######## bus_node_fifo_flat ########
bus_node_fifo_flat, sequential cells grouped by signal name:
Drawn at 3 px/um. Other sequential cells in the stronger grey, the rest of the logic in the fainter grey.
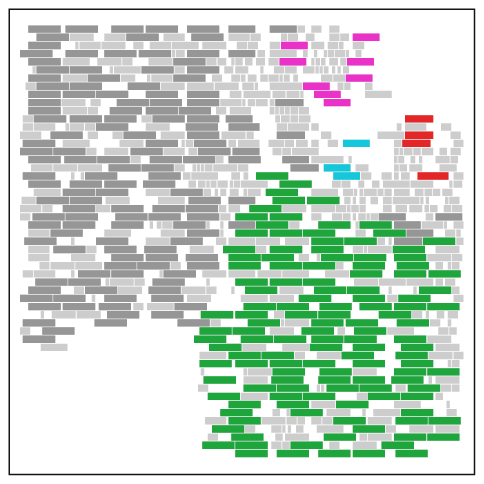
bus_node_fifo_flat, metal layers overlaid:
Drawn at 3 px/um.
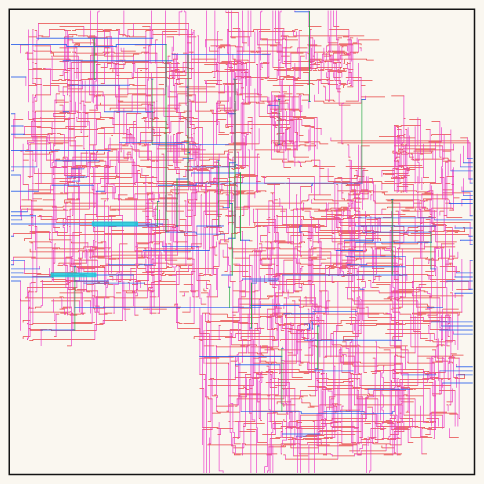
==> src/rtl/bus_node_fifo_if.sv <==
// Host and bus side signals of one bus node endpoint.
// The master modport drives the strobes; the slave modport is the FIFO node.
interface bus_node_fifo_if #(
    parameter int PCKG_SZ = 16,
    parameter int DEPTH   = 8
);
    localparam int CNT_W = $clog2(DEPTH + 1);

    logic               wr_en;
    logic [PCKG_SZ-1:0] wr_data;
    logic               tx_full;
    logic [CNT_W-1:0]   tx_count;
    logic               pndng;
    logic [PCKG_SZ-1:0] D_pop;
    logic               pop;
    logic               push;
    logic [PCKG_SZ-1:0] D_push;
    logic               rd_en;
    logic [PCKG_SZ-1:0] rd_data;
    logic               rx_valid;
    logic [CNT_W-1:0]   rx_count;
    logic [3:0]         err_flags;
    logic [7:0]         drop_cnt;

    modport master (
        output wr_en, wr_data, pop, push, D_push, rd_en,
        input  tx_full, tx_count, pndng, D_pop,
        input  rd_data, rx_valid, rx_count, err_flags, drop_cnt
    );

    modport slave (
        input  wr_en, wr_data, pop, push, D_push, rd_en,
        output tx_full, tx_count, pndng, D_pop,
        output rd_data, rx_valid, rx_count, err_flags, drop_cnt
    );
endinterface

==> src/rtl/bus_node_fifo.sv <==
// Bus endpoint adapter: TX FIFO toward the bus arbiter, RX FIFO toward the host.
// Status flags come straight from the count registers, so no input reaches them combinationally.
module bus_node_fifo #(
    parameter int PCKG_SZ = 16,
    parameter int DEPTH   = 8
) (
    input logic                clk,
    input logic                reset,
    bus_node_fifo_if.slave     bus
);
    localparam int CNT_W = $clog2(DEPTH + 1);
    localparam int PTR_W = $clog2(DEPTH);

    logic [PCKG_SZ-1:0] r_tx_mem [DEPTH];
    logic [PCKG_SZ-1:0] r_rx_mem [DEPTH];
    logic [PTR_W-1:0]   r_tx_wp;
    logic [PTR_W-1:0]   r_tx_rp;
    logic [PTR_W-1:0]   r_rx_wp;
    logic [PTR_W-1:0]   r_rx_rp;
    logic [CNT_W-1:0]   r_tx_cnt;
    logic [CNT_W-1:0]   r_rx_cnt;
    logic [3:0]         r_err;
    logic [7:0]         r_drop;

    logic w_tx_empty;
    logic w_tx_full;
    logic w_tx_rd;
    logic w_tx_wr;
    logic w_rx_empty;
    logic w_rx_full;
    logic w_rx_rd;
    logic w_rx_wr;

    assign w_tx_empty = (r_tx_cnt == '0);
    assign w_tx_full  = (r_tx_cnt == CNT_W'(DEPTH));
    assign w_rx_empty = (r_rx_cnt == '0);
    assign w_rx_full  = (r_rx_cnt == CNT_W'(DEPTH));

    // A full FIFO still takes a write when its head leaves in the same cycle.
    assign w_tx_rd = bus.pop & ~w_tx_empty;
    assign w_tx_wr = bus.wr_en & (~w_tx_full | w_tx_rd);
    assign w_rx_rd = bus.rd_en & ~w_rx_empty;
    assign w_rx_wr = bus.push & (~w_rx_full | bus.rd_en);

    assign bus.tx_full   = w_tx_full;
    assign bus.tx_count  = r_tx_cnt;
    assign bus.pndng     = ~w_tx_empty;
    assign bus.D_pop     = w_tx_empty ? '0 : r_tx_mem[r_tx_rp];
    assign bus.rx_valid  = ~w_rx_empty;
    assign bus.rx_count  = r_rx_cnt;
    assign bus.rd_data   = w_rx_empty ? '0 : r_rx_mem[r_rx_rp];
    assign bus.err_flags = r_err;
    assign bus.drop_cnt  = r_drop;

    always_ff @(posedge clk) begin
        if (w_tx_wr) r_tx_mem[r_tx_wp] <= bus.wr_data;
        if (w_rx_wr) r_rx_mem[r_rx_wp] <= bus.D_push;
    end

    always_ff @(posedge clk or negedge reset) begin
        if (!reset) begin
            r_tx_wp  <= '0;
            r_tx_rp  <= '0;
            r_tx_cnt <= '0;
        end else begin
            if (w_tx_wr) r_tx_wp <= r_tx_wp + PTR_W'(1);
            if (w_tx_rd) r_tx_rp <= r_tx_rp + PTR_W'(1);
            if (w_tx_wr && !w_tx_rd)
                r_tx_cnt <= r_tx_cnt + CNT_W'(1);
            else if (w_tx_rd && !w_tx_wr)
                r_tx_cnt <= r_tx_cnt - CNT_W'(1);
        end
    end

    always_ff @(posedge clk or negedge reset) begin
        if (!reset) begin
            r_rx_wp  <= '0;
            r_rx_rp  <= '0;
            r_rx_cnt <= '0;
        end else begin
            if (w_rx_wr) r_rx_wp <= r_rx_wp + PTR_W'(1);
            if (w_rx_rd) r_rx_rp <= r_rx_rp + PTR_W'(1);
            if (w_rx_wr && !w_rx_rd)
                r_rx_cnt <= r_rx_cnt + CNT_W'(1);
            else if (w_rx_rd && !w_rx_wr)
                r_rx_cnt <= r_rx_cnt - CNT_W'(1);
        end
    end

    // Sticky bits {rd_udf, rx_ovf, pop_udf, wr_ovf}.
    always_ff @(posedge clk or negedge reset) begin
        if (!reset) begin
            r_err  <= '0;
            r_drop <= '0;
        end else begin
            if (bus.wr_en && !w_tx_wr) r_err[0] <= 1'b1;
            if (bus.pop && w_tx_empty) r_err[1] <= 1'b1;
            if (bus.push && !w_rx_wr) begin
                r_err[2] <= 1'b1;
                if (r_drop != 8'hFF) r_drop <= r_drop + 8'd1;
            end
            if (bus.rd_en && w_rx_empty) r_err[3] <= 1'b1;
        end
    end
endmodule

==> src/flat_wrapper.sv <==
// flat-port wrapper written by rule: the top's interface ports become plain ports
module bus_node_fifo_flat 
#(
    parameter int PCKG_SZ = 16,
    parameter int DEPTH   = 8
)
  (clk, reset, bus_wr_en, bus_wr_data, bus_pop, bus_push, bus_D_push, bus_rd_en, bus_tx_full, bus_tx_count, bus_pndng, bus_D_pop, bus_rd_data, bus_rx_valid, bus_rx_count, bus_err_flags, bus_drop_cnt);
  bus_node_fifo_if #(.PCKG_SZ(PCKG_SZ), .DEPTH(DEPTH)) bus_i ();
  input logic clk;
  input logic reset;
  input wire logic [$bits(bus_i.wr_en)-1:0] bus_wr_en;
  input wire logic [$bits(bus_i.wr_data)-1:0] bus_wr_data;
  input wire logic [$bits(bus_i.pop)-1:0] bus_pop;
  input wire logic [$bits(bus_i.push)-1:0] bus_push;
  input wire logic [$bits(bus_i.D_push)-1:0] bus_D_push;
  input wire logic [$bits(bus_i.rd_en)-1:0] bus_rd_en;
  output wire logic [$bits(bus_i.tx_full)-1:0] bus_tx_full;
  output wire logic [$bits(bus_i.tx_count)-1:0] bus_tx_count;
  output wire logic [$bits(bus_i.pndng)-1:0] bus_pndng;
  output wire logic [$bits(bus_i.D_pop)-1:0] bus_D_pop;
  output wire logic [$bits(bus_i.rd_data)-1:0] bus_rd_data;
  output wire logic [$bits(bus_i.rx_valid)-1:0] bus_rx_valid;
  output wire logic [$bits(bus_i.rx_count)-1:0] bus_rx_count;
  output wire logic [$bits(bus_i.err_flags)-1:0] bus_err_flags;
  output wire logic [$bits(bus_i.drop_cnt)-1:0] bus_drop_cnt;
  assign bus_i.wr_en = bus_wr_en;
  assign bus_i.wr_data = bus_wr_data;
  assign bus_i.pop = bus_pop;
  assign bus_i.push = bus_push;
  assign bus_i.D_push = bus_D_push;
  assign bus_i.rd_en = bus_rd_en;
  assign bus_tx_full = bus_i.tx_full;
  assign bus_tx_count = bus_i.tx_count;
  assign bus_pndng = bus_i.pndng;
  assign bus_D_pop = bus_i.D_pop;
  assign bus_rd_data = bus_i.rd_data;
  assign bus_rx_valid = bus_i.rx_valid;
  assign bus_rx_count = bus_i.rx_count;
  assign bus_err_flags = bus_i.err_flags;
  assign bus_drop_cnt = bus_i.drop_cnt;
  bus_node_fifo #(.PCKG_SZ(PCKG_SZ), .DEPTH(DEPTH)) u_core (.clk(clk), .reset(reset), .bus(bus_i));
endmodule
==> config.mk <==
export PLATFORM = sky130hd
export DESIGN_NAME = bus_node_fifo_flat
export DESIGN_NICKNAME = d
export VERILOG_FILES = /design/src/rtl/bus_node_fifo_if.sv /design/src/rtl/bus_node_fifo.sv /design/src/flat_wrapper.sv
export SDC_FILE = /design/constraint.sdc
export NUM_CORES = 1
export LEC_CHECK = 0
export CORE_MARGIN = 3
export CORE_UTILIZATION = 52
export CTS_CLUSTER_SIZE = 25
export DETAILED_ROUTE_END_ITERATION = 12
export PLACE_DENSITY = 0.81
export RECOVER_POWER = 50
export SLEW_MARGIN = 20
export SYNTH_ARGS = -nofsm -noshare
export SYNTH_HDL_FRONTEND = slang
export SYNTH_SLANG_ARGS = --single-unit
==> constraint.sdc <==
create_clock -name clk -period 2.81 [get_ports clk]
set_clock_uncertainty 0.2 [all_clocks]
set_input_delay 0.281 -clock clk [delete_from_list [all_inputs] [get_ports clk]]
set_output_delay 0.281 -clock clk [all_outputs]
set_load 0.05 [all_outputs]
==> metrics.csv <==
metric,value,unit
status,"finished, final reports clean",
GRT Max-Usage Layer,met2,
Top Layer Used,met5,
number of vias per cell,5.78,
post-CTS setup buffers,2,
clock buf count,40,
routed len/inst,22.6,um
Worst Hold End,u_core.bus.err_flags[0],
CP max FO,5,
die area,23900,um^2
Sink Count,288,
Critical Path Start,u_core.bus.tx_count[0],
post-detail-place hpwl,13800,um
biggest area cells,"edfxtp_1, mux4_2, dfrtp_1, mux2i_1, nor2_1",
Seq. cell area,8500,um^2
Placed Instance Area,13100,um^2
hold_buf cts,1,
met1 Use GR,25.9,%
yosys warns,0,
min-delay src,bus_wr_en,
crit path capture,u_core.bus.tx_count[3],
"worst slack, placed",60.2,ps
Die Ht,155,um
clk latency of the worst-skew pair,540,ps
M1 wire length,9180,um
reg2reg end,u_core.bus.tx_count[3],
clk cell area share,6.47,%
setup slack after layout,92.0,ps
"Setup violations, final",0,
post-layout util,66.3,%
Notes on 'sequential cells grouped by signal name' of bus_node_fifo_flat above:
`u_core.r_tx_mem`: shown in green, flops 128. `u_core.r_tx_wp`: shown in cyan, flops 3. `u_core.bus.drop_cnt`: shown in magenta, flops 8. `u_core.bus.tx_count`: shown in red, flops 4, where north-east.
Another 145 sequential cells are not coloured.

Notes on 'metal layers overlaid' of bus_node_fifo_flat above:
met3: shown in blue, wire length 1430 um. met2: shown in magenta, wire length 11700 um. met5: shown in cyan, wire length 27.6 um. met1: shown in red, wire length 9190 um. met4: shown in green, wire length 490 um.

-- power by group --
group          switching [mW]  total (mW)  internal [mW]  leakage [nW]
Combinational            4.51        7.81           3.29          1.77
Sequential              0.387        5.85           5.46          2.70
Clock                    1.50        3.67           2.18         0.446
Total                    6.40        17.3           10.9          4.91
-- cells by family after synthesis --
kind of cell               synth area share [%]
xor gates and xnor gates                   1.07
adders and majority gates                  1.55
muxes                                      16.5
and+or+nand+nor                            4.38
DFF                                        73.9
buffers and inverters                      1.32
AOI/OAI and AO/OA                          1.29

######## truth_table_capture ########
truth_table_capture, sequential cells grouped by signal name:
Drawn at 6 px/um. Other sequential cells in the stronger grey, the rest of the logic in the fainter grey.
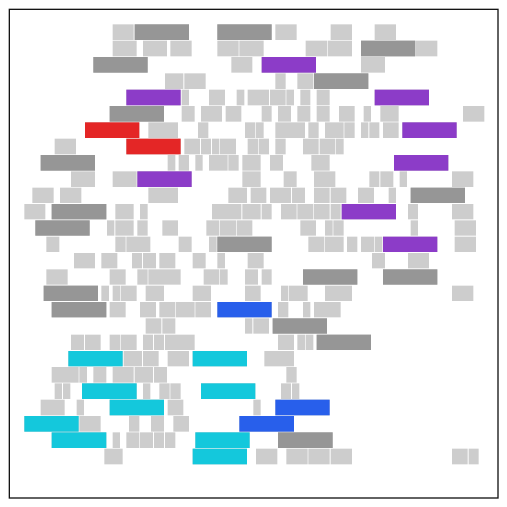
truth_table_capture, metal layers overlaid:
Drawn at 6 px/um.
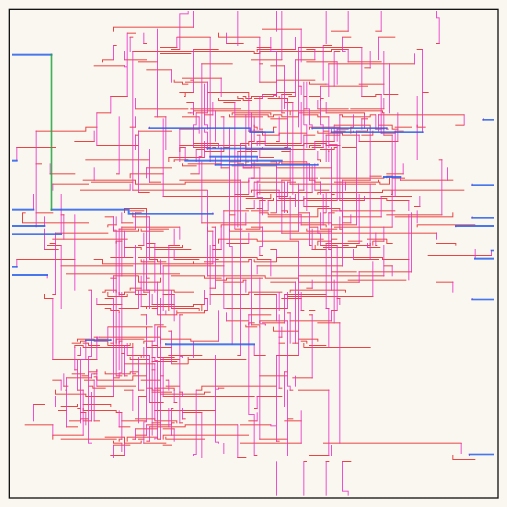
truth_table_capture, clock wiring as the flow saved it:
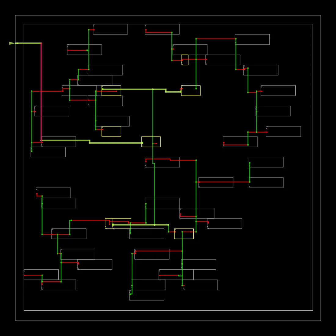
==> src/rtl/tt_pkg.sv <==
// Truth-table capture shared types.
// State encoding, vector sizing and code bit mapping.
package tt_pkg;

  typedef enum logic [2:0] {
    IDLE,
    APPLY,
    SETTLE,
    SAMPLE,
    DONE
  } tt_state_e;

  localparam int N_VECTORS = 8;
  localparam int IDX_W     = 3;

  // Input index i lands in code bit 7-i (Wolfram ordering).
  function automatic logic [IDX_W-1:0] wolfram_bit(
    input logic [IDX_W-1:0] idx
  );
    return IDX_W'(N_VECTORS - 1) - idx;
  endfunction

endpackage

==> src/rtl/tt_sync.sv <==
// Gate output synchronizer.
// STAGES-deep flop chain; depth 0 is a wire.
module tt_sync #(
  parameter int STAGES = 2
) (
  input  logic clk,
  input  logic rst_n,
  input  logic d,
  output logic q
);

  if (STAGES == 0) begin : g_bypass
    logic unused_clk_rst;
    assign unused_clk_rst = clk ^ rst_n;
    assign q = d;
  end else begin : g_chain
    logic [STAGES-1:0] sync_q;
    logic [STAGES-1:0] sync_d;

    // Shift the observed value one stage per clock.
    always_comb begin
      sync_d[0] = d;
      for (int i = 1; i < STAGES; i++) begin
        sync_d[i] = sync_q[i-1];
      end
    end

    // Chain flops clear on reset.
    always_ff @(posedge clk or negedge rst_n) begin
      if (!rst_n) sync_q <= '0;
      else        sync_q <= sync_d;
    end

    assign q = sync_q[STAGES-1];
  end

endmodule

==> src/rtl/truth_table_capture.sv <==
// Truth-table capture harness.
// Sweeps a 3-input gate and assembles its Wolfram code.
module truth_table_capture
  import tt_pkg::*;
#(
  parameter int SETTLE_CYCLES = 4,
  parameter int SYNC_STAGES   = 2
) (
  input  logic       clk,
  input  logic       rst_n,
  input  logic       start,
  input  logic       abort,
  input  logic [7:0] expected,
  output logic       in1,
  output logic       in2,
  output logic       in3,
  input  logic       gate_out,
  output logic       busy,
  output logic       done,
  output logic [7:0] code,
  output logic       match,
  output logic       aborted
);

  localparam int CNT_W = 9;
  localparam logic [CNT_W-1:0] CNT_LOAD =
    CNT_W'(SETTLE_CYCLES + SYNC_STAGES - 1);
  localparam logic [IDX_W-1:0] IDX_LAST =
    IDX_W'(N_VECTORS - 1);

  tt_state_e        state_q, state_d;
  logic [IDX_W-1:0] idx_q, idx_d;
  logic [IDX_W-1:0] vec_q, vec_d;
  logic [CNT_W-1:0] cnt_q, cnt_d;
  logic [7:0]       exp_q, exp_d;
  logic [7:0]       code_q, code_d;
  logic             match_q, match_d;
  logic             busy_q, busy_d;
  logic             done_q, done_d;
  logic             abt_q, abt_d;
  logic             sync_out;

  tt_sync #(
    .STAGES(SYNC_STAGES)
  ) u_sync (
    .clk  (clk),
    .rst_n(rst_n),
    .d    (gate_out),
    .q    (sync_out)
  );

  // Sweep sequencing, sampling and run outcome.
  always_comb begin
    state_d = state_q;
    idx_d   = idx_q;
    vec_d   = vec_q;
    cnt_d   = cnt_q;
    exp_d   = exp_q;
    code_d  = code_q;
    match_d = match_q;
    done_d  = 1'b0;
    abt_d   = 1'b0;
    unique case (state_q)
      IDLE: begin
        if (start) begin
          exp_d   = expected;
          code_d  = '0;
          idx_d   = '0;
          vec_d   = '0;
          state_d = APPLY;
        end
      end
      APPLY: begin
        cnt_d   = CNT_LOAD;
        state_d = SETTLE;
      end
      SETTLE: begin
        if (cnt_q == '0) state_d = SAMPLE;
        else             cnt_d   = cnt_q - 1'b1;
      end
      SAMPLE: begin
        code_d[wolfram_bit(idx_q)] = sync_out;
        if (idx_q == IDX_LAST) begin
          vec_d   = '0;
          done_d  = 1'b1;
          match_d = (code_d == exp_q);
          state_d = DONE;
        end else begin
          idx_d   = idx_q + 1'b1;
          vec_d   = idx_q + 1'b1;
          state_d = APPLY;
        end
      end
      DONE: begin
        state_d = IDLE;
      end
    endcase
    if (abort && state_q != IDLE) begin
      state_d = IDLE;
      vec_d   = '0;
      code_d  = code_q;
      match_d = 1'b0;
      done_d  = 1'b0;
      abt_d   = 1'b1;
    end
    busy_d = (state_d != IDLE);
  end

  // All harness state and registered outputs.
  always_ff @(posedge clk or negedge rst_n) begin
    if (!rst_n) begin
      state_q <= IDLE;
      idx_q   <= '0;
      vec_q   <= '0;
      cnt_q   <= '0;
      exp_q   <= '0;
      code_q  <= '0;
      match_q <= 1'b0;
      busy_q  <= 1'b0;
      done_q  <= 1'b0;
      abt_q   <= 1'b0;
    end else begin
      state_q <= state_d;
      idx_q   <= idx_d;
      vec_q   <= vec_d;
      cnt_q   <= cnt_d;
      exp_q   <= exp_d;
      code_q  <= code_d;
      match_q <= match_d;
      busy_q  <= busy_d;
      done_q  <= done_d;
      abt_q   <= abt_d;
    end
  end

  assign in1     = vec_q[2];
  assign in2     = vec_q[1];
  assign in3     = vec_q[0];
  assign busy    = busy_q;
  assign done    = done_q;
  assign code    = code_q;
  assign match   = match_q;
  assign aborted = abt_q;

endmodule

==> config.mk <==
export PLATFORM = sky130hd
export DESIGN_NAME = truth_table_capture
export DESIGN_NICKNAME = d
export VERILOG_FILES = /design/src/rtl/tt_pkg.sv /design/src/rtl/tt_sync.sv /design/src/rtl/truth_table_capture.sv
export SDC_FILE = /design/constraint.sdc
export NUM_CORES = 1
export LEC_CHECK = 0
export CAP_MARGIN = 30
export CORE_MARGIN = 2
export CORE_UTILIZATION = 35
export DETAILED_ROUTE_END_ITERATION = 10
export PLACE_DENSITY = 0.57
export SLEW_MARGIN = 20
export SYNTH_ARGS = -nofsm -noshare
export SYNTH_HDL_FRONTEND = slang
export SYNTH_SLANG_ARGS = --single-unit
==> constraint.sdc <==
create_clock -name clk -period 2.5 [get_ports clk]
set_clock_uncertainty 0.2 [all_clocks]
set_input_delay 0.5 -clock clk [delete_from_list [all_inputs] [get_ports clk]]
set_output_delay 0.5 -clock clk [all_outputs]
set_load 0.01 [all_outputs]
==> metrics.csv <==
metric,value,unit
min-delay worst type,primary input to async pin,
critical path data required time,2510,ps
Total Routing Usage GR,15.5,%
reg2reg end,cnt_q[7],
vias,1717,
clk pwr,439,uW
status,"finished, final reports clean",
drt pass-1 iters,4,
Crit path max-delay family,simple AND/OR/NAND/NOR gates,
CTS tree,built,
worst vdd ir,0.000394,V
root buf cell,clkbuf_8,
distinct lib cells,41,
Die Ht,81.2,um
number of vias per cell,5.28,
met3 Usage GRT,3.78,%
"Power, Total",2.33,mW
Worst Tran Pin Value,507,ps
IO buf count,27,
final RePlAce weighted congestion,0.813,
clk slew on worst S/H paths,80,ps
Comb power,966,uW
H-tree lvl count,2,
Worst path most repeated cell,or3_1,
R2R Setup Slk,140,ps
antenna violations before repair,0,
sequential power,930,uW
syn_area_per_cell,9.94,um^2
antenna-violating nets left,0,
gr ovfl total,0,
worst flop-to-flop path startpoint,cnt_q[2],
die area,6600,um^2
Top Consumer,combinational cells,
"XOR Share, Synth",2.94,%
Placed Instance Area,2530,um^2
Resized Gates After CTS,0,
Final Critical Period,2360,ps
die width,81.2,um
io pins,28,
## Picture notes: 'sequential cells grouped by signal name' of truth_table_capture
`code`: shown in purple, flops 8. `vec_q`: shown in blue, flops 3. `u_sync.g_chain.sync_q`: shown in red, flops 2. `cnt_q`: shown in cyan, flops 9.

## Picture notes: 'metal layers overlaid' of truth_table_capture
met4: shown in green, wire length 25.8 um. met3: shown in blue, wire length 209 um. met2: shown in magenta, wire length 2050 um. met1: shown in red, wire length 2280 um.

## Picture notes: 'clock wiring as the flow saved it' of truth_table_capture
registers: 40
clk latency of the worst-skew pair: 290 ps
clock buf count: 6

## layout make-up
type | count | area (um^2)
tap | 75 | 93.8
clock buffer | 6 | 82.6
clock inverter | 2 | 10.0
sequential | 40 | 1000
fill | 562 | 3230
timing repair buffer | 42 | 378
inverter | 7 | 26.3
multi-input combinational | 153 | 1030
## state kept, by name (all words and copies together), names as in the netlist
name / count
vec_q: 3
u_sync.g_chain.sync_q: 2
cnt_q: 9
state_q: 3
code: 8
exp_q: 8
match: 1
aborted: 1
busy: 1
idx_q: 3
done: 1

######## risc_sequencer_flat ########
risc_sequencer_flat, clock wiring as the flow saved it:
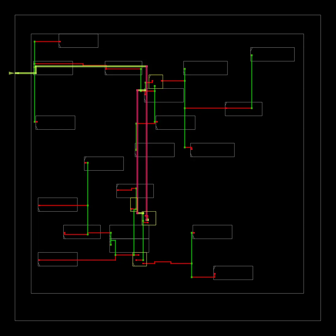
risc_sequencer_flat, local utilization:
Drawn at 6 px/um. The die is cut into 6 by 6 equal tiles; white is low, dark blue is high, 0 to 100% covered.
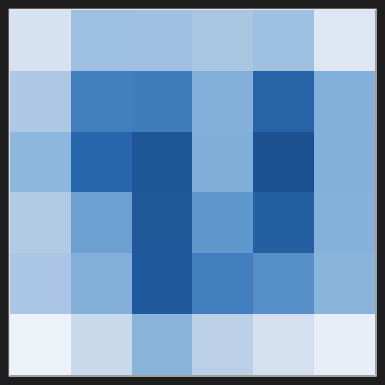
risc_sequencer_flat, metal layers overlaid:
Drawn at 8 px/um.
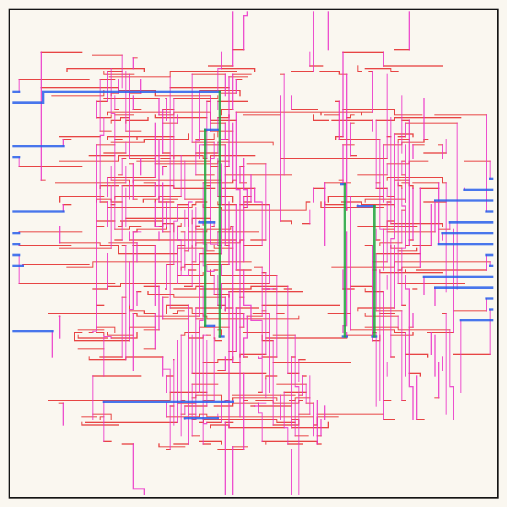
[config.mk]
export PLATFORM = sky130hd
export DESIGN_NAME = risc_sequencer_flat
export DESIGN_NICKNAME = d
export VERILOG_FILES = /design/src/rtl/risc_sequencer_if.sv /design/src/rtl/risc_sequencer.sv /design/src/flat_wrapper.sv
export SDC_FILE = /design/constraint.sdc
export NUM_CORES = 1
export LEC_CHECK = 0
export CAP_MARGIN = 20
export CORE_MARGIN = 3
export CORE_UTILIZATION = 40
export DETAILED_ROUTE_END_ITERATION = 8
export GPL_TIMING_DRIVEN = 0
export PLACE_DENSITY = 0.71
export SLEW_MARGIN = 20
export SYNTH_ARGS = -nofsm -noshare
export SYNTH_HDL_FRONTEND = slang
export SYNTH_SLANG_ARGS = --single-unit
[constraint.sdc]
create_clock -name clk -period 2.2 [get_ports clk]
set_input_delay 0.33 -clock clk [delete_from_list [all_inputs] [get_ports clk]]
set_output_delay 0.33 -clock clk [all_outputs]
set_load 0.1 [all_outputs]
[src/rtl/risc_sequencer_if.sv]
// Datapath-side bundle for the VeriRisc phase sequencer: decoded IR/flag inputs,
// control strobes and debug/status outputs.
interface risc_sequencer_if #(
  parameter int ICNT_W = 16
);
  logic [2:0]        opcode;
  logic              zero;
  logic              sel;
  logic              rd;
  logic              ld_ir;
  logic              inc_pc;
  logic              ld_pc;
  logic              ld_ac;
  logic              wr;
  logic              data_e;
  logic              halt;
  logic [2:0]        phase;
  logic [ICNT_W-1:0] instr_cnt;

  modport master (
    input  opcode, zero,
    output sel, rd, ld_ir, inc_pc, ld_pc, ld_ac, wr, data_e, halt, phase, instr_cnt
  );

  modport slave (
    output opcode, zero,
    input  sel, rd, ld_ir, inc_pc, ld_pc, ld_ac, wr, data_e, halt, phase, instr_cnt
  );
endinterface

[src/rtl/risc_sequencer.sv]
// VeriRisc 8-phase sequencer / control decoder with halt state and a saturating retired-instruction count.
// Optional macro RISC_SEQ_RESUME_EN adds a `resume` input that restarts from the halted state.
module risc_sequencer #(
  parameter int ICNT_W = 16
) (
  input  logic                clk,
  input  logic                rst,
`ifdef RISC_SEQ_RESUME_EN
  input  logic                resume,
`endif
  risc_sequencer_if.master    bus
);

  typedef enum logic [2:0] {
    INST_ADDR  = 3'd0,
    INST_FETCH = 3'd1,
    INST_LOAD  = 3'd2,
    IDLE       = 3'd3,
    OP_ADDR    = 3'd4,
    OP_FETCH   = 3'd5,
    ALU_OP     = 3'd6,
    STORE      = 3'd7
  } phase_e;

  localparam logic [2:0] OP_HLT = 3'd0;
  localparam logic [2:0] OP_SKZ = 3'd1;
  localparam logic [2:0] OP_ADD = 3'd2;
  localparam logic [2:0] OP_AND = 3'd3;
  localparam logic [2:0] OP_XOR = 3'd4;
  localparam logic [2:0] OP_LDA = 3'd5;
  localparam logic [2:0] OP_STO = 3'd6;
  localparam logic [2:0] OP_JMP = 3'd7;

  function automatic logic [ICNT_W-1:0] sat_inc(input logic [ICNT_W-1:0] v);
    return (&v) ? v : v + ICNT_W'(1);
  endfunction

  phase_e            phase_q, phase_d;
  logic              halted_q, halted_d;
  logic [ICNT_W-1:0] cnt_q, cnt_d;
  logic              resume_req;
  logic              aluop;
  logic              is_hlt, is_skz, is_sto, is_jmp;

`ifdef RISC_SEQ_RESUME_EN
  assign resume_req = resume;
`else
  assign resume_req = 1'b0;
`endif

  assign is_hlt = (bus.opcode == OP_HLT);
  assign is_skz = (bus.opcode == OP_SKZ);
  assign is_sto = (bus.opcode == OP_STO);
  assign is_jmp = (bus.opcode == OP_JMP);
  assign aluop  = (bus.opcode == OP_ADD) || (bus.opcode == OP_AND) ||
                  (bus.opcode == OP_XOR) || (bus.opcode == OP_LDA);

  always_ff @(posedge clk) begin
    if (rst) begin
      phase_q  <= INST_ADDR;
      halted_q <= 1'b0;
      cnt_q    <= '0;
    end else begin
      phase_q  <= phase_d;
      halted_q <= halted_d;
      cnt_q    <= cnt_d;
    end
  end

  always_comb begin
    phase_d     = phase_q;
    halted_d    = halted_q;
    cnt_d       = cnt_q;
    bus.sel     = 1'b0;
    bus.rd      = 1'b0;
    bus.ld_ir   = 1'b0;
    bus.inc_pc  = 1'b0;
    bus.ld_pc   = 1'b0;
    bus.ld_ac   = 1'b0;
    bus.wr      = 1'b0;
    bus.data_e  = 1'b0;
    bus.halt    = 1'b0;

    if (halted_q) begin
      bus.halt = 1'b1;
      // Resume skips the HLT's own operand phase; PC advances past the HLT now.
      if (resume_req) begin
        bus.inc_pc = 1'b1;
        halted_d   = 1'b0;
        phase_d    = OP_FETCH;
      end
    end else begin
      phase_d = phase_e'(phase_q + 3'd1);
      unique case (phase_q)
        INST_ADDR: begin
          bus.sel = 1'b1;
        end
        INST_FETCH: begin
          bus.sel = 1'b1;
          bus.rd  = 1'b1;
        end
        INST_LOAD, IDLE: begin
          bus.sel   = 1'b1;
          bus.rd    = 1'b1;
          bus.ld_ir = 1'b1;
        end
        OP_ADDR: begin
          if (is_hlt) begin
            bus.halt = 1'b1;
            halted_d = 1'b1;
            phase_d  = phase_q;
          end else begin
            bus.inc_pc = 1'b1;
          end
        end
        OP_FETCH: begin
          bus.rd = aluop;
        end
        ALU_OP: begin
          bus.rd     = aluop;
          bus.inc_pc = is_skz && bus.zero;
          bus.ld_pc  = is_jmp;
          bus.data_e = is_sto;
        end
        STORE: begin
          bus.rd     = aluop;
          bus.ld_ac  = aluop;
          bus.ld_pc  = is_jmp;
          bus.wr     = is_sto;
          bus.data_e = is_sto;
          // A resumed HLT reaches here with opcode still HLT and must not count.
          if (!is_hlt) cnt_d = sat_inc(cnt_q);
        end
        default: begin
          phase_d = INST_ADDR;
        end
      endcase
    end
  end

  assign bus.phase     = phase_q;
  assign bus.instr_cnt = cnt_q;

endmodule

[src/flat_wrapper.sv]
// flat-port wrapper written by rule: the top's interface ports become plain ports
module risc_sequencer_flat 
#(
  parameter int ICNT_W = 16
)
  (clk, rst, bus_opcode, bus_zero, bus_sel, bus_rd, bus_ld_ir, bus_inc_pc, bus_ld_pc, bus_ld_ac, bus_wr, bus_data_e, bus_halt, bus_phase, bus_instr_cnt);
  risc_sequencer_if #(.ICNT_W(ICNT_W)) bus_i ();
  input  logic clk;
  input  logic rst;
  input wire logic [$bits(bus_i.opcode)-1:0] bus_opcode;
  input wire logic [$bits(bus_i.zero)-1:0] bus_zero;
  output wire logic [$bits(bus_i.sel)-1:0] bus_sel;
  output wire logic [$bits(bus_i.rd)-1:0] bus_rd;
  output wire logic [$bits(bus_i.ld_ir)-1:0] bus_ld_ir;
  output wire logic [$bits(bus_i.inc_pc)-1:0] bus_inc_pc;
  output wire logic [$bits(bus_i.ld_pc)-1:0] bus_ld_pc;
  output wire logic [$bits(bus_i.ld_ac)-1:0] bus_ld_ac;
  output wire logic [$bits(bus_i.wr)-1:0] bus_wr;
  output wire logic [$bits(bus_i.data_e)-1:0] bus_data_e;
  output wire logic [$bits(bus_i.halt)-1:0] bus_halt;
  output wire logic [$bits(bus_i.phase)-1:0] bus_phase;
  output wire logic [$bits(bus_i.instr_cnt)-1:0] bus_instr_cnt;
  assign bus_i.opcode = bus_opcode;
  assign bus_i.zero = bus_zero;
  assign bus_sel = bus_i.sel;
  assign bus_rd = bus_i.rd;
  assign bus_ld_ir = bus_i.ld_ir;
  assign bus_inc_pc = bus_i.inc_pc;
  assign bus_ld_pc = bus_i.ld_pc;
  assign bus_ld_ac = bus_i.ld_ac;
  assign bus_wr = bus_i.wr;
  assign bus_data_e = bus_i.data_e;
  assign bus_halt = bus_i.halt;
  assign bus_phase = bus_i.phase;
  assign bus_instr_cnt = bus_i.instr_cnt;
  risc_sequencer #(.ICNT_W(ICNT_W)) u_core (.clk(clk), .rst(rst), .bus(bus_i));
endmodule
==> metrics.csv <==
metric,value,unit
status,"finished, final reports clean",
Multi-In Gates,112,
Placed Instance Area,1710,um^2
"Seq share, synth",33.2,%
met3 Usage GRT,1.91,%
max_cap viols,0,
Comb/total area,48.3,%
distinct lib cells,34,
CORE AREA,2810,um^2
Worst setup SP type,flop,
post-CTS setup buffers,3,
Seq area share,23.3,%
antenna diode count,0,
io pins,34,
Resized Gates After CTS,55,
Syn Nets,158,
max-slew violations,0,
Die Ht,60.9,um
ys flop type,dfxtp_1,
Async SR Flop Fraction,0,%
WL final,3370,um
M1 wire length,1500,um
number of cells in Yosys stat,145,
"Design Area, Final",1830,um^2
most numerous logic cell after layout,dfxtp_2,
biggest area cells,"dfxtp_1, ha_1, a21oi_1, nor2_1, o31ai_1",
"Power, Total",848,uW
CTS buffer count,3,
RSZ-0062 raised after global routing,true,
Worst path depth,1,
Critical Path Start,u_core.bus.instr_cnt[1],
Mapped Cells,145,
min-delay src,u_core.bus.instr_cnt[4],
Synth mux share,3.63,%
worst reg2reg path depth,7,
worst path bufs/invs,1,
reg2reg end,u_core.bus.instr_cnt[7],
Iteration-0 DRC Markers,53,
GRT Max-Usage Layer,met2,
worst hold slack,503,ps
About 'clock wiring as the flow saved it' of risc_sequencer_flat:
clock buf count: 3
Worst Skew: 1.71 ps
clk pwr: 191 uW
registers: 20
Sink Count: 20

About 'local utilization' of risc_sequencer_flat:
The mean over all tiles is 48%. 19% of the tiles are over 75% full. The fullest tile reaches 87%.

About 'metal layers overlaid' of risc_sequencer_flat:
met3: shown in blue, wire length 128 um. met1: shown in red, wire length 1500 um. met4: shown in green, wire length 90.4 um. met2: shown in magenta, wire length 1650 um.

## power breakdown
| part | internal, mW | switching, mW | total [mW] |
|---|---|---|---|
| Sequential | 0.369 | 0.0159 | 0.385 |
| Clock | 0.0664 | 0.125 | 0.191 |
| Combinational | 0.0784 | 0.194 | 0.272 |
## worst register-to-register path: stages, from the launching register on
cell and delay, ps:
dfxtp_4 410, ha_4 160, ha_4 150, nand2b_4 80, or2_2 280, buf_6 140
or4b_4 530, mux2_2 280

######## firebird7_in_gate2_tessent_sri_seq ########
firebird7_in_gate2_tessent_sri_seq, metal layers overlaid:
Drawn at 10 px/um.
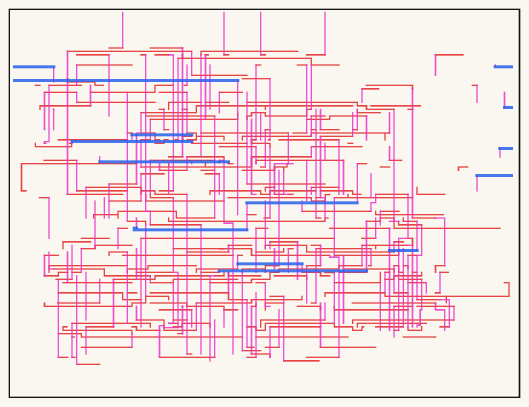
firebird7_in_gate2_tessent_sri_seq, PDN straps and rails:
Drawn at 8 px/um. Pins as bars on the die edge. Tap cells in grey.
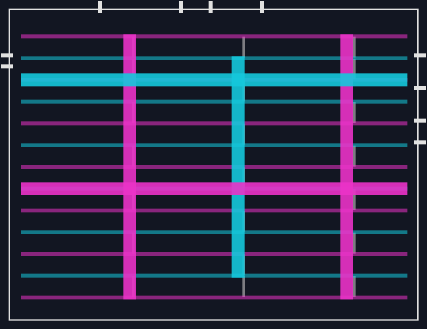
<file path="config.mk">
export PLATFORM = sky130hd
export DESIGN_NAME = firebird7_in_gate2_tessent_sri_seq
export DESIGN_NICKNAME = d
export VERILOG_FILES = /design/src/rtl/firebird7_in_gate2_sri_pkg.sv /design/src/rtl/firebird7_in_gate2_tessent_sri_seq.sv
export SDC_FILE = /design/constraint.sdc
export NUM_CORES = 1
export LEC_CHECK = 0
export CAP_MARGIN = 20
export CORE_ASPECT_RATIO = 0.75
export CORE_UTILIZATION = 50
export CTS_CLUSTER_DIAMETER = 200
export CTS_CLUSTER_SIZE = 16
export DETAILED_ROUTE_END_ITERATION = 8
export GPL_TIMING_DRIVEN = 0
export PLACE_DENSITY = 0.7
export RECOVER_POWER = 50
export SLEW_MARGIN = 5
export SYNTH_ARGS = -nofsm -noshare
export SYNTH_HDL_FRONTEND = slang
export SYNTH_SLANG_ARGS = --single-unit
export TNS_END_PERCENT = 10
</file>
<file path="constraint.sdc">
create_clock -name ijtag_tck -period 2.29 [get_ports ijtag_tck]
set_input_delay 0.687 -clock ijtag_tck [delete_from_list [all_inputs] [get_ports ijtag_tck]]
set_output_delay 0.687 -clock ijtag_tck [all_outputs]
set_load 0.03 [all_outputs]
</file>
<file path="src/rtl/firebird7_in_gate2_sri_pkg.sv">
// Shared types for the sri reset-request sequencer: FSM state encoding and
// the two-bit status word returned through the TDR capture path.
package firebird7_in_gate2_sri_pkg;

  typedef enum logic [2:0] {
    ST_IDLE    = 3'd0,
    ST_ASSERT  = 3'd1,
    ST_HOLD    = 3'd2,
    ST_RELEASE = 3'd3,
    ST_DONE    = 3'd4,
    ST_ERR     = 3'd5
  } sri_state_e;

  localparam logic [1:0] STATUS_IDLE = 2'b00;
  localparam logic [1:0] STATUS_BUSY = 2'b01;
  localparam logic [1:0] STATUS_DONE = 2'b10;
  localparam logic [1:0] STATUS_ERR  = 2'b11;

endpackage

</file>
<file path="src/rtl/firebird7_in_gate2_tessent_sri_seq.sv">
// Sequencer that turns a 1->0 edge on the sri TDR bit into a handshaked
// reset request. Define FIREBIRD7_SRI_TIMEOUT_EN to bound the ack waits.
module firebird7_in_gate2_tessent_sri_seq
  import firebird7_in_gate2_sri_pkg::*;
#(
  parameter int CNT_W          = 8,
  parameter int HOLD_CYCLES    = 16,
  parameter int TIMEOUT_CYCLES = 200
) (
  input  logic       ijtag_tck,
  input  logic       ijtag_reset,
  input  logic       sri_ctrl_in,
  input  logic       sri_ack,
  output logic       sri_rst_req,
  output logic       sri_busy,
  output logic       sri_done,
  output logic       sri_err,
  output logic [1:0] sri_status
);

  localparam logic [CNT_W-1:0] CNT_ZERO  = {CNT_W{1'b0}};
  localparam logic [CNT_W-1:0] CNT_ONE   = CNT_W'(1);
  localparam logic [CNT_W-1:0] HOLD_LOAD = CNT_W'(HOLD_CYCLES - 1);
`ifdef FIREBIRD7_SRI_TIMEOUT_EN
  localparam logic [CNT_W-1:0] TO_LAST   = CNT_W'(TIMEOUT_CYCLES - 1);
`endif

  sri_state_e       state_q, state_d;
  logic             ctrl_q;
  logic [CNT_W-1:0] cnt_q, cnt_d;
  logic             rst_req_q, rst_req_d;
  logic             busy_q, busy_d;
  logic             done_q, done_d;
  logic             err_q, err_d;
  logic [1:0]       status_q, status_d;

  // Next-state/counter logic, then output decode of the next state so the
  // registered outputs track the state register cycle for cycle.
  always_comb begin
    state_d = state_q;
    cnt_d   = cnt_q;
    case (state_q)
      ST_IDLE: begin
        if (ctrl_q && !sri_ctrl_in) begin
          state_d = ST_ASSERT;
          cnt_d   = CNT_ZERO;
        end else begin
          state_d = ST_IDLE;
        end
      end
      ST_ASSERT: begin
        if (sri_ack) begin
          state_d = ST_HOLD;
          cnt_d   = HOLD_LOAD;
        end
`ifdef FIREBIRD7_SRI_TIMEOUT_EN
        else if (cnt_q == TO_LAST) begin
          state_d = ST_ERR;
        end else begin
          cnt_d = cnt_q + CNT_ONE;
        end
`else
        else begin
          state_d = ST_ASSERT;
        end
`endif
      end
      ST_HOLD: begin
        if (cnt_q == CNT_ZERO) begin
          state_d = ST_RELEASE;
          cnt_d   = CNT_ZERO;
        end else begin
          cnt_d = cnt_q - CNT_ONE;
        end
      end
      ST_RELEASE: begin
        if (!sri_ack) begin
          state_d = ST_DONE;
        end
`ifdef FIREBIRD7_SRI_TIMEOUT_EN
        else if (cnt_q == TO_LAST) begin
          state_d = ST_ERR;
        end else begin
          cnt_d = cnt_q + CNT_ONE;
        end
`else
        else begin
          state_d = ST_RELEASE;
        end
`endif
      end
      ST_DONE: begin
        if (sri_ctrl_in) begin
          state_d = ST_IDLE;
        end else begin
          state_d = ST_DONE;
        end
      end
      ST_ERR: begin
        if (sri_ctrl_in) begin
          state_d = ST_IDLE;
        end else begin
          state_d = ST_ERR;
        end
      end
      default: begin
        state_d = ST_IDLE;
        cnt_d   = CNT_ZERO;
      end
    endcase

    rst_req_d = 1'b0;
    busy_d    = 1'b0;
    done_d    = 1'b0;
    err_d     = 1'b0;
    status_d  = STATUS_IDLE;
    case (state_d)
      ST_IDLE: begin
        status_d = STATUS_IDLE;
      end
      ST_ASSERT, ST_HOLD: begin
        rst_req_d = 1'b1;
        busy_d    = 1'b1;
        status_d  = STATUS_BUSY;
      end
      ST_RELEASE: begin
        busy_d   = 1'b1;
        status_d = STATUS_BUSY;
      end
      ST_DONE: begin
        done_d   = 1'b1;
        status_d = STATUS_DONE;
      end
      ST_ERR: begin
`ifdef FIREBIRD7_SRI_TIMEOUT_EN
        err_d = 1'b1;
`endif
        status_d = STATUS_ERR;
      end
      default: begin
        status_d = STATUS_IDLE;
      end
    endcase
  end

  // State, edge-detect copy, shared counter and registered outputs.
  always_ff @(posedge ijtag_tck) begin
    if (ijtag_reset) begin
      state_q   <= ST_IDLE;
      ctrl_q    <= 1'b1;
      cnt_q     <= CNT_ZERO;
      rst_req_q <= 1'b0;
      busy_q    <= 1'b0;
      done_q    <= 1'b0;
      err_q     <= 1'b0;
      status_q  <= STATUS_IDLE;
    end else begin
      state_q   <= state_d;
      ctrl_q    <= sri_ctrl_in;
      cnt_q     <= cnt_d;
      rst_req_q <= rst_req_d;
      busy_q    <= busy_d;
      done_q    <= done_d;
      err_q     <= err_d;
      status_q  <= status_d;
    end
  end

  assign sri_rst_req = rst_req_q;
  assign sri_busy    = busy_q;
  assign sri_done    = done_q;
  assign sri_err     = err_q;
  assign sri_status  = status_q;

endmodule

</file>
==> metrics.csv <==
metric,value,unit
count of tool warnings,27,
Worst Skew,2.99,ps
distinct lib cells,38,
min-delay worst type,flop to flop,
vias,811,
io pins,10,
antenna violations before repair,0,
worst reg2reg path depth,6,
post-detail-place hpwl,1350,um
Max-slew headroom,57.1,%
Non-clk invs,5,
"Simple Share, Synth",28.5,%
"Seq share, synth",38.0,%
status,"finished, final reports clean",
Total Routing Usage GR,23.5,%
antenna-violating nets left,0,
reg2reg end,cnt_q[4],
met1 Use GR,32.7,%
first-pass GRT wire length,3260,um
Sequential Power Share,46.5,%
max_cap viols,0,
Comb power,241,uW
"XOR Share, Synth",0,%
met3 Usage GRT,8.63,%
Iteration-0 DRC Markers,31,
post-layout util,65.6,%
most area-hungry cell type in the Yosys netlist,dfxtp_1,
Sink Count,17,
FP Util,56.8,%
syn_area_per_cell,8.61,um^2
Mapped Area,896,um^2
P&R area growth vs syn,15.4,%
Seq area share,32.9,%
Syn Nets,109,
Signal buf overhead,10.5,%
yosys stat area,896,um^2
Notes on 'metal layers overlaid' of firebird7_in_gate2_tessent_sri_seq above:
met3: shown in blue, wire length 111 um. met2: shown in magenta, wire length 790 um. met1: shown in red, wire length 1050 um.

Notes on 'PDN straps and rails' of firebird7_in_gate2_tessent_sri_seq above:
VSS: shown in magenta. VDD: shown in cyan.
13 met1 rails follow the rows. 21 tap cells. The core has 12 rows. 3 straps on met4.

[per-stage QoR]
step                TNS [ps]  hold slack (ps)  cell area, um^2  instances  worst slack, ps
CTS                        0              493             1030        137              228
global route               0              530             1030        137             13.5
floorplan                  0              452              896        104              580
finish                     0              489             1030        137              151
global placement       -89.2              463             1000        133            -38.0
detailed placement      -264              482             1000        133            -73.0
[metal layers]
metal	wire length (um)	vias up	part of all wire, %
li1	-	411	-
met1	1050	377	54
met2	789	23	40
met3	110	0	5.6
met4	0	0	0
met5	0	-	0

######## dcache_mshr ########
dcache_mshr, sequential cells grouped by signal name:
Drawn at 2 px/um. Other sequential cells in the stronger grey, the rest of the logic in the fainter grey.
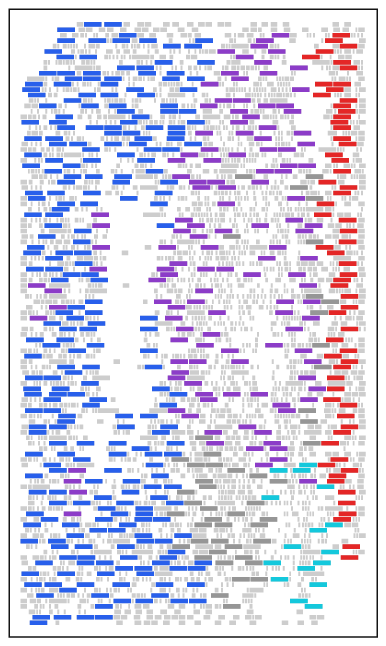
### config.mk
export PLATFORM = sky130hd
export DESIGN_NAME = dcache_mshr
export DESIGN_NICKNAME = d
export VERILOG_FILES = /design/src/rtl/dcache_mshr.sv
export SDC_FILE = /design/constraint.sdc
export NUM_CORES = 1
export LEC_CHECK = 0
export ABC_AREA = 1
export CAP_MARGIN = 5
export CORE_ASPECT_RATIO = 1.75
export CORE_MARGIN = 5
export CORE_UTILIZATION = 50
export DETAILED_ROUTE_END_ITERATION = 8
export PLACE_DENSITY = 0.74
export REMOVE_ABC_BUFFERS = 1
export SETUP_SLACK_MARGIN = 0.4
export SYNTH_ARGS = -nofsm -noshare
export SYNTH_HDL_FRONTEND = slang
export SYNTH_SLANG_ARGS = --single-unit
### constraint.sdc
create_clock -name clock -period 25.9 [get_ports clock]
set_clock_uncertainty 0.2 [all_clocks]
set_input_delay 7.77 -clock clock [delete_from_list [all_inputs] [get_ports clock]]
set_output_delay 7.77 -clock clock [all_outputs]
set_load 0.02 [all_outputs]
### src/rtl/dcache_mshr.sv
// rtl/dcache_mshr.sv - miss status holding registers between the dcache controller and main memory
// Tracks outstanding loads/stores, issues them in allocation order and returns load fills by memory tag.
module dcache_mshr #(
  parameter int NUM_MSHR = 4
) (
  input  logic        clock,
  input  logic        reset,
  input  logic [1:0]  proc2Dmem_command,
  input  logic [31:0] proc2Dmem_addr,
  input  logic [1:0]  proc2Dmem_size,
  input  logic [63:0] proc2Dmem_data,
  output logic        dmem_req_ready,
  output logic [1:0]  proc2mem_command,
  output logic [31:0] proc2mem_addr,
  output logic [1:0]  proc2mem_size,
  output logic [63:0] proc2mem_data,
  input  logic [3:0]  mem2proc_response,
  input  logic [63:0] mem2proc_data,
  input  logic [3:0]  mem2proc_tag,
  output logic [4:0]  Dmem2proc_idx,
  output logic [7:0]  Dmem2proc_tag,
  output logic [63:0] Dmem2proc_data,
  output logic        Dmem2proc_valid
);
  localparam int IDX_W = $clog2(NUM_MSHR);
  localparam logic [1:0] BUS_NONE    = 2'd0;
  localparam logic [1:0] BUS_LOAD    = 2'd1;
  localparam logic [1:0] BUS_STORE   = 2'd2;
  localparam logic [1:0] SIZE_DOUBLE = 2'd3;

  typedef enum logic {PEND = 1'b0, WAIT = 1'b1} ent_state_e;

  logic [NUM_MSHR-1:0] valid_q, valid_d, is_store_q, is_store_d;
  ent_state_e          state_q [NUM_MSHR];
  ent_state_e          state_d [NUM_MSHR];
  logic [31:0]         addr_q [NUM_MSHR];
  logic [31:0]         addr_d [NUM_MSHR];
  logic [1:0]          size_q [NUM_MSHR];
  logic [1:0]          size_d [NUM_MSHR];
  logic [63:0]         data_q [NUM_MSHR];
  logic [63:0]         data_d [NUM_MSHR];
  logic [3:0]          mem_tag_q [NUM_MSHR];
  logic [3:0]          mem_tag_d [NUM_MSHR];
  logic [IDX_W-1:0]    fifo_q [NUM_MSHR];
  logic [IDX_W-1:0]    fifo_d [NUM_MSHR];
  logic [IDX_W-1:0]    head_q, head_d, tail_q, tail_d;
  logic [IDX_W:0]      count_q, count_d;
  logic                fill_valid_q, fill_valid_d;
  logic [4:0]          fill_idx_q, fill_idx_d;
  logic [7:0]          fill_tag_q, fill_tag_d;
  logic [63:0]         fill_data_q, fill_data_d;

  logic                req_valid, merge_hit, free_found, fill_hit, alloc, pop;
  logic [IDX_W-1:0]    free_idx, fill_sel, head_idx;

  assign head_idx = fifo_q[head_q];

  // A fill-matched entry is excluded from merging: it is being freed this cycle.
  always_comb begin
    fill_hit   = 1'b0;
    fill_sel   = '0;
    free_found = 1'b0;
    free_idx   = '0;
    merge_hit  = 1'b0;
    for (int i = NUM_MSHR - 1; i >= 0; i--) begin
      if (mem2proc_tag != 4'd0 && valid_q[i] && state_q[i] == WAIT && mem_tag_q[i] == mem2proc_tag) begin
        fill_hit = 1'b1;
        fill_sel = IDX_W'(i);
      end
      if (!valid_q[i]) begin
        free_found = 1'b1;
        free_idx   = IDX_W'(i);
      end
    end
    for (int i = 0; i < NUM_MSHR; i++) begin
      if (proc2Dmem_command == BUS_LOAD && valid_q[i] && !is_store_q[i] &&
          addr_q[i][31:3] == proc2Dmem_addr[31:3] && !(fill_hit && fill_sel == IDX_W'(i))) begin
        merge_hit = 1'b1;
      end
    end
    req_valid      = proc2Dmem_command != BUS_NONE;
    dmem_req_ready = req_valid && (merge_hit || free_found);
    alloc          = req_valid && !merge_hit && free_found;
    pop            = count_q != '0 && mem2proc_response != 4'd0;
  end

  always_comb begin
    proc2mem_command = BUS_NONE;
    proc2mem_addr    = '0;
    proc2mem_size    = '0;
    proc2mem_data    = '0;
    if (count_q != '0) begin
      if (is_store_q[head_idx]) begin
        proc2mem_command = BUS_STORE;
        proc2mem_addr    = addr_q[head_idx];
        proc2mem_size    = size_q[head_idx];
        proc2mem_data    = data_q[head_idx];
      end else begin
        proc2mem_command = BUS_LOAD;
        proc2mem_addr    = {addr_q[head_idx][31:3], 3'b000};
        proc2mem_size    = SIZE_DOUBLE;
      end
    end
  end

  // Allocation only sees valid_q, so entries freed this cycle become reusable next cycle.
  always_comb begin
    valid_d     = valid_q;
    is_store_d  = is_store_q;
    state_d     = state_q;
    addr_d      = addr_q;
    size_d      = size_q;
    data_d      = data_q;
    mem_tag_d   = mem_tag_q;
    fifo_d      = fifo_q;
    head_d      = head_q;
    tail_d      = tail_q;
    count_d     = count_q;
    fill_valid_d = fill_hit;
    fill_idx_d  = fill_idx_q;
    fill_tag_d  = fill_tag_q;
    fill_data_d = fill_data_q;
    if (pop) begin
      head_d = head_q + 1'b1;
      if (is_store_q[head_idx]) begin
        valid_d[head_idx] = 1'b0;
      end else begin
        state_d[head_idx]   = WAIT;
        mem_tag_d[head_idx] = mem2proc_response;
      end
    end
    if (fill_hit) begin
      valid_d[fill_sel] = 1'b0;
      fill_idx_d  = addr_q[fill_sel][7:3];
      fill_tag_d  = addr_q[fill_sel][15:8];
      fill_data_d = mem2proc_data;
    end
    if (alloc) begin
      valid_d[free_idx]    = 1'b1;
      is_store_d[free_idx] = proc2Dmem_command == BUS_STORE;
      state_d[free_idx]    = PEND;
      addr_d[free_idx]     = proc2Dmem_addr;
      size_d[free_idx]     = proc2Dmem_size;
      data_d[free_idx]     = proc2Dmem_data;
      fifo_d[tail_q]       = free_idx;
      tail_d               = tail_q + 1'b1;
    end
    case ({alloc, pop})
      2'b10:   count_d = count_q + 1'b1;
      2'b01:   count_d = count_q - 1'b1;
      default: count_d = count_q;
    endcase
  end

  always_ff @(posedge clock or posedge reset) begin
    if (reset) begin
      valid_q      <= '0;
      is_store_q   <= '0;
      head_q       <= '0;
      tail_q       <= '0;
      count_q      <= '0;
      fill_valid_q <= 1'b0;
      fill_idx_q   <= '0;
      fill_tag_q   <= '0;
      fill_data_q  <= '0;
      for (int i = 0; i < NUM_MSHR; i++) begin
        state_q[i]   <= PEND;
        addr_q[i]    <= '0;
        size_q[i]    <= '0;
        data_q[i]    <= '0;
        mem_tag_q[i] <= '0;
        fifo_q[i]    <= '0;
      end
    end else begin
      valid_q      <= valid_d;
      is_store_q   <= is_store_d;
      state_q      <= state_d;
      addr_q       <= addr_d;
      size_q       <= size_d;
      data_q       <= data_d;
      mem_tag_q    <= mem_tag_d;
      fifo_q       <= fifo_d;
      head_q       <= head_d;
      tail_q       <= tail_d;
      count_q      <= count_d;
      fill_valid_q <= fill_valid_d;
      fill_idx_q   <= fill_idx_d;
      fill_tag_q   <= fill_tag_d;
      fill_data_q  <= fill_data_d;
    end
  end

  assign Dmem2proc_valid = fill_valid_q;
  assign Dmem2proc_idx   = fill_idx_q;
  assign Dmem2proc_tag   = fill_tag_q;
  assign Dmem2proc_data  = fill_data_q;
endmodule

==> metrics.csv <==
metric,value,unit
status,"finished, final reports clean",
worst hold slack,270,ps
clk slew on worst S/H paths,60,ps
Placement Rows,111,
Non-clock buffers,388,
Comb power frac,54.8,%
worst reg2reg path depth,18,
count of library flops with an enable pin,0,
maximum clock rate,52.9,MHz
vias,25201,
H-tree lvl count,2,
setup_tns,0,ps
CP endpoint kind,output port,
worst vdd ir,0.000118,V
Mapped Area,26300,um^2
Worst path most repeated cell,nand2_1,
top-count cell post-synth,nand2_1,
syn_area_per_cell,7.69,um^2
post-CTS setup buffers,0,
Pleak,15.3,nW
yosys warns,0,
Top Layer Used,met5,
Worst Hold Depth,2,
hold_buf cts,0,
die width,183,um
final non-filler cell total,4305,
net switching power,2.34,mW
Worst Hold End,data_q[185],
CTS Buffer Depth,3,
max-slew violations,0,
die area,57400,um^2
M1 wire length,33200,um
first-pass GRT wire length,140000,um
ys flops,513,
DRC,0,
Placed Instance Area,29700,um^2
largest net degree at the start of global routing,230,
most area-hungry cell type in the Yosys netlist,dfrtp_1,
met2 routed WL,44500,um
Worst path depth,16,
io pins,353,
Mapped Cells,3416,
yosys stat area,26300,um^2
Die Ht,313,um
most flop-heavy register,data_q,
registers,513,
tapcells inserted,678,
met3 wire len,6760,um
antenna violations before repair,8,
Sw Share,48.2,%
FP Util,50.3,%
min-delay src,data_q[185],
"worst slack, placed",7020,ps
crit path capture,dmem_req_ready,
period utilization,73.0,%
Resized Gates After CTS,0,
number of cells in Yosys stat,3416,
About 'sequential cells grouped by signal name' of dcache_mshr:
`mem_tag_q`: shown in cyan, flops 16, where south-east. `addr_q`: shown in purple, flops 128. `Dmem2proc_data`: shown in red, flops 64, where a vertical strip on the right. `data_q`: shown in blue, flops 256.

-- cells by family after synthesis --
logic type / after synthesis / share of synthesized area, %
buffers and inverters: 448 / 7.54
adder cells (fa/ha/maj): 6 / 0.314
AND/OR/NAND/NOR: 2099 / 34.4
XOR/XNOR: 32 / 1.07
flip-flops: 513 / 48.9
multiplexers: 1 / 0.0429
AND-OR/OR-AND: 317 / 7.72
-- power by group through the flow --
stage	clock, mW	combinational [mW]	sequential [mW]
final	0.744	2.66	1.45
after global routing	0.785	2.88	1.49
after CTS	0.754	2.65	1.44
after detailed placement	0	2.64	1.45
after global placement	0	2.61	1.44
after floorplan	0	1.52	1.46

######## conv_tile_loader ########
## config.mk

```make
export PLATFORM = sky130hd
export DESIGN_NAME = conv_tile_loader
export DESIGN_NICKNAME = d
export VERILOG_FILES = /design/src/rtl/conv_pkg.sv /design/src/rtl/conv_tile_loader.sv
export SDC_FILE = /design/constraint.sdc
export NUM_CORES = 1
export LEC_CHECK = 0
export ABC_CLOCK_PERIOD_IN_PS = 10700
export CORE_MARGIN = 2
export CORE_UTILIZATION = 40
export DETAILED_ROUTE_END_ITERATION = 12
export GPL_TIMING_DRIVEN = 0
export PLACE_DENSITY_LB_ADDON = 0.12
export SLEW_MARGIN = 20
export SYNTH_ARGS = -nofsm -noshare
export SYNTH_HDL_FRONTEND = slang
export SYNTH_SLANG_ARGS = --single-unit
export TNS_END_PERCENT = 5
```

## constraint.sdc

```tcl
create_clock -name clk -period 10.7 [get_ports clk]
set_input_delay 1.605 -clock clk [delete_from_list [all_inputs] [get_ports clk]]
set_output_delay 1.605 -clock clk [all_outputs]
set_load 0.02 [all_outputs]
```

## src/rtl/conv_pkg.sv

```systemverilog
// conv_pkg: shared dimensions, loader state encoding and stream-index decode for the conv tile loader.
package conv_pkg;
  localparam int TILE_DIM    = 6;
  localparam int KER_DIM     = 3;
  localparam int OUT_DIM     = 4;
  localparam int KER_BYTES   = 9;
  localparam int FRAME_BYTES = 45;
  typedef enum logic [1:0] {IDLE, LOAD, START, WAIT} loader_state_t;
  typedef logic [7:0] byte_t;
  typedef struct packed {
    logic       ker;
    logic [2:0] row;
    logic [2:0] col;
  } rc_t;
  // Stream index 0..8 lands in the kernel, 9..44 in the tile, both row-major.
  function automatic rc_t decode(input logic [5:0] k);
    rc_t        r;
    logic [5:0] t;
    t     = k - 6'(KER_BYTES);
    r.ker = k < 6'(KER_BYTES);
    r.row = r.ker ? 3'(k / 6'(KER_DIM)) : 3'(t / 6'(TILE_DIM));
    r.col = r.ker ? 3'(k % 6'(KER_DIM)) : 3'(t % 6'(TILE_DIM));
    return r;
  endfunction
endpackage

```

## src/rtl/conv_tile_loader.sv

```systemverilog
// conv_tile_loader: assembles a kernel+tile byte stream into held arrays and hands them to the conv engine.
// CONV_TILE_LOADER_KERNEL_HOLD_EN adds kernel_hold, letting a frame carry only the 36 tile bytes.
module conv_tile_loader
  import conv_pkg::*;
#(
  parameter int DONE_TIMEOUT = 40
) (
  input  logic                                       clk,
  input  logic                                       rst,
  input  logic [7:0]                                 in_data,
  input  logic                                       in_valid,
  input  logic                                       in_last,
  output logic                                       in_ready,
  output logic [TILE_DIM-1:0][TILE_DIM-1:0][7:0]     input_tile,
  output logic [KER_DIM-1:0][KER_DIM-1:0][7:0]       kernel,
  output logic                                       conv_start,
  input  logic                                       conv_done,
  output logic                                       busy,
  output logic                                       err_frame
`ifdef CONV_TILE_LOADER_KERNEL_HOLD_EN
  ,
  input  logic                                       kernel_hold
`endif
);
  localparam int TW = $clog2(DONE_TIMEOUT);
  localparam logic [5:0] LAST_IDX = 6'(FRAME_BYTES - 1);
  loader_state_t state_q, state_d;
  logic [5:0] cnt_q, cnt_d, k;
  logic busy_q, busy_d, err_q, err_d, done_q, done_d;
  logic [TW-1:0] timer_q, timer_d;
  logic [KER_DIM-1:0][KER_DIM-1:0][7:0] ker_q, ker_d;
  logic [TILE_DIM-1:0][TILE_DIM-1:0][7:0] tile_q, tile_d;
  logic xfer, wait_exit;
  rc_t rc;
`ifdef CONV_TILE_LOADER_KERNEL_HOLD_EN
  assign k = (state_q == IDLE && kernel_hold) ? 6'(KER_BYTES) : cnt_q;
`else
  assign k = cnt_q;
`endif
  assign rc         = decode(k);
  assign in_ready   = ~rst & (state_q == IDLE || state_q == LOAD);
  assign conv_start = ~rst & (state_q == START);
  assign xfer       = in_valid & in_ready;
  // A sticky-high conv_done gives no edge, so the timer is the fallback exit.
  assign wait_exit  = (conv_done & ~done_q) | (timer_q == TW'(DONE_TIMEOUT - 1));
  assign input_tile = tile_q;
  assign kernel     = ker_q;
  assign busy       = busy_q;
  assign err_frame  = err_q;
  always_comb begin
    state_d = state_q;
    cnt_d   = cnt_q;
    busy_d  = busy_q;
    err_d   = err_q;
    done_d  = done_q;
    timer_d = timer_q;
    ker_d   = ker_q;
    tile_d  = tile_q;
    if (xfer) begin
      if (rc.ker) ker_d[2'(rc.row)][2'(rc.col)] = in_data;
      else tile_d[rc.row][rc.col] = in_data;
      busy_d = 1'b1;
      if (k == LAST_IDX) begin
        state_d = START;
        cnt_d   = LAST_IDX;
        err_d   = err_q | ~in_last;
      end else if (in_last) begin
        state_d = IDLE;
        cnt_d   = '0;
        busy_d  = 1'b0;
        err_d   = 1'b1;
      end else begin
        state_d = LOAD;
        cnt_d   = k + 6'd1;
      end
    end else if (state_q == START) begin
      state_d = WAIT;
      timer_d = '0;
      done_d  = conv_done;
    end else if (state_q == WAIT) begin
      timer_d = timer_q + TW'(1);
      done_d  = conv_done;
      if (wait_exit) begin
        state_d = IDLE;
        cnt_d   = '0;
        busy_d  = 1'b0;
      end
    end
  end
  always_ff @(posedge clk) begin
    if (rst) begin
      state_q <= IDLE;
      cnt_q   <= '0;
      busy_q  <= 1'b0;
      err_q   <= 1'b0;
      done_q  <= 1'b0;
      timer_q <= '0;
      ker_q   <= '0;
      tile_q  <= '0;
    end else begin
      state_q <= state_d;
      cnt_q   <= cnt_d;
      busy_q  <= busy_d;
      err_q   <= err_d;
      done_q  <= done_d;
      timer_q <= timer_d;
      ker_q   <= ker_d;
      tile_q  <= tile_d;
    end
  end
endmodule

```

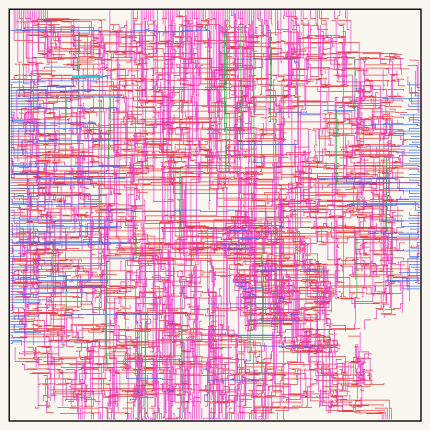
conv_tile_loader: metal layers overlaid
Drawn at 2 px/um.
met1: shown in red, wire length 23.2 mm. met2: shown in magenta, wire length 24.7 mm. met4: shown in green, wire length 1690 um. met3: shown in blue, wire length 3630 um. met5: shown in cyan, wire length 13.8 um.

==> metrics.csv <==
metric,value,unit
status,"finished, final reports clean",
post-CTS setup buffers,0,
Mapped Area,16200,um^2
Worst Skew,22.9,ps
count of tool warnings,30,
Synth mux share,22.8,%
"Design Area, Final",21900,um^2
reg2reg end,input_tile[164],
gr ovfl total,0,
pwr/cell area,134,nW/um^2
Iteration-0 DRC Markers,505,
Max-slew headroom,31.4,%
CORE AREA,39800,um^2
Seq. cell area,7550,um^2
worst vdd ir,0.000110,V
Die Ht,205,um
max_cap viols,0,
Syn Nets,1539,
CTS Buffer Depth,3,
Worst Hold Depth,2,
setup slack after layout,5110,ps
Total Routing Usage GR,25.0,%
antenna violations before repair,3,
Signal buf overhead,19.6,%
Sink Count,377,
R2R Setup Slk,5250,ps
final RePlAce weighted congestion,0.863,
"XOR Share, Synth",0.658,%
Top Layer Used,met5,
M1 wire length,23200,um
H-tree lvl count,2,
ys flop type,dfxtp_1,
"Critical Path, Cell by Cell",clkbuf_1 -> clkbuf_1 -> clkbuf_1 -> clkbuf_1 -> nor2_1 -> clkdlybuf4s50_1,
Fillers,3651,
number of vias per cell,5.02,
Placed Instance Area,20600,um^2
"Setup violations, final",0,
net switching power,659,uW
Worst EP arrival,3980,ps
FP Util,40.6,%
Seq area share,34.5,%
clk slew on worst S/H paths,60,ps
die width,205,um
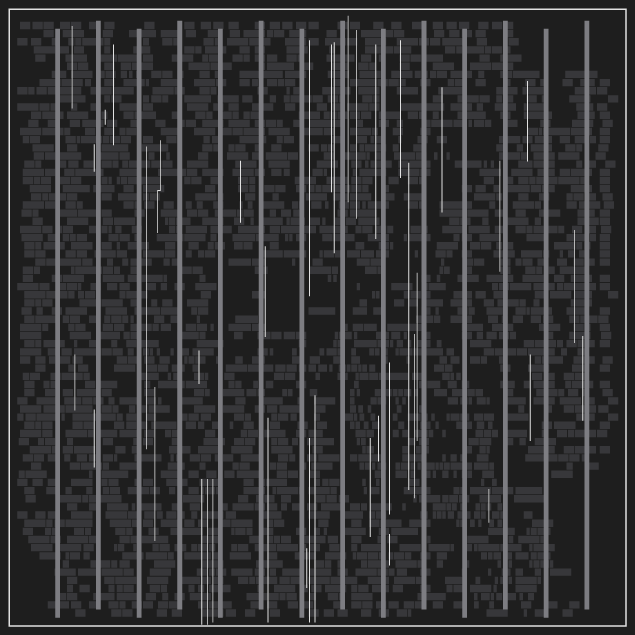
conv_tile_loader: M4 wires
Drawn at 3 px/um. Supply wires on this layer in grey. Cells faint in the background.
The layer carries 1690 um of wire. The longest straight run is 109 um.

==> flip-flops by register name, summed over array words and instances (netlist names) <==
register	cells
cnt_q	6
timer_q	6
busy	1
err_frame	1
kernel	72
done_q	1
state_q	2
input_tile	288
==> worst max-delay path by stage <==
stage	from	endpoint	slack, ps	depth (start not counted)
finish	rst	conv_start	5110	6
detailed placement	rst	conv_start	5060	6
CTS	rst	conv_start	5050	6
floorplan	cnt_q[0]	input_tile[144]	6310	17
global placement	rst	conv_start	5120	6
global route	rst	conv_start	4940	6

######## microwave_sequencer ########
microwave_sequencer, local utilization:
Drawn at 4 px/um. The die is cut into 8 by 8 equal tiles; white is low, dark blue is high, 0 to 100% covered.
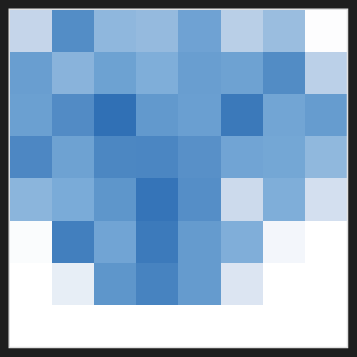
==> config.mk <==
export PLATFORM = sky130hd
export DESIGN_NAME = microwave_sequencer
export DESIGN_NICKNAME = d
export VERILOG_FILES = /design/src/rtl/microwave_sequencer.sv
export SDC_FILE = /design/constraint.sdc
export NUM_CORES = 1
export LEC_CHECK = 0
export CORE_UTILIZATION = 35
export DETAILED_ROUTE_END_ITERATION = 8
export GPL_ROUTABILITY_DRIVEN = 0
export PLACE_DENSITY_LB_ADDON = 0.25
export SETUP_SLACK_MARGIN = 0.4
export SYNTH_ARGS = -nofsm -noshare
export SYNTH_HDL_FRONTEND = slang
export SYNTH_SLANG_ARGS = --single-unit
==> constraint.sdc <==
create_clock -name clock -period 3.1 [get_ports clock]
set_clock_uncertainty 0.1 [all_clocks]
set_input_delay 0.93 -clock clock [delete_from_list [all_inputs] [get_ports clock]]
set_output_delay 0.93 -clock clock [all_outputs]
set_load 0.005 [all_outputs]
==> src/rtl/microwave_sequencer.sv <==
`default_nettype none
// ============================================================================
// Module   : microwave_sequencer
// Brief    : Microwave control FSM with keypad M:SS entry and BCD countdown.
//            Optional macro QUICK_START_EN enables the +30 s quick-start button.
// Revision : 1.0  initial release
// ============================================================================
module microwave_sequencer #(
    parameter int CLK_PER_SEC = 100000,
    parameter int TICK_W      = 17
) (
    input  logic       clock,
    input  logic       clear,
    input  logic [9:0] keypad,
    input  logic       startn,
    input  logic       stopn,
    input  logic       door_closed,
    output logic [3:0] min_bcd,
    output logic [3:0] sec_tens_bcd,
    output logic [3:0] sec_ones_bcd,
    output logic       mag_on,
    output logic [1:0] state,
    output logic       done
);

    typedef enum logic [1:0] {
        ST_IDLE  = 2'b00,
        ST_COOK  = 2'b01,
        ST_PAUSE = 2'b10,
        ST_DONE  = 2'b11
    } state_t;

    localparam logic [TICK_W-1:0] C_TICK_LAST = TICK_W'(CLK_PER_SEC - 1);

    state_t            r_state, w_state_nxt;
    logic              r_key_any_d, r_startn_d, r_stopn_d;
    logic              r_key_ev, r_start_ev, r_stop_ev;
    logic [3:0]        r_key_digit, w_key_digit;
    logic [TICK_W-1:0] r_tick_cnt, w_tick_cnt_nxt;
    logic [3:0]        r_min, r_tens, r_ones;
    logic [3:0]        w_min_nxt, w_tens_nxt, w_ones_nxt;
    logic [3:0]        w_dec_min, w_dec_tens, w_dec_ones;
    logic [3:0]        w_ck_min, w_ck_tens, w_ck_ones;
    logic              r_mag_on, r_done;
    logic              w_tick, w_time_zero;

    // Highest pressed key wins when several are held together.
    always_comb begin
        w_key_digit = 4'd0;
        for (int i = 0; i < 10; i++) begin
            if (keypad[i]) w_key_digit = 4'(i);
        end
    end

    always_ff @(posedge clock) begin
        if (clear) begin
            r_key_any_d <= |keypad;
            r_startn_d  <= startn;
            r_stopn_d   <= stopn;
            r_key_ev    <= 1'b0;
            r_start_ev  <= 1'b0;
            r_stop_ev   <= 1'b0;
            r_key_digit <= 4'd0;
        end else begin
            r_key_any_d <= |keypad;
            r_startn_d  <= startn;
            r_stopn_d   <= stopn;
            r_key_ev    <= (|keypad) & ~r_key_any_d;
            r_start_ev  <= r_startn_d & ~startn;
            r_stop_ev   <= r_stopn_d & ~stopn;
            r_key_digit <= w_key_digit;
        end
    end

    assign w_tick      = (r_tick_cnt == C_TICK_LAST);
    assign w_time_zero = (r_min == 4'd0) && (r_tens == 4'd0) && (r_ones == 4'd0);

    always_comb begin
        w_dec_min  = r_min;
        w_dec_tens = r_tens;
        w_dec_ones = r_ones;
        if (r_ones != 4'd0) begin
            w_dec_ones = r_ones - 4'd1;
        end else if (r_tens != 4'd0) begin
            w_dec_tens = r_tens - 4'd1;
            w_dec_ones = 4'd9;
        end else begin
            w_dec_min  = r_min - 4'd1;
            w_dec_tens = 4'd5;
            w_dec_ones = 4'd9;
        end
    end

    always_comb begin
        w_state_nxt    = r_state;
        w_min_nxt      = r_min;
        w_tens_nxt     = r_tens;
        w_ones_nxt     = r_ones;
        w_tick_cnt_nxt = r_tick_cnt;
        w_ck_min       = r_min;
        w_ck_tens      = r_tens;
        w_ck_ones      = r_ones;
        case (r_state)
            ST_IDLE: begin
                if (r_stop_ev) begin
                    w_min_nxt  = 4'd0;
                    w_tens_nxt = 4'd0;
                    w_ones_nxt = 4'd0;
                end else if (r_start_ev && door_closed && !w_time_zero) begin
                    w_state_nxt    = ST_COOK;
                    w_tick_cnt_nxt = '0;
`ifdef QUICK_START_EN
                end else if (r_start_ev && door_closed) begin
                    w_state_nxt    = ST_COOK;
                    w_tens_nxt     = 4'd3;
                    w_tick_cnt_nxt = '0;
`endif
                end else if (r_key_ev) begin
                    w_min_nxt  = r_tens;
                    w_tens_nxt = (r_ones > 4'd5) ? 4'd5 : r_ones;
                    w_ones_nxt = r_key_digit;
                end
            end
            ST_COOK: begin
                // Leaving COOK freezes the counter so a resume keeps the partial second.
                if (!door_closed || r_stop_ev) begin
                    w_state_nxt = ST_PAUSE;
                end else begin
                    w_tick_cnt_nxt = w_tick ? '0 : r_tick_cnt + TICK_W'(1);
                    if (w_tick) begin
                        w_ck_min  = w_dec_min;
                        w_ck_tens = w_dec_tens;
                        w_ck_ones = w_dec_ones;
                    end
`ifdef QUICK_START_EN
                    if (r_start_ev) begin
                        if (w_ck_tens >= 4'd3) begin
                            if (w_ck_min == 4'd9) begin
                                w_ck_tens = 4'd5;
                                w_ck_ones = 4'd9;
                            end else begin
                                w_ck_min  = w_ck_min + 4'd1;
                                w_ck_tens = w_ck_tens - 4'd3;
                            end
                        end else begin
                            w_ck_tens = w_ck_tens + 4'd3;
                        end
                    end
`endif
                    w_min_nxt  = w_ck_min;
                    w_tens_nxt = w_ck_tens;
                    w_ones_nxt = w_ck_ones;
                    if ((w_ck_min == 4'd0) && (w_ck_tens == 4'd0) && (w_ck_ones == 4'd0)) begin
                        w_state_nxt = ST_DONE;
                    end
                end
            end
            ST_PAUSE: begin
                if (r_stop_ev) begin
                    w_state_nxt = ST_IDLE;
                    w_min_nxt   = 4'd0;
                    w_tens_nxt  = 4'd0;
                    w_ones_nxt  = 4'd0;
                end else if (r_start_ev && door_closed) begin
                    w_state_nxt = ST_COOK;
                end
            end
            default: begin
                w_min_nxt  = 4'd0;
                w_tens_nxt = 4'd0;
                w_ones_nxt = 4'd0;
                if (r_key_ev || r_start_ev || r_stop_ev) w_state_nxt = ST_IDLE;
            end
        endcase
    end

    always_ff @(posedge clock) begin
        if (clear) begin
            r_state    <= ST_IDLE;
            r_min      <= 4'd0;
            r_tens     <= 4'd0;
            r_ones     <= 4'd0;
            r_tick_cnt <= '0;
            r_mag_on   <= 1'b0;
            r_done     <= 1'b0;
        end else begin
            r_state    <= w_state_nxt;
            r_min      <= w_min_nxt;
            r_tens     <= w_tens_nxt;
            r_ones     <= w_ones_nxt;
            r_tick_cnt <= w_tick_cnt_nxt;
            r_mag_on   <= (r_state == ST_COOK);
            r_done     <= (w_state_nxt == ST_DONE) && (r_state != ST_DONE);
        end
    end

    assign min_bcd      = r_min;
    assign sec_tens_bcd = r_tens;
    assign sec_ones_bcd = r_ones;
    assign mag_on       = r_mag_on;
    assign state        = r_state;
    assign done         = r_done;

endmodule
`default_nettype wire

==> metrics.csv <==
metric,value,unit
status,"finished, violations left",
failing checks,design-rule violations,
post-detail-place hpwl,4310,um
placed cell count,391,
Worst EP arrival,2720,ps
ys flops,43,
CTS Buffer Depth,2,
first-pass GRT wire length,10200,um
"worst slack, placed",199,ps
Final Critical Period,2600,ps
met2 routed WL,2750,um
count of library flops with an enable pin,0,
Placement Rows,29,
Non-clk invs,6,
min-delay src,r_key_any_d,
Seq. cell area,861,um^2
reg2reg end,min_bcd[1],
Max-slew headroom,58.5,%
setup_tns,0,ps
Seq area share,29.8,%
met3 wire len,291,um
registers,43,
clk slew on worst S/H paths,80,ps
final non-filler cell total,399,
top-count cell post-synth,dfxtp_1,
logic area,1420,um^2
distinct lib cells,59,
Signal buf overhead,13.5,%
maximum clock rate,384,MHz
post-CTS setup buffers,0,
post-layout util,44.9,%
Mapped Cells,289,
ys flop type,dfxtp_1,
Fillers,649,
most numerous logic cells after layout,"dfxtp_1, nor2_1, clkdlybuf4s50_1",
M1 wire length,3000,um
gr ovfl total,0,
"Setup violations, final",0,
Worst Hold End,r_key_ev,
Async SR Flop Fraction,0,%
Worst setup SP type,primary input,
RSZ-0062 raised after global routing,false,
biggest area cells,"dfxtp_1, a21oi_1, nor2_1, nor3_1, nand4_1",
R2R Setup Slk,700,ps
Placed Instance Area,2780,um^2
count of tool warnings,27,
Mapped Area,2360,um^2
setup slack after layout,497,ps
"Design Area, Final",2890,um^2
"Simple Share, Synth",32.2,%
Crit Path Class,primary input to flop,
DRC,2,
## Picture notes: 'local utilization' of microwave_sequencer
The densest ninth of the die: centre. The fullest tile reaches 74%. The mean over all tiles is 39%. 20% of the tiles are nearly empty. The emptiest ninth of the die: south-east.

report_power, final:
| group | switching [mW] | internal, mW | total, mW |
|---|---|---|---|
| combinational | 0.0763 | 0.0624 | 0.139 |
| sequential | 0.0113 | 0.562 | 0.573 |
| clock | 0.202 | 0.182 | 0.384 |
| total | 0.289 | 0.806 | 1.10 |
critical path: stages:
cell and delay [ps]:
clkdlybuf4s50_1 490, or3b_1 400, nor3_1 350, and3_1 250
a21oi_1 80, a211oi_1 210

######## lane_striper ########
`config.mk`:
```
export PLATFORM = sky130hd
export DESIGN_NAME = lane_striper
export DESIGN_NICKNAME = d
export VERILOG_FILES = /design/src/rtl/logphy_pkg.sv /design/src/rtl/lane_striper.sv
export SDC_FILE = /design/constraint.sdc
export NUM_CORES = 1
export LEC_CHECK = 0
export CAP_MARGIN = 20
export CORE_ASPECT_RATIO = 1.4
export CORE_MARGIN = 5
export CORE_UTILIZATION = 25
export CTS_BUF_LIST = sky130_fd_sc_hd__clkbuf_4
export CTS_CLUSTER_SIZE = 24
export DETAILED_ROUTE_END_ITERATION = 10
export PLACE_DENSITY = 0.48
export SYNTH_ARGS = -nofsm -noshare
export SYNTH_HDL_FRONTEND = slang
export SYNTH_SLANG_ARGS = --single-unit
```
`constraint.sdc`:
```
create_clock -name clk -period 4.6 [get_ports clk]
set_clock_uncertainty 0.15 [all_clocks]
set_input_delay 0.92 -clock clk [delete_from_list [all_inputs] [get_ports clk]]
set_output_delay 0.92 -clock clk [all_outputs]
set_load 0.02 [all_outputs]
```
`src/rtl/logphy_pkg.sv`:
```
// Constants and types shared by the logphy Queue, the lane striper and the de-striper.
package logphy_pkg;
    localparam int FLIT_W = 128;
    localparam int BYTE_W = 8;

    typedef enum logic {
        IDLE = 1'b0,
        SEND = 1'b1
    } striper_state_t;
endpackage

```
`src/rtl/lane_striper.sv`:
```
// Byte-stripes 128-bit flits from the Queue across LANES byte lanes, one
// LANES-byte beat per handshake, with no bubble between back-to-back flits.
module lane_striper
    import logphy_pkg::*;
#(
    parameter int LANES = 4,
    parameter int CNT_W = 16
) (
    input  logic                      clk,
    input  logic                      reset,
    input  logic                      deq_valid_i,
    output logic                      deq_rdy_o,
    input  logic [FLIT_W-1:0]         data_i,
    output logic                      lane_valid_o,
    input  logic                      lane_rdy_i,
    output logic [LANES*BYTE_W-1:0]   lane_data_o,
    output logic                      flit_start_o,
    output logic                      flit_end_o,
    output logic [CNT_W-1:0]          flit_cnt_o
);
    localparam int LANE_W = LANES * BYTE_W;
    localparam int BEATS  = FLIT_W / LANE_W;
    localparam int BEAT_W = (BEATS > 1) ? $clog2(BEATS) : 1;
    localparam logic [BEAT_W-1:0] LAST_BEAT = BEAT_W'(BEATS - 1);

    striper_state_t                  state_q, state_d;
    logic [BEATS-1:0][LANE_W-1:0]    flit_q;
    logic [BEAT_W-1:0]               beat_q;
    logic [CNT_W-1:0]                cnt_q;
    logic                            sending, last_beat, beat_done, accept;

    assign sending   = (state_q == SEND);
    assign last_beat = sending && (beat_q == LAST_BEAT);
    assign beat_done = sending && lane_rdy_i;
    assign accept    = deq_valid_i && deq_rdy_o;

    // Lane outputs come only from flit_q, so data_i never reaches the lanes combinationally.
    assign lane_valid_o = sending;
    assign lane_data_o  = sending ? flit_q[beat_q] : '0;
    assign flit_start_o = sending && (beat_q == '0);
    assign flit_end_o   = last_beat;
    assign deq_rdy_o    = !sending || (last_beat && lane_rdy_i);
    assign flit_cnt_o   = cnt_q;

    always_comb begin
        state_d = state_q;
        case (state_q)
            IDLE:    if (deq_valid_i) state_d = SEND;
            SEND:    if (lane_rdy_i && last_beat && !deq_valid_i) state_d = IDLE;
            default: state_d = IDLE;
        endcase
    end

    always_ff @(posedge clk or posedge reset) begin
        if (reset) state_q <= IDLE;
        else       state_q <= state_d;
    end

    always_ff @(posedge clk or posedge reset) begin
        if (reset) begin
            flit_q <= '0;
            beat_q <= '0;
            cnt_q  <= '0;
        end else begin
            // A new flit lands on the same edge the previous last beat leaves.
            if (accept) begin
                flit_q <= data_i;
                beat_q <= '0;
            end else if (beat_done && !last_beat) begin
                beat_q <= beat_q + 1'b1;
            end
            if (beat_done && last_beat) cnt_q <= cnt_q + 1'b1;
        end
    end
endmodule

```
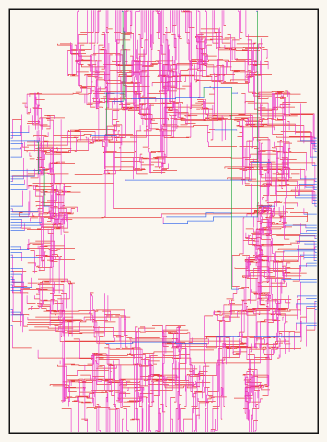
lane_striper: metal layers overlaid
Drawn at 2 px/um.
met3: shown in blue, wire length 872 um. met4: shown in green, wire length 342 um. met2: shown in magenta, wire length 9860 um. met1: shown in red, wire length 7530 um.

==> metrics.csv <==
metric,value,unit
antenna violations before repair,1,
yosys stat area,7230,um^2
Final Critical Period,4030,ps
FP Util,25.4,%
max-slew violations,0,
CTS tree,built,
H-tree lvl count,4,
pwr/cell area,657,nW/um^2
most area-hungry cell type in the Yosys netlist,dfrtp_1,
antenna diode count,1,
clk slew on worst S/H paths,130,ps
layout cell share with drive strength beyond 1,32.8,%
Worst EP arrival,2960,ps
Top Consumer,combinational cells,
status,"finished, final reports clean",
number of cells in Yosys stat,428,
top-count cell post-synth,dfrtp_1,
Seq. cell area,3680,um^2
Worst setup SP type,flop,
most numerous logic cells after layout,"clkdlybuf4s50_1, dfrtp_1, mux2_4",
CP max stage cell,dfrtp_2,
placed cell count,965,
IO buf count,183,
Crit path max-delay family,buffers and inverters,
die width,154,um
"worst slack, placed",1110,ps
P&R area growth vs syn,32.3,%
max incr delay on CP,800,ps
syn_area_per_cell,16.9,um^2
routed len/inst,18.7,um
Seq area share,38.5,%
Comb/total area,33.8,%
io pins,184,
==> metal layers <==
metal,part of all wire (%),GRT usage (%),vias up
met2,53,20.1,121
li1,-,-,1892
met3,4.7,3.07,19
met4,1.8,3.99,0
met5,0,0,-
met1,40,13.8,2186
==> cell families (layout without fill, tap and decap cells) <==
kind of cell               after synthesis  in the layout  synth area share, %
and+or+nand+nor                         70             70                 5.74
AOI/OAI and AO/OA                        2              2                0.225
muxes                                  161            161                 36.3
buffers and inverters                   30            224                 4.55
DFF                                    147            147                 50.9
adders and majority gates                3              3                0.519
xor gates and xnor gates                15             15                 1.82
other                                    0              1                    0

######## stepper_axis ########
stepper_axis, M4 wires:
Drawn at 4 px/um. Supply wires on this layer in grey. Cells faint in the background.
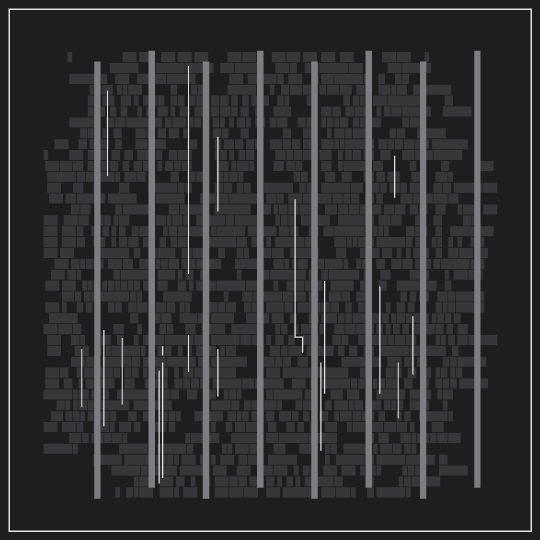
stepper_axis, sequential cells grouped by signal name:
Drawn at 4 px/um. Other sequential cells in the stronger grey, the rest of the logic in the fainter grey.
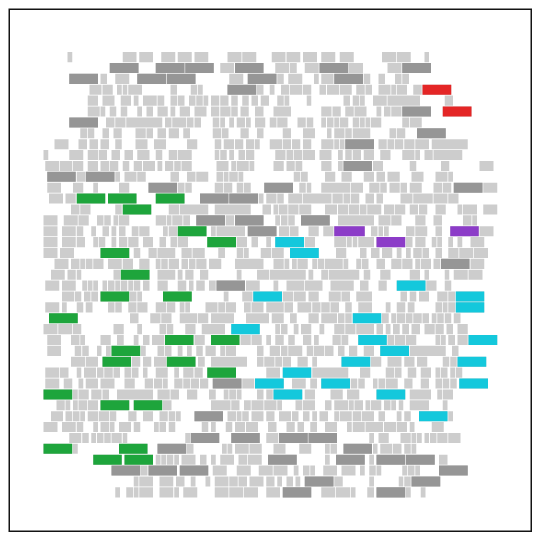
stepper_axis, clock wiring as the flow saved it:
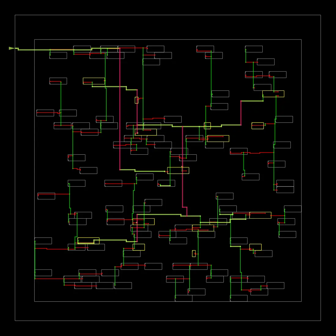
File: src/rtl/stepper_axis.sv
// stepper_axis: single-axis step/dir pulse generator with homing, abort and driver-fault handling.
// Define STEPPER_RAMP_EN to build the trapezoidal acceleration/deceleration ramp.
module stepper_axis #(
    parameter int CNT_W     = 24,
    parameter int DIV_W     = 20,
    parameter int MSTEP     = 7,
    parameter int PER_START = 20000,
    parameter int RAMP_DEC  = 16
) (
    input  logic                    clk_100M,
    input  logic                    rst,
    input  logic                    cmd_valid,
    output logic                    cmd_ready,
    input  logic                    cmd_dir,
    input  logic                    cmd_home,
    input  logic [CNT_W-1:0]        cmd_steps,
    input  logic [DIV_W-1:0]        cmd_period,
    input  logic                    abort,
    input  logic                    fault_clr,
    output logic                    busy,
    output logic                    done,
    output logic                    fault,
    output logic                    home_err,
    output logic signed [CNT_W-1:0] pos,
    output logic                    mtr_step,
    output logic                    mtr_dir,
    output logic                    mtr_nen,
    output logic                    mtr_slp,
    output logic                    mtr_nrst,
    output logic                    mtr_decay,
    output logic [2:0]              mtr_m,
    input  logic                    mtr_nhome,
    input  logic                    mtr_nflt
);
    typedef enum logic [2:0] {IDLE, RUN, HOME, DONE, FAULT} state_t;

    state_t           state, state_next;
    logic [1:0]       nhome_sync, nflt_sync;
    logic             nhome_s, nflt_s;
    logic             step_q, in_step;
    logic [CNT_W-1:0] remain;
    logic [DIV_W-1:0] period_q, cnt, per_use, half;
    logic             active, accept, phase_end, rise, fall, finish, home_hit, stop;

    if (PER_START < 2 || PER_START >= 2**DIV_W || RAMP_DEC < 0 || MSTEP < 0 || MSTEP > 7)
        begin : g_bad_params
            $error("stepper_axis: PER_START, RAMP_DEC or MSTEP out of range");
        end

    assign mtr_m     = 3'(MSTEP);
    assign mtr_decay = 1'b1;
    assign mtr_slp   = 1'b1;
    assign mtr_nrst  = ~rst;
    assign nhome_s   = nhome_sync[1];
    assign nflt_s    = nflt_sync[1];

    always_ff @(posedge clk_100M) begin
        if (rst) begin
            nhome_sync <= 2'b11;
            nflt_sync  <= 2'b11;
        end else begin
            nhome_sync <= {nhome_sync[0], mtr_nhome};
            nflt_sync  <= {nflt_sync[0], mtr_nflt};
        end
    end

    always_ff @(posedge clk_100M) begin
        if (rst) state <= IDLE;
        else     state <= state_next;
    end

    // NOTE: every output of this block gets a default first, so no path can infer a latch.
    always_comb begin
        state_next = state;
        active     = (state == RUN) || (state == HOME);
        cmd_ready  = (state == IDLE) && !rst && nflt_s;
        accept     = cmd_valid && cmd_ready;
        phase_end  = (cnt == '0);
        rise       = active && !step_q && phase_end && (remain != '0);
        fall       = active && step_q && phase_end;
        finish     = active && !step_q && phase_end && (remain == '0);
        home_hit   = (state == HOME) && !nhome_s;
        stop       = active && (abort || !nflt_s);
        busy       = active && !rst;
        mtr_nen    = !active || rst;
        done       = (state == DONE) && !rst;
        fault      = (state == FAULT) && !rst;
        mtr_step   = step_q && !rst;
        unique case (state)
            IDLE:      if (accept) state_next = (cmd_steps == '0) ? DONE : (cmd_home ? HOME : RUN);
            RUN, HOME: if (abort || home_hit || finish) state_next = DONE;
            DONE:      state_next = IDLE;
            FAULT:     if (fault_clr && nflt_s) state_next = IDLE;
            default:   state_next = IDLE;
        endcase
        if (!nflt_s) state_next = FAULT;
    end

    // cnt counts down the current phase; a step that is cut short is taken back off pos.
    always_ff @(posedge clk_100M) begin
        if (rst) begin
            mtr_dir  <= 1'b0;
            remain   <= '0;
            period_q <= DIV_W'(2);
            cnt      <= '0;
            step_q   <= 1'b0;
            in_step  <= 1'b0;
            pos      <= '0;
            home_err <= 1'b0;
        end else if (accept) begin
            mtr_dir  <= cmd_dir;
            remain   <= cmd_steps;
            period_q <= (cmd_period < DIV_W'(2)) ? DIV_W'(2) : cmd_period;
            cnt      <= DIV_W'(1);
            step_q   <= 1'b0;
            in_step  <= 1'b0;
            home_err <= 1'b0;
        end else if (stop) begin
            step_q  <= 1'b0;
            in_step <= 1'b0;
            if (in_step) pos <= mtr_dir ? pos - CNT_W'(1) : pos + CNT_W'(1);
        end else if (home_hit) begin
            step_q  <= 1'b0;
            in_step <= 1'b0;
            pos     <= '0;
        end else if (rise) begin
            step_q  <= 1'b1;
            in_step <= 1'b1;
            remain  <= remain - CNT_W'(1);
            cnt     <= per_use - DIV_W'(1);
            pos     <= mtr_dir ? pos + CNT_W'(1) : pos - CNT_W'(1);
        end else if (fall) begin
            step_q <= 1'b0;
            cnt    <= half - DIV_W'(1);
        end else if (finish) begin
            in_step <= 1'b0;
            if (state == HOME) home_err <= 1'b1;
        end else if (active) begin
            cnt <= cnt - DIV_W'(1);
        end
    end

`ifdef STEPPER_RAMP_EN
    localparam logic [DIV_W-1:0] START = DIV_W'(PER_START);
    localparam logic [DIV_W-1:0] DEC   = DIV_W'(RAMP_DEC);

    logic [DIV_W-1:0] cur_per, ramp_top;
    logic [CNT_W-1:0] acc_steps;
    logic             first, acc_inc;

    // Deceleration mirrors the acceleration steps taken; homing only ever accelerates.
    always_comb begin
        ramp_top = (START > period_q) ? START : period_q;
        acc_inc  = 1'b0;
        if (first) begin
            per_use = ramp_top;
        end else if (state == RUN && remain <= acc_steps) begin
            per_use = (ramp_top - cur_per > DEC) ? cur_per + DEC : ramp_top;
        end else if (cur_per > period_q) begin
            acc_inc = 1'b1;
            per_use = (cur_per - period_q > DEC) ? cur_per - DEC : period_q;
        end else begin
            per_use = cur_per;
        end
    end

    assign half = cur_per;

    always_ff @(posedge clk_100M) begin
        if (rst) begin
            cur_per   <= DIV_W'(2);
            acc_steps <= '0;
            first     <= 1'b1;
        end else if (accept) begin
            acc_steps <= '0;
            first     <= 1'b1;
        end else if (rise) begin
            cur_per <= per_use;
            first   <= 1'b0;
            if (acc_inc) acc_steps <= acc_steps + CNT_W'(1);
        end
    end
`else
    assign per_use = period_q;
    assign half    = period_q;
`endif

endmodule
File: config.mk
export PLATFORM = sky130hd
export DESIGN_NAME = stepper_axis
export DESIGN_NICKNAME = d
export VERILOG_FILES = /design/src/rtl/stepper_axis.sv
export SDC_FILE = /design/constraint.sdc
export NUM_CORES = 1
export LEC_CHECK = 0
export ABC_CLOCK_PERIOD_IN_PS = 2700
export CORE_MARGIN = 8
export CORE_UTILIZATION = 51
export CTS_CLUSTER_DIAMETER = 30
export CTS_CLUSTER_SIZE = 10
export DETAILED_ROUTE_END_ITERATION = 10
export PLACE_DENSITY = 0.75
export SYNTH_ARGS = -nofsm -noshare
export SYNTH_HDL_FRONTEND = slang
export SYNTH_SLANG_ARGS = --single-unit
File: constraint.sdc
create_clock -name clk_100M -period 2.7 [get_ports clk_100M]
set_input_delay 0.27 -clock clk_100M [delete_from_list [all_inputs] [get_ports clk_100M]]
set_output_delay 0.27 -clock clk_100M [all_outputs]
set_load 0.03 [all_outputs]
==> metrics.csv <==
metric,value,unit
status,"finished, final reports clean",
layout cell share with drive strength beyond 1,12.2,%
Worst EP arrival,2930,ps
CTS buffer count,9,
met3 Usage GRT,5.63,%
WL final,21800,um
reg2reg end,pos[2],
"Adder Share, Synth",1.32,%
Largest regs,"pos (24), remain (24)",
biggest area cells,"dfxtp_1, o21ai_0, nand2_1, a21oi_1, nor4_1",
post-layout util,65.9,%
pwr/cell area,1530,nW/um^2
Final Critical Period,2640,ps
clk slew on worst S/H paths,70,ps
max_cap viols,0,
worst hold slack,302,ps
routed len/inst,18.4,um
period utilization,97.8,%
Critical Path Start,cnt[4],
die width,130,um
syn_area_per_cell,7.38,um^2
Worst Hold End,state[2],
number of cells in Yosys stat,900,
RSZ-0062 raised after global routing,false,
min-delay worst type,primary input to flop,
Crit Path Class,flop to flop,
H-tree lvl count,3,
Signal buf overhead,17.5,%
"Critical Path, Cell by Cell",or4_1 -> nor4_2 -> o211ai_2 -> a21o_2 -> buf_4 -> or3_1 -> a21oi_1,
"worst slack, placed",-15.0,ps
IO buf count,85,
"Simple Share, Synth",31.5,%
"Setup violations, final",0,
maximum clock rate,379,MHz
Placement Rows,41,
distinct lib cells,80,
most area-hungry cell type in the Yosys netlist,dfxtp_1,
M2 GR Usage,37.1,%
min-delay src,rst,
GRT Max-Usage Layer,met2,
Pleak,3.08,nW
CP max FO,14,
max incr delay on CP,590,ps
Worst Tran Pin Value,801,ps
worst reg2reg path depth,7,
Worst path depth,7,
max-slew violations,0,
Worst Skew,6.65,ps
Mapped Area,6640,um^2
registers,99,
Iteration-0 DRC Markers,923,
post-synth top area share,29.8,%
Seq area share,23.7,%
Crit path max-delay family,simple AND/OR/NAND/NOR gates,
Multi-In Gates,717,
met2 routed WL,9360,um
Async SR Flop Fraction,0,%
ys flop type,dfxtp_1,
yosys warns,0,
worst vdd ir,0.000883,V
post-detail-place hpwl,16000,um
vias in the first global route,6920,
P&R area growth vs syn,25.8,%
Worst Hold Depth,2,
antenna-violating nets left,0,
## Picture notes: 'M4 wires' of stepper_axis
The layer carries 379 um of wire. The wires run mostly vertical. 14 nets have wire on it.

## Picture notes: 'sequential cells grouped by signal name' of stepper_axis
`cnt`: shown in cyan, flops 20. `remain`: shown in green, flops 24. `nhome_sync`: shown in red, flops 2. `state`: shown in purple, flops 3.

## Picture notes: 'clock wiring as the flow saved it' of stepper_axis
clock buf count: 14
Sink Count: 99

## metrics by stage
stage	instances	power (mW)	instance area (um^2)	setup TNS, ps
after floorplan	904	8.40	6660	0
after global placement	1169	11.2	8040	0
after detailed placement	1169	11.3	8040	-15.0
after CTS	1184	12.6	8330	0
after global routing	1184	13.8	8350	0
final	1184	12.8	8350	0
## power breakdown
group	internal [mW]	switching [mW]	total [mW]
sequential	1.89	0.636	2.53
clock	0.698	0.574	1.27
combinational	3.82	5.21	9.02
total	6.40	6.42	12.8

######## dmem_access_ctrl ########
dmem_access_ctrl, local utilization:
Drawn at 3 px/um. The die is cut into 19 by 9 equal tiles; white is low, dark blue is high, 0 to 100% covered.
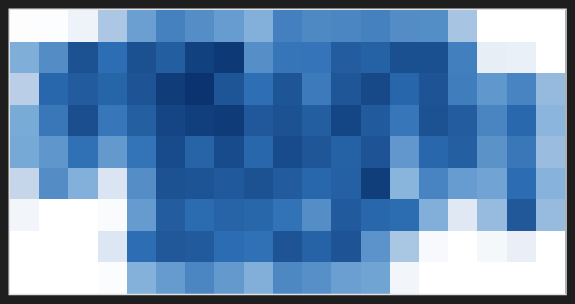
--- src/rtl/dmem_access_ctrl.sv ---
// Load/store sequencer in front of a single-port data memory.
// Misaligned half/word accesses are issued as byte-serial sb/lbu cycles and reassembled.
//
// state  | meaning
// IDLE   | ready for a request; request is latched and classified here
// ACCESS | driving the memory port (1 cycle aligned, 2/4 cycles split)
// RESP   | response held until resp_ready
module dmem_access_ctrl #(
   parameter int ADDR_WIDTH = 32,
   parameter int DATA_WIDTH = 32,
   parameter bit SPLIT_EN   = 1'b1
) (
   input  logic                  clk,
   input  logic                  rst,
   input  logic                  req_valid,
   output logic                  req_ready,
   input  logic                  req_we,
   input  logic [2:0]            req_funct3,
   input  logic [ADDR_WIDTH-1:0] req_addr,
   input  logic [DATA_WIDTH-1:0] req_wdata,
   output logic                  resp_valid,
   input  logic                  resp_ready,
   output logic [DATA_WIDTH-1:0] resp_rdata,
   output logic                  resp_err,
   output logic                  mem_wr_en,
   output logic [2:0]            mem_funct3,
   output logic [ADDR_WIDTH-1:0] mem_addr,
   output logic [DATA_WIDTH-1:0] mem_wdata,
   input  logic [DATA_WIDTH-1:0] mem_rdata
);

   typedef enum logic [1:0] {IDLE, ACCESS, RESP} state_t;

   state_t                state_q, state_d;
   logic                  we_q, we_d;
   logic [2:0]            f3_q, f3_d;
   logic [ADDR_WIDTH-1:0] addr_q, addr_d;
   logic [DATA_WIDTH-1:0] wdata_q, wdata_d;
   logic                  split_q, split_d;
   logic [1:0]            cnt_q, cnt_d;
   logic [DATA_WIDTH-1:0] asm_q, asm_d;
   logic [DATA_WIDTH-1:0] rdata_q, rdata_d;
   logic                  err_q, err_d;

   logic                  legal, misal, last;
   logic [DATA_WIDTH-1:0] asm_nxt, asm_ext, wdata_sh;

   always_comb begin
      if (req_we) legal = (req_funct3 == 3'b000) || (req_funct3 == 3'b001) || (req_funct3 == 3'b010);
      else        legal = (req_funct3 == 3'b000) || (req_funct3 == 3'b001) || (req_funct3 == 3'b010)
                       || (req_funct3 == 3'b100) || (req_funct3 == 3'b101);
      misal = ((req_funct3[1:0] == 2'b01) && req_addr[0])
           || ((req_funct3[1:0] == 2'b10) && (req_addr[1:0] != 2'b00));
   end

   // Split word ends at byte 3, split half at byte 1
   assign last     = (cnt_q == (f3_q[1] ? 2'd3 : 2'd1));
   assign wdata_sh = wdata_q >> {cnt_q, 3'b000};

   always_comb begin
      asm_nxt                         = asm_q;
      asm_nxt[{cnt_q, 3'b000} +: 8]   = mem_rdata[7:0];
      case (f3_q)
         3'b001:  asm_ext = {{16{asm_nxt[15]}}, asm_nxt[15:0]};
         3'b101:  asm_ext = {16'h0000, asm_nxt[15:0]};
         default: asm_ext = asm_nxt;
      endcase
   end

   always_comb begin
      state_d = state_q;
      we_d    = we_q;
      f3_d    = f3_q;
      addr_d  = addr_q;
      wdata_d = wdata_q;
      split_d = split_q;
      cnt_d   = cnt_q;
      asm_d   = asm_q;
      rdata_d = rdata_q;
      err_d   = err_q;
      case (state_q)
         IDLE: begin
            if (req_valid) begin
               we_d    = req_we;
               f3_d    = req_funct3;
               addr_d  = req_addr;
               wdata_d = req_wdata;
               split_d = misal && SPLIT_EN;
               cnt_d   = 2'd0;
               asm_d   = '0;
               rdata_d = '0;
               if (!legal || (misal && !SPLIT_EN)) begin
                  err_d   = 1'b1;
                  state_d = RESP;
               end else begin
                  state_d = ACCESS;
               end
            end
         end
         ACCESS: begin
            if (!split_q) begin
               if (!we_q) rdata_d = mem_rdata;
               state_d = RESP;
            end else begin
               if (!we_q) asm_d = asm_nxt;
               if (last) begin
                  if (!we_q) rdata_d = asm_ext;
                  state_d = RESP;
               end else begin
                  cnt_d = cnt_q + 2'd1;
               end
            end
         end
         RESP: begin
            if (resp_ready) begin
               rdata_d = '0;
               err_d   = 1'b0;
               state_d = IDLE;
            end
         end
         default: state_d = IDLE;
      endcase
   end

   always_ff @(posedge clk) begin
      if (rst) begin
         state_q <= IDLE;
         we_q    <= 1'b0;
         f3_q    <= 3'b010;
         addr_q  <= '0;
         wdata_q <= '0;
         split_q <= 1'b0;
         cnt_q   <= 2'd0;
         asm_q   <= '0;
         rdata_q <= '0;
         err_q   <= 1'b0;
      end else begin
         state_q <= state_d;
         we_q    <= we_d;
         f3_q    <= f3_d;
         addr_q  <= addr_d;
         wdata_q <= wdata_d;
         split_q <= split_d;
         cnt_q   <= cnt_d;
         asm_q   <= asm_d;
         rdata_q <= rdata_d;
         err_q   <= err_d;
      end
   end

   // Outputs are forced to their idle values while rst is high so a reset
   // cuts a split store off in the very cycle it is asserted.
   always_comb begin
      req_ready  = 1'b0;
      resp_valid = 1'b0;
      resp_rdata = '0;
      resp_err   = 1'b0;
      mem_wr_en  = 1'b0;
      mem_funct3 = 3'b010;
      mem_addr   = '0;
      mem_wdata  = '0;
      if (!rst) begin
         req_ready  = (state_q == IDLE);
         resp_valid = (state_q == RESP);
         resp_rdata = rdata_q;
         resp_err   = err_q;
         if (state_q == ACCESS) begin
            mem_wr_en = we_q;
            if (split_q) begin
               mem_funct3 = we_q ? 3'b000 : 3'b100;
               mem_addr   = addr_q + ADDR_WIDTH'(cnt_q);
               mem_wdata  = {{(DATA_WIDTH-8){1'b0}}, wdata_sh[7:0]};
            end else begin
               mem_funct3 = f3_q;
               mem_addr   = addr_q;
               mem_wdata  = wdata_q;
            end
         end
      end
   end

endmodule

--- config.mk ---
export PLATFORM = sky130hd
export DESIGN_NAME = dmem_access_ctrl
export DESIGN_NICKNAME = d
export VERILOG_FILES = /design/src/rtl/dmem_access_ctrl.sv
export SDC_FILE = /design/constraint.sdc
export NUM_CORES = 1
export LEC_CHECK = 0
export CAP_MARGIN = 20
export CORE_ASPECT_RATIO = 0.5
export CORE_MARGIN = 2
export CORE_UTILIZATION = 43
export DETAILED_ROUTE_END_ITERATION = 16
export GPL_TIMING_DRIVEN = 0
export PLACE_DENSITY = 0.84
export SYNTH_ARGS = -nofsm -noshare
export SYNTH_HDL_FRONTEND = slang
export SYNTH_SLANG_ARGS = --single-unit
--- constraint.sdc ---
create_clock -name clk -period 3.1 [get_ports clk]
set_input_delay 0.62 -clock clk [delete_from_list [all_inputs] [get_ports clk]]
set_output_delay 0.62 -clock clk [all_outputs]
set_load 0.02 [all_outputs]
==> metrics.csv <==
metric,value,unit
status,"finished, violations left",
failing checks,negative setup slack,
"Setup violations, final",5,
Multi-In Gates,708,
Worst Tran Pin Value,1030,ps
Non-clock buffers,287,
max incr delay on CP,420,ps
yosys warns,0,
RSZ-0062 raised after global routing,true,
registers,138,
CTS tree,built,
setup slack after layout,-119,ps
Cell Int Power,3.22,mW
Iteration-0 DRC Markers,712,
IO buf count,205,
post-layout util,63.6,%
Crit Path Class,flop to output port,
Comb/total area,40.9,%
Worst path depth,7,
top-count cell post-synth,nand2_1,
first-pass GRT wire length,37300,um
Top logic family,simple AND/OR/NAND/NOR gates,
die width,185,um
Top Consumer,registers,
Worst Skew,8.98,ps
Placement Rows,33,
CP endpoint kind,output port,
root buf cell,clkbuf_16,
Async SR Flop Fraction,0,%
Die Ht,94.5,um
Crit path max-delay family,simple AND/OR/NAND/NOR gates,
most numerous logic cell after layout,nand2_1,
worst vdd ir,0.000474,V
Final Critical Period,3220,ps
ys flop type,dfxtp_1,
Notes on 'local utilization' of dmem_access_ctrl above:
The densest ninth of the die: centre. 12% of the tiles are nearly empty. 41% of the tiles are over 75% full.

==> metal layers <==
layer | share of wire (%) | track usage, % | vias up
li1 | - | - | 3708
met1 | 41 | 33.8 | 3726
met2 | 48 | 46.4 | 356
met3 | 7.5 | 4.32 | 76
met4 | 3.4 | 12.4 | 0
met5 | 0 | 0 | -
==> sequential cells by signal, summed over array words and instances, names as in the netlist <==
signal   count
split_q      1
addr_q      32
wdata_q     32
asm_q       32
cnt_q        2
we_q         1
state_q      2
rdata_q     32
err_q        1
f3_q         3

######## multicycle_control_flat ########
multicycle_control_flat, clock wiring as the flow saved it:
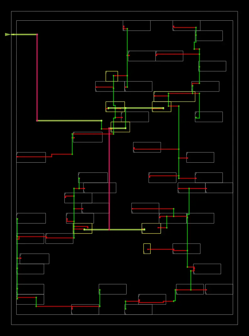
**src/rtl/ctrl_pkg.sv**
```systemverilog
// Shared opcodes, FSM state encoding and datapath select codes for multicycle_control.
package ctrl_pkg;

    localparam logic [5:0] OP_RTYPE = 6'b000000;
    localparam logic [5:0] OP_J     = 6'b000010;
    localparam logic [5:0] OP_BEQ   = 6'b000100;
    localparam logic [5:0] OP_BNE   = 6'b000101;
    localparam logic [5:0] OP_ADDI  = 6'b001000;
    localparam logic [5:0] OP_ANDI  = 6'b001100;
    localparam logic [5:0] OP_ORI   = 6'b001101;
    localparam logic [5:0] OP_LW    = 6'b100011;
    localparam logic [5:0] OP_SW    = 6'b101011;

    typedef enum logic [3:0] {
        S_IDLE      = 4'd0,
        S_FETCH     = 4'd1,
        S_DECODE    = 4'd2,
        S_MEM_ADDR  = 4'd3,
        S_MEM_READ  = 4'd4,
        S_MEM_WB    = 4'd5,
        S_MEM_WRITE = 4'd6,
        S_R_EXEC    = 4'd7,
        S_R_WB      = 4'd8,
        S_BRANCH    = 4'd9,
        S_JUMP      = 4'd10,
        S_I_EXEC    = 4'd11,
        S_I_WB      = 4'd12,
        S_TRAP      = 4'd13
    } state_t;

    typedef enum logic [1:0] {
        ALU_ADD   = 2'b00,
        ALU_SUB   = 2'b01,
        ALU_FUNCT = 2'b10,
        ALU_IMM   = 2'b11
    } aluop_t;

    typedef enum logic [1:0] {
        PC_ALU    = 2'b00,
        PC_ALUOUT = 2'b01,
        PC_JUMP   = 2'b10
    } pcsrc_t;

    typedef struct packed {
        logic       pc_write;
        logic       pc_write_cond;
        logic       pc_write_cond_ne;
        logic       iord;
        logic       mem_read;
        logic       mem_write;
        logic       ir_write;
        logic       mem_to_reg;
        logic       reg_dst;
        logic       reg_write;
        logic       alu_src_a;
        logic [1:0] alu_src_b;
        aluop_t     alu_op;
        pcsrc_t     pc_source;
        logic       instr_done;
        logic       illegal_op;
    } ctrl_t;

endpackage

```
**src/rtl/multicycle_control_if.sv**
```systemverilog
// Controller <-> multicycle datapath bundle; timeout exists only with MEM_TIMEOUT_EN.
interface multicycle_control_if #(
    parameter int OPCODE_W = 6,
    parameter int CNT_W    = 32
);
    logic [OPCODE_W-1:0] opcode;
    logic                mem_ready;
    logic PCWrite, PCWriteCond, PCWriteCondNe, IorD, MemRead, MemWrite;
    logic IRWrite, MemtoReg, RegDst, RegWrite, ALUSrcA;
    logic [1:0]          ALUSrcB, ALUOp, PCSource;
    logic [3:0]          state;
    logic                instr_done;
    logic                illegal_op;
    logic [CNT_W-1:0]    instr_count;
`ifdef MEM_TIMEOUT_EN
    logic                timeout;
`endif

    modport master (
        input  opcode, mem_ready,
        output PCWrite, PCWriteCond, PCWriteCondNe, IorD, MemRead, MemWrite,
               IRWrite, MemtoReg, RegDst, RegWrite, ALUSrcA,
               ALUSrcB, ALUOp, PCSource, state, instr_done, illegal_op, instr_count
`ifdef MEM_TIMEOUT_EN
        , output timeout
`endif
    );

    modport slave (
        output opcode, mem_ready,
        input  PCWrite, PCWriteCond, PCWriteCondNe, IorD, MemRead, MemWrite,
               IRWrite, MemtoReg, RegDst, RegWrite, ALUSrcA,
               ALUSrcB, ALUOp, PCSource, state, instr_done, illegal_op, instr_count
`ifdef MEM_TIMEOUT_EN
        , input timeout
`endif
    );

endinterface

```
**src/rtl/ctrl_out_decode.sv**
```systemverilog
// Combinational strobe decode from the registered state, mem_ready and latched opcode.
module ctrl_out_decode
    import ctrl_pkg::*;
#(
    parameter int OPCODE_W = 6
) (
    input  state_t              state,
    input  logic                mem_ready,
    input  logic [OPCODE_W-1:0] opcode,
    output ctrl_t               ctl
);

    always_comb begin
        ctl = '0;
        case (state)
            S_FETCH: begin
                ctl.mem_read  = 1'b1;
                ctl.alu_src_b = 2'b01;
                ctl.ir_write  = mem_ready;
                ctl.pc_write  = mem_ready;
            end
            S_DECODE:    ctl.alu_src_b = 2'b11;
            S_MEM_ADDR: begin
                ctl.alu_src_a = 1'b1;
                ctl.alu_src_b = 2'b10;
            end
            S_MEM_READ: begin
                ctl.mem_read = 1'b1;
                ctl.iord     = 1'b1;
            end
            S_MEM_WB: begin
                ctl.reg_write  = 1'b1;
                ctl.mem_to_reg = 1'b1;
                ctl.instr_done = 1'b1;
            end
            S_MEM_WRITE: begin
                ctl.mem_write  = 1'b1;
                ctl.iord       = 1'b1;
                ctl.instr_done = mem_ready;
            end
            S_R_EXEC: begin
                ctl.alu_src_a = 1'b1;
                ctl.alu_op    = ALU_FUNCT;
            end
            S_R_WB: begin
                ctl.reg_write  = 1'b1;
                ctl.reg_dst    = 1'b1;
                ctl.instr_done = 1'b1;
            end
            S_BRANCH: begin
                ctl.alu_src_a        = 1'b1;
                ctl.alu_op           = ALU_SUB;
                ctl.pc_source        = PC_ALUOUT;
                ctl.pc_write_cond    = (opcode == OP_BEQ);
                ctl.pc_write_cond_ne = (opcode == OP_BNE);
                ctl.instr_done       = 1'b1;
            end
            S_JUMP: begin
                ctl.pc_write   = 1'b1;
                ctl.pc_source  = PC_JUMP;
                ctl.instr_done = 1'b1;
            end
            S_I_EXEC: begin
                ctl.alu_src_a = 1'b1;
                ctl.alu_src_b = 2'b10;
                ctl.alu_op    = (opcode == OP_ADDI) ? ALU_ADD : ALU_IMM;
            end
            S_I_WB: begin
                ctl.reg_write  = 1'b1;
                ctl.instr_done = 1'b1;
            end
            S_TRAP:      ctl.illegal_op = 1'b1;
            default:     ctl = '0;
        endcase
    end

endmodule

```
**src/rtl/multicycle_control.sv**
```systemverilog
// Multicycle MIPS main control FSM with retired-instruction counter and illegal-opcode trap.
// Define MEM_TIMEOUT_EN to trap when a memory wait reaches MEM_TIMEOUT cycles.
module multicycle_control
    import ctrl_pkg::*;
#(
    parameter int OPCODE_W    = 6,
    parameter int CNT_W       = 32,
    parameter int MEM_TIMEOUT = 16
) (
    input logic Clk,
    input logic Rst,
    multicycle_control_if.master bus
);

    state_t              state_q, state_d;
    logic [OPCODE_W-1:0] op_q;
    logic [CNT_W-1:0]    count_q;
    ctrl_t               ctl;

    // The IR opcode is only trusted in DECODE, so later states use this copy.
    ctrl_out_decode #(.OPCODE_W(OPCODE_W)) u_dec (
        .state     (state_q),
        .mem_ready (bus.mem_ready),
        .opcode    (op_q),
        .ctl       (ctl)
    );

`ifdef MEM_TIMEOUT_EN
    localparam int WAIT_W = $clog2(MEM_TIMEOUT + 1);
    logic [WAIT_W-1:0] wait_q;
    logic              timeout_q;
    logic              waiting, expire;

    assign waiting = (state_q == S_FETCH) || (state_q == S_MEM_READ) || (state_q == S_MEM_WRITE);
    assign expire  = waiting && !bus.mem_ready && (wait_q == WAIT_W'(MEM_TIMEOUT - 1));
`endif

    always_comb begin
        state_d = state_q;
        case (state_q)
            S_IDLE:      state_d = S_FETCH;
            S_FETCH:     if (bus.mem_ready) state_d = S_DECODE;
            S_DECODE: begin
                case (bus.opcode)
                    OP_LW, OP_SW:             state_d = S_MEM_ADDR;
                    OP_RTYPE:                 state_d = S_R_EXEC;
                    OP_BEQ, OP_BNE:           state_d = S_BRANCH;
                    OP_J:                     state_d = S_JUMP;
                    OP_ADDI, OP_ANDI, OP_ORI: state_d = S_I_EXEC;
                    default:                  state_d = S_TRAP;
                endcase
            end
            S_MEM_ADDR:  state_d = (op_q == OP_SW) ? S_MEM_WRITE : S_MEM_READ;
            S_MEM_READ:  if (bus.mem_ready) state_d = S_MEM_WB;
            S_MEM_WRITE: if (bus.mem_ready) state_d = S_FETCH;
            S_R_EXEC:    state_d = S_R_WB;
            S_I_EXEC:    state_d = S_I_WB;
            S_MEM_WB, S_R_WB, S_BRANCH, S_JUMP, S_I_WB: state_d = S_FETCH;
            S_TRAP:      state_d = S_TRAP;
            default:     state_d = S_IDLE;
        endcase
`ifdef MEM_TIMEOUT_EN
        if (expire) state_d = S_TRAP;
`endif
    end

    always_ff @(posedge Clk) begin
        if (!Rst) begin
            state_q <= S_IDLE;
            op_q    <= '0;
            count_q <= '0;
        end else begin
            state_q <= state_d;
            if (state_q == S_DECODE) op_q <= bus.opcode;
            if (ctl.instr_done) count_q <= count_q + CNT_W'(1);
        end
    end

`ifdef MEM_TIMEOUT_EN
    // Any state change clears the count, which covers entry into each wait state.
    always_ff @(posedge Clk) begin
        if (!Rst) begin
            wait_q    <= '0;
            timeout_q <= 1'b0;
        end else begin
            if (state_d != state_q) wait_q <= '0;
            else if (waiting && !bus.mem_ready) wait_q <= wait_q + WAIT_W'(1);
            if (expire) timeout_q <= 1'b1;
        end
    end

    assign bus.timeout = timeout_q;
`endif

    assign bus.PCWrite       = ctl.pc_write;
    assign bus.PCWriteCond   = ctl.pc_write_cond;
    assign bus.PCWriteCondNe = ctl.pc_write_cond_ne;
    assign bus.IorD          = ctl.iord;
    assign bus.MemRead       = ctl.mem_read;
    assign bus.MemWrite      = ctl.mem_write;
    assign bus.IRWrite       = ctl.ir_write;
    assign bus.MemtoReg      = ctl.mem_to_reg;
    assign bus.RegDst        = ctl.reg_dst;
    assign bus.RegWrite      = ctl.reg_write;
    assign bus.ALUSrcA       = ctl.alu_src_a;
    assign bus.ALUSrcB       = ctl.alu_src_b;
    assign bus.ALUOp         = ctl.alu_op;
    assign bus.PCSource      = ctl.pc_source;
    assign bus.state         = state_q;
    assign bus.instr_done    = ctl.instr_done;
    assign bus.illegal_op    = ctl.illegal_op;
    assign bus.instr_count   = count_q;

endmodule

```
**src/flat_wrapper.sv**
```systemverilog
// flat-port wrapper written by rule: the top's interface ports become plain ports
module multicycle_control_flat import ctrl_pkg::*;
#(
    parameter int OPCODE_W    = 6,
    parameter int CNT_W       = 32,
    parameter int MEM_TIMEOUT = 16
)
  (Clk, Rst, bus_opcode, bus_mem_ready, bus_PCWrite, bus_PCWriteCond, bus_PCWriteCondNe, bus_IorD, bus_MemRead, bus_MemWrite, bus_IRWrite, bus_MemtoReg, bus_RegDst, bus_RegWrite, bus_ALUSrcA, bus_ALUSrcB, bus_ALUOp, bus_PCSource, bus_state, bus_instr_done, bus_illegal_op, bus_instr_count);
  multicycle_control_if #(.OPCODE_W(OPCODE_W), .CNT_W(CNT_W)) bus_i ();
  input logic Clk;
  input logic Rst;
  input wire logic [$bits(bus_i.opcode)-1:0] bus_opcode;
  input wire logic [$bits(bus_i.mem_ready)-1:0] bus_mem_ready;
  output wire logic [$bits(bus_i.PCWrite)-1:0] bus_PCWrite;
  output wire logic [$bits(bus_i.PCWriteCond)-1:0] bus_PCWriteCond;
  output wire logic [$bits(bus_i.PCWriteCondNe)-1:0] bus_PCWriteCondNe;
  output wire logic [$bits(bus_i.IorD)-1:0] bus_IorD;
  output wire logic [$bits(bus_i.MemRead)-1:0] bus_MemRead;
  output wire logic [$bits(bus_i.MemWrite)-1:0] bus_MemWrite;
  output wire logic [$bits(bus_i.IRWrite)-1:0] bus_IRWrite;
  output wire logic [$bits(bus_i.MemtoReg)-1:0] bus_MemtoReg;
  output wire logic [$bits(bus_i.RegDst)-1:0] bus_RegDst;
  output wire logic [$bits(bus_i.RegWrite)-1:0] bus_RegWrite;
  output wire logic [$bits(bus_i.ALUSrcA)-1:0] bus_ALUSrcA;
  output wire logic [$bits(bus_i.ALUSrcB)-1:0] bus_ALUSrcB;
  output wire logic [$bits(bus_i.ALUOp)-1:0] bus_ALUOp;
  output wire logic [$bits(bus_i.PCSource)-1:0] bus_PCSource;
  output wire logic [$bits(bus_i.state)-1:0] bus_state;
  output wire logic [$bits(bus_i.instr_done)-1:0] bus_instr_done;
  output wire logic [$bits(bus_i.illegal_op)-1:0] bus_illegal_op;
  output wire logic [$bits(bus_i.instr_count)-1:0] bus_instr_count;
  assign bus_i.opcode = bus_opcode;
  assign bus_i.mem_ready = bus_mem_ready;
  assign bus_PCWrite = bus_i.PCWrite;
  assign bus_PCWriteCond = bus_i.PCWriteCond;
  assign bus_PCWriteCondNe = bus_i.PCWriteCondNe;
  assign bus_IorD = bus_i.IorD;
  assign bus_MemRead = bus_i.MemRead;
  assign bus_MemWrite = bus_i.MemWrite;
  assign bus_IRWrite = bus_i.IRWrite;
  assign bus_MemtoReg = bus_i.MemtoReg;
  assign bus_RegDst = bus_i.RegDst;
  assign bus_RegWrite = bus_i.RegWrite;
  assign bus_ALUSrcA = bus_i.ALUSrcA;
  assign bus_ALUSrcB = bus_i.ALUSrcB;
  assign bus_ALUOp = bus_i.ALUOp;
  assign bus_PCSource = bus_i.PCSource;
  assign bus_state = bus_i.state;
  assign bus_instr_done = bus_i.instr_done;
  assign bus_illegal_op = bus_i.illegal_op;
  assign bus_instr_count = bus_i.instr_count;
  multicycle_control #(.OPCODE_W(OPCODE_W), .CNT_W(CNT_W), .MEM_TIMEOUT(MEM_TIMEOUT)) u_core (.Clk(Clk), .Rst(Rst), .bus(bus_i));
endmodule
```
**config.mk**
```make
export PLATFORM = sky130hd
export DESIGN_NAME = multicycle_control_flat
export DESIGN_NICKNAME = d
export VERILOG_FILES = /design/src/rtl/ctrl_pkg.sv /design/src/rtl/multicycle_control_if.sv /design/src/rtl/ctrl_out_decode.sv /design/src/rtl/multicycle_control.sv /design/src/flat_wrapper.sv
export SDC_FILE = /design/constraint.sdc
export NUM_CORES = 1
export LEC_CHECK = 0
export ABC_AREA = 0
export CORE_ASPECT_RATIO = 1.4
export CORE_UTILIZATION = 50
export DETAILED_ROUTE_END_ITERATION = 7
export DONT_BUFFER_PORTS = 1
export SLEW_MARGIN = 40
export SYNTH_ARGS = -nofsm -noshare
export SYNTH_HDL_FRONTEND = slang
export SYNTH_SLANG_ARGS = --single-unit
```
**constraint.sdc**
```tcl
create_clock -name Clk -period 2.15 [get_ports Clk]
set_clock_uncertainty 0.05 [all_clocks]
set_input_delay 0.43 -clock Clk [delete_from_list [all_inputs] [get_ports Clk]]
set_output_delay 0.43 -clock Clk [all_outputs]
set_load 0.02 [all_outputs]
```
==> metrics.csv <==
metric,value,unit
met1 Use GR,28.6,%
count of tool warnings,30,
tapcells inserted,62,
top-count cell post-synth,dfxtp_1,
yosys stat area,2410,um^2
status,"finished, final reports clean",
M1 wire length,2540,um
WL final,6520,um
routed len/inst,15.4,um
Cell Int Power,1.20,mW
max-slew violations,0,
Worst Hold End,u_core.bus.state[0],
ys flop type,dfxtp_1,
Non-clock buffers,55,
Worst Hold Depth,1,
Crit path max-delay family,simple AND/OR/NAND/NOR gates,
Comb power frac,11.4,%
clock network fraction of total power,39.5,%
drt pass-1 iters,4,
layout cell share with drive strength beyond 1,25.2,%
CORE AREA,4570,um^2
ys flops,42,
min-delay src,Rst,
clk slew on worst S/H paths,80,ps
maximum clock rate,473,MHz
worst hold slack,207,ps
setup_tns,0,ps
nets,370,
Final Critical Period,2120,ps
top cell category,logic gates,
logic area,1530,um^2
## Picture notes: 'clock wiring as the flow saved it' of multicycle_control_flat
CTS buffer count: 5
registers: 42
clk pwr: 640 uW
clk latency of the worst-skew pair: 300 ps

==> kinds of logic after synthesis <==
| group | count (synthesis) | share of synthesized area [%] |
|---|---|---|
| adders and majority gates | 1 | 0.520 |
| DFF | 42 | 34.9 |
| and+or+nand+nor | 156 | 34.6 |
| xor gates and xnor gates | 10 | 3.64 |
| muxes | 9 | 3.74 |
| buffers and inverters | 26 | 4.11 |
| AOI/OAI and AO/OA | 70 | 18.4 |
==> state kept, by name, summed over array words and instances (netlist names) <==
name,count
u_core.bus.instr_count,32
u_core.op_q,6
u_core.bus.state,4


==> screenshots <==
Clock wiring as the flow saved it.
picture 1
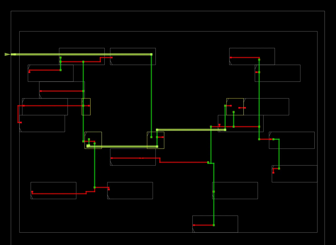
picture 2
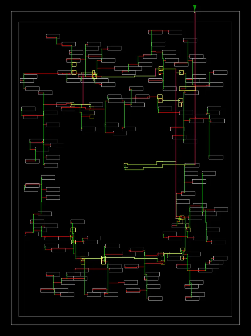
picture 3
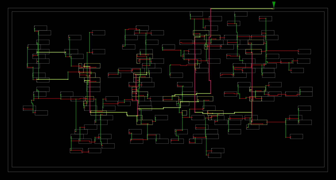
picture 4
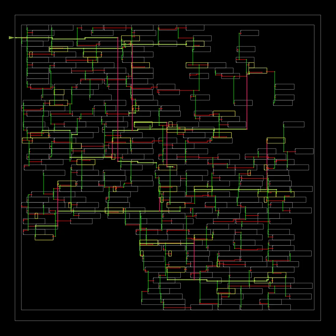
picture 5
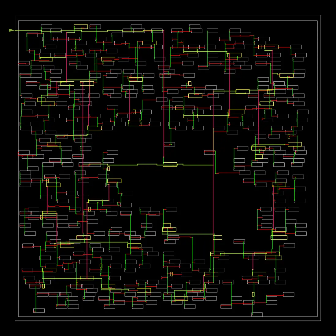
picture 6
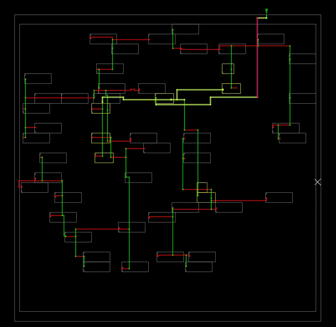
conv_tile_loader is picture 5.
dmem_access_ctrl is picture 3.
microwave_sequencer is picture 6.
bus_node_fifo_flat is picture 4.
lane_striper is picture 2.
firebird7_in_gate2_tessent_sri_seq is picture 1.


==> notes/layouts.md <==
Pictures saved along the way, in no particular order.

Sequential cells grouped by signal name.
panel A
Drawn at 3 px/um. Other sequential cells in the stronger grey, the rest of the logic in the fainter grey.
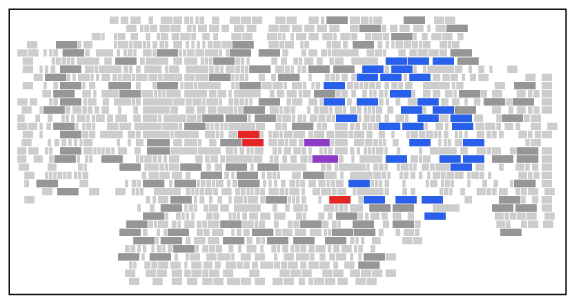
panel B
Drawn at 8 px/um. Other sequential cells in the stronger grey, the rest of the logic in the fainter grey.
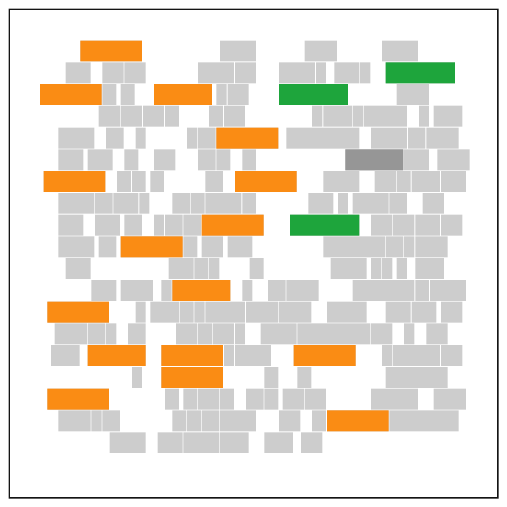
panel C
Drawn at 2 px/um. Other sequential cells in the stronger grey, the rest of the logic in the fainter grey.
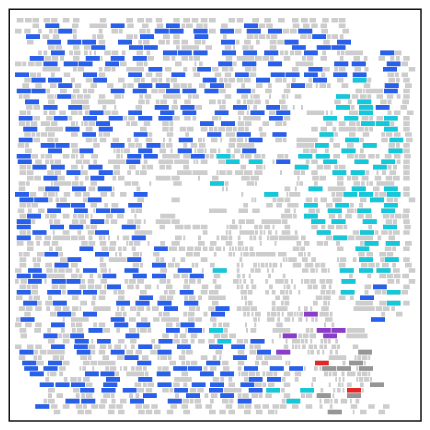
panel D
Drawn at 6 px/um. Other sequential cells in the stronger grey, the rest of the logic in the fainter grey.
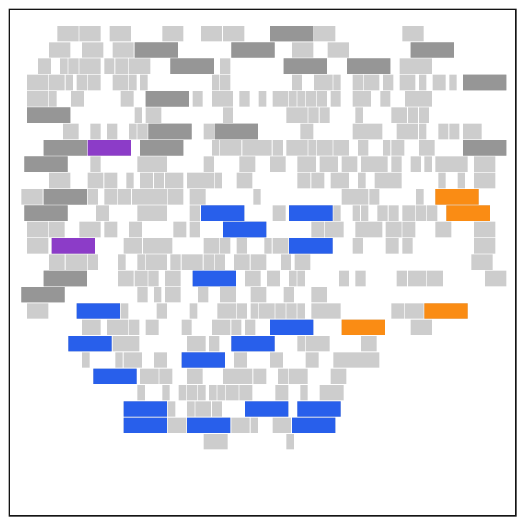
panel E
Drawn at 6 px/um. Other cells in grey.
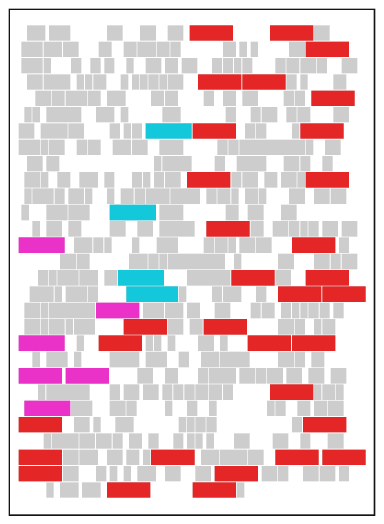
panel F
Drawn at 10 px/um. Other sequential cells in the stronger grey, the rest of the logic in the fainter grey.
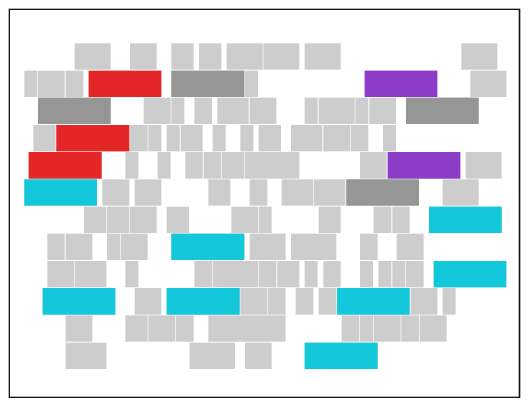
Panel B is risc_sequencer_flat.
Panel A is dmem_access_ctrl.
Panel F is firebird7_in_gate2_tessent_sri_seq.
Panel D is microwave_sequencer.
Panel C is conv_tile_loader.
Panel E is multicycle_control_flat.
- most sequential cells: panel C
- smallest die: panel F

No activity file was given, so power comes from the tool's default toggle rates.
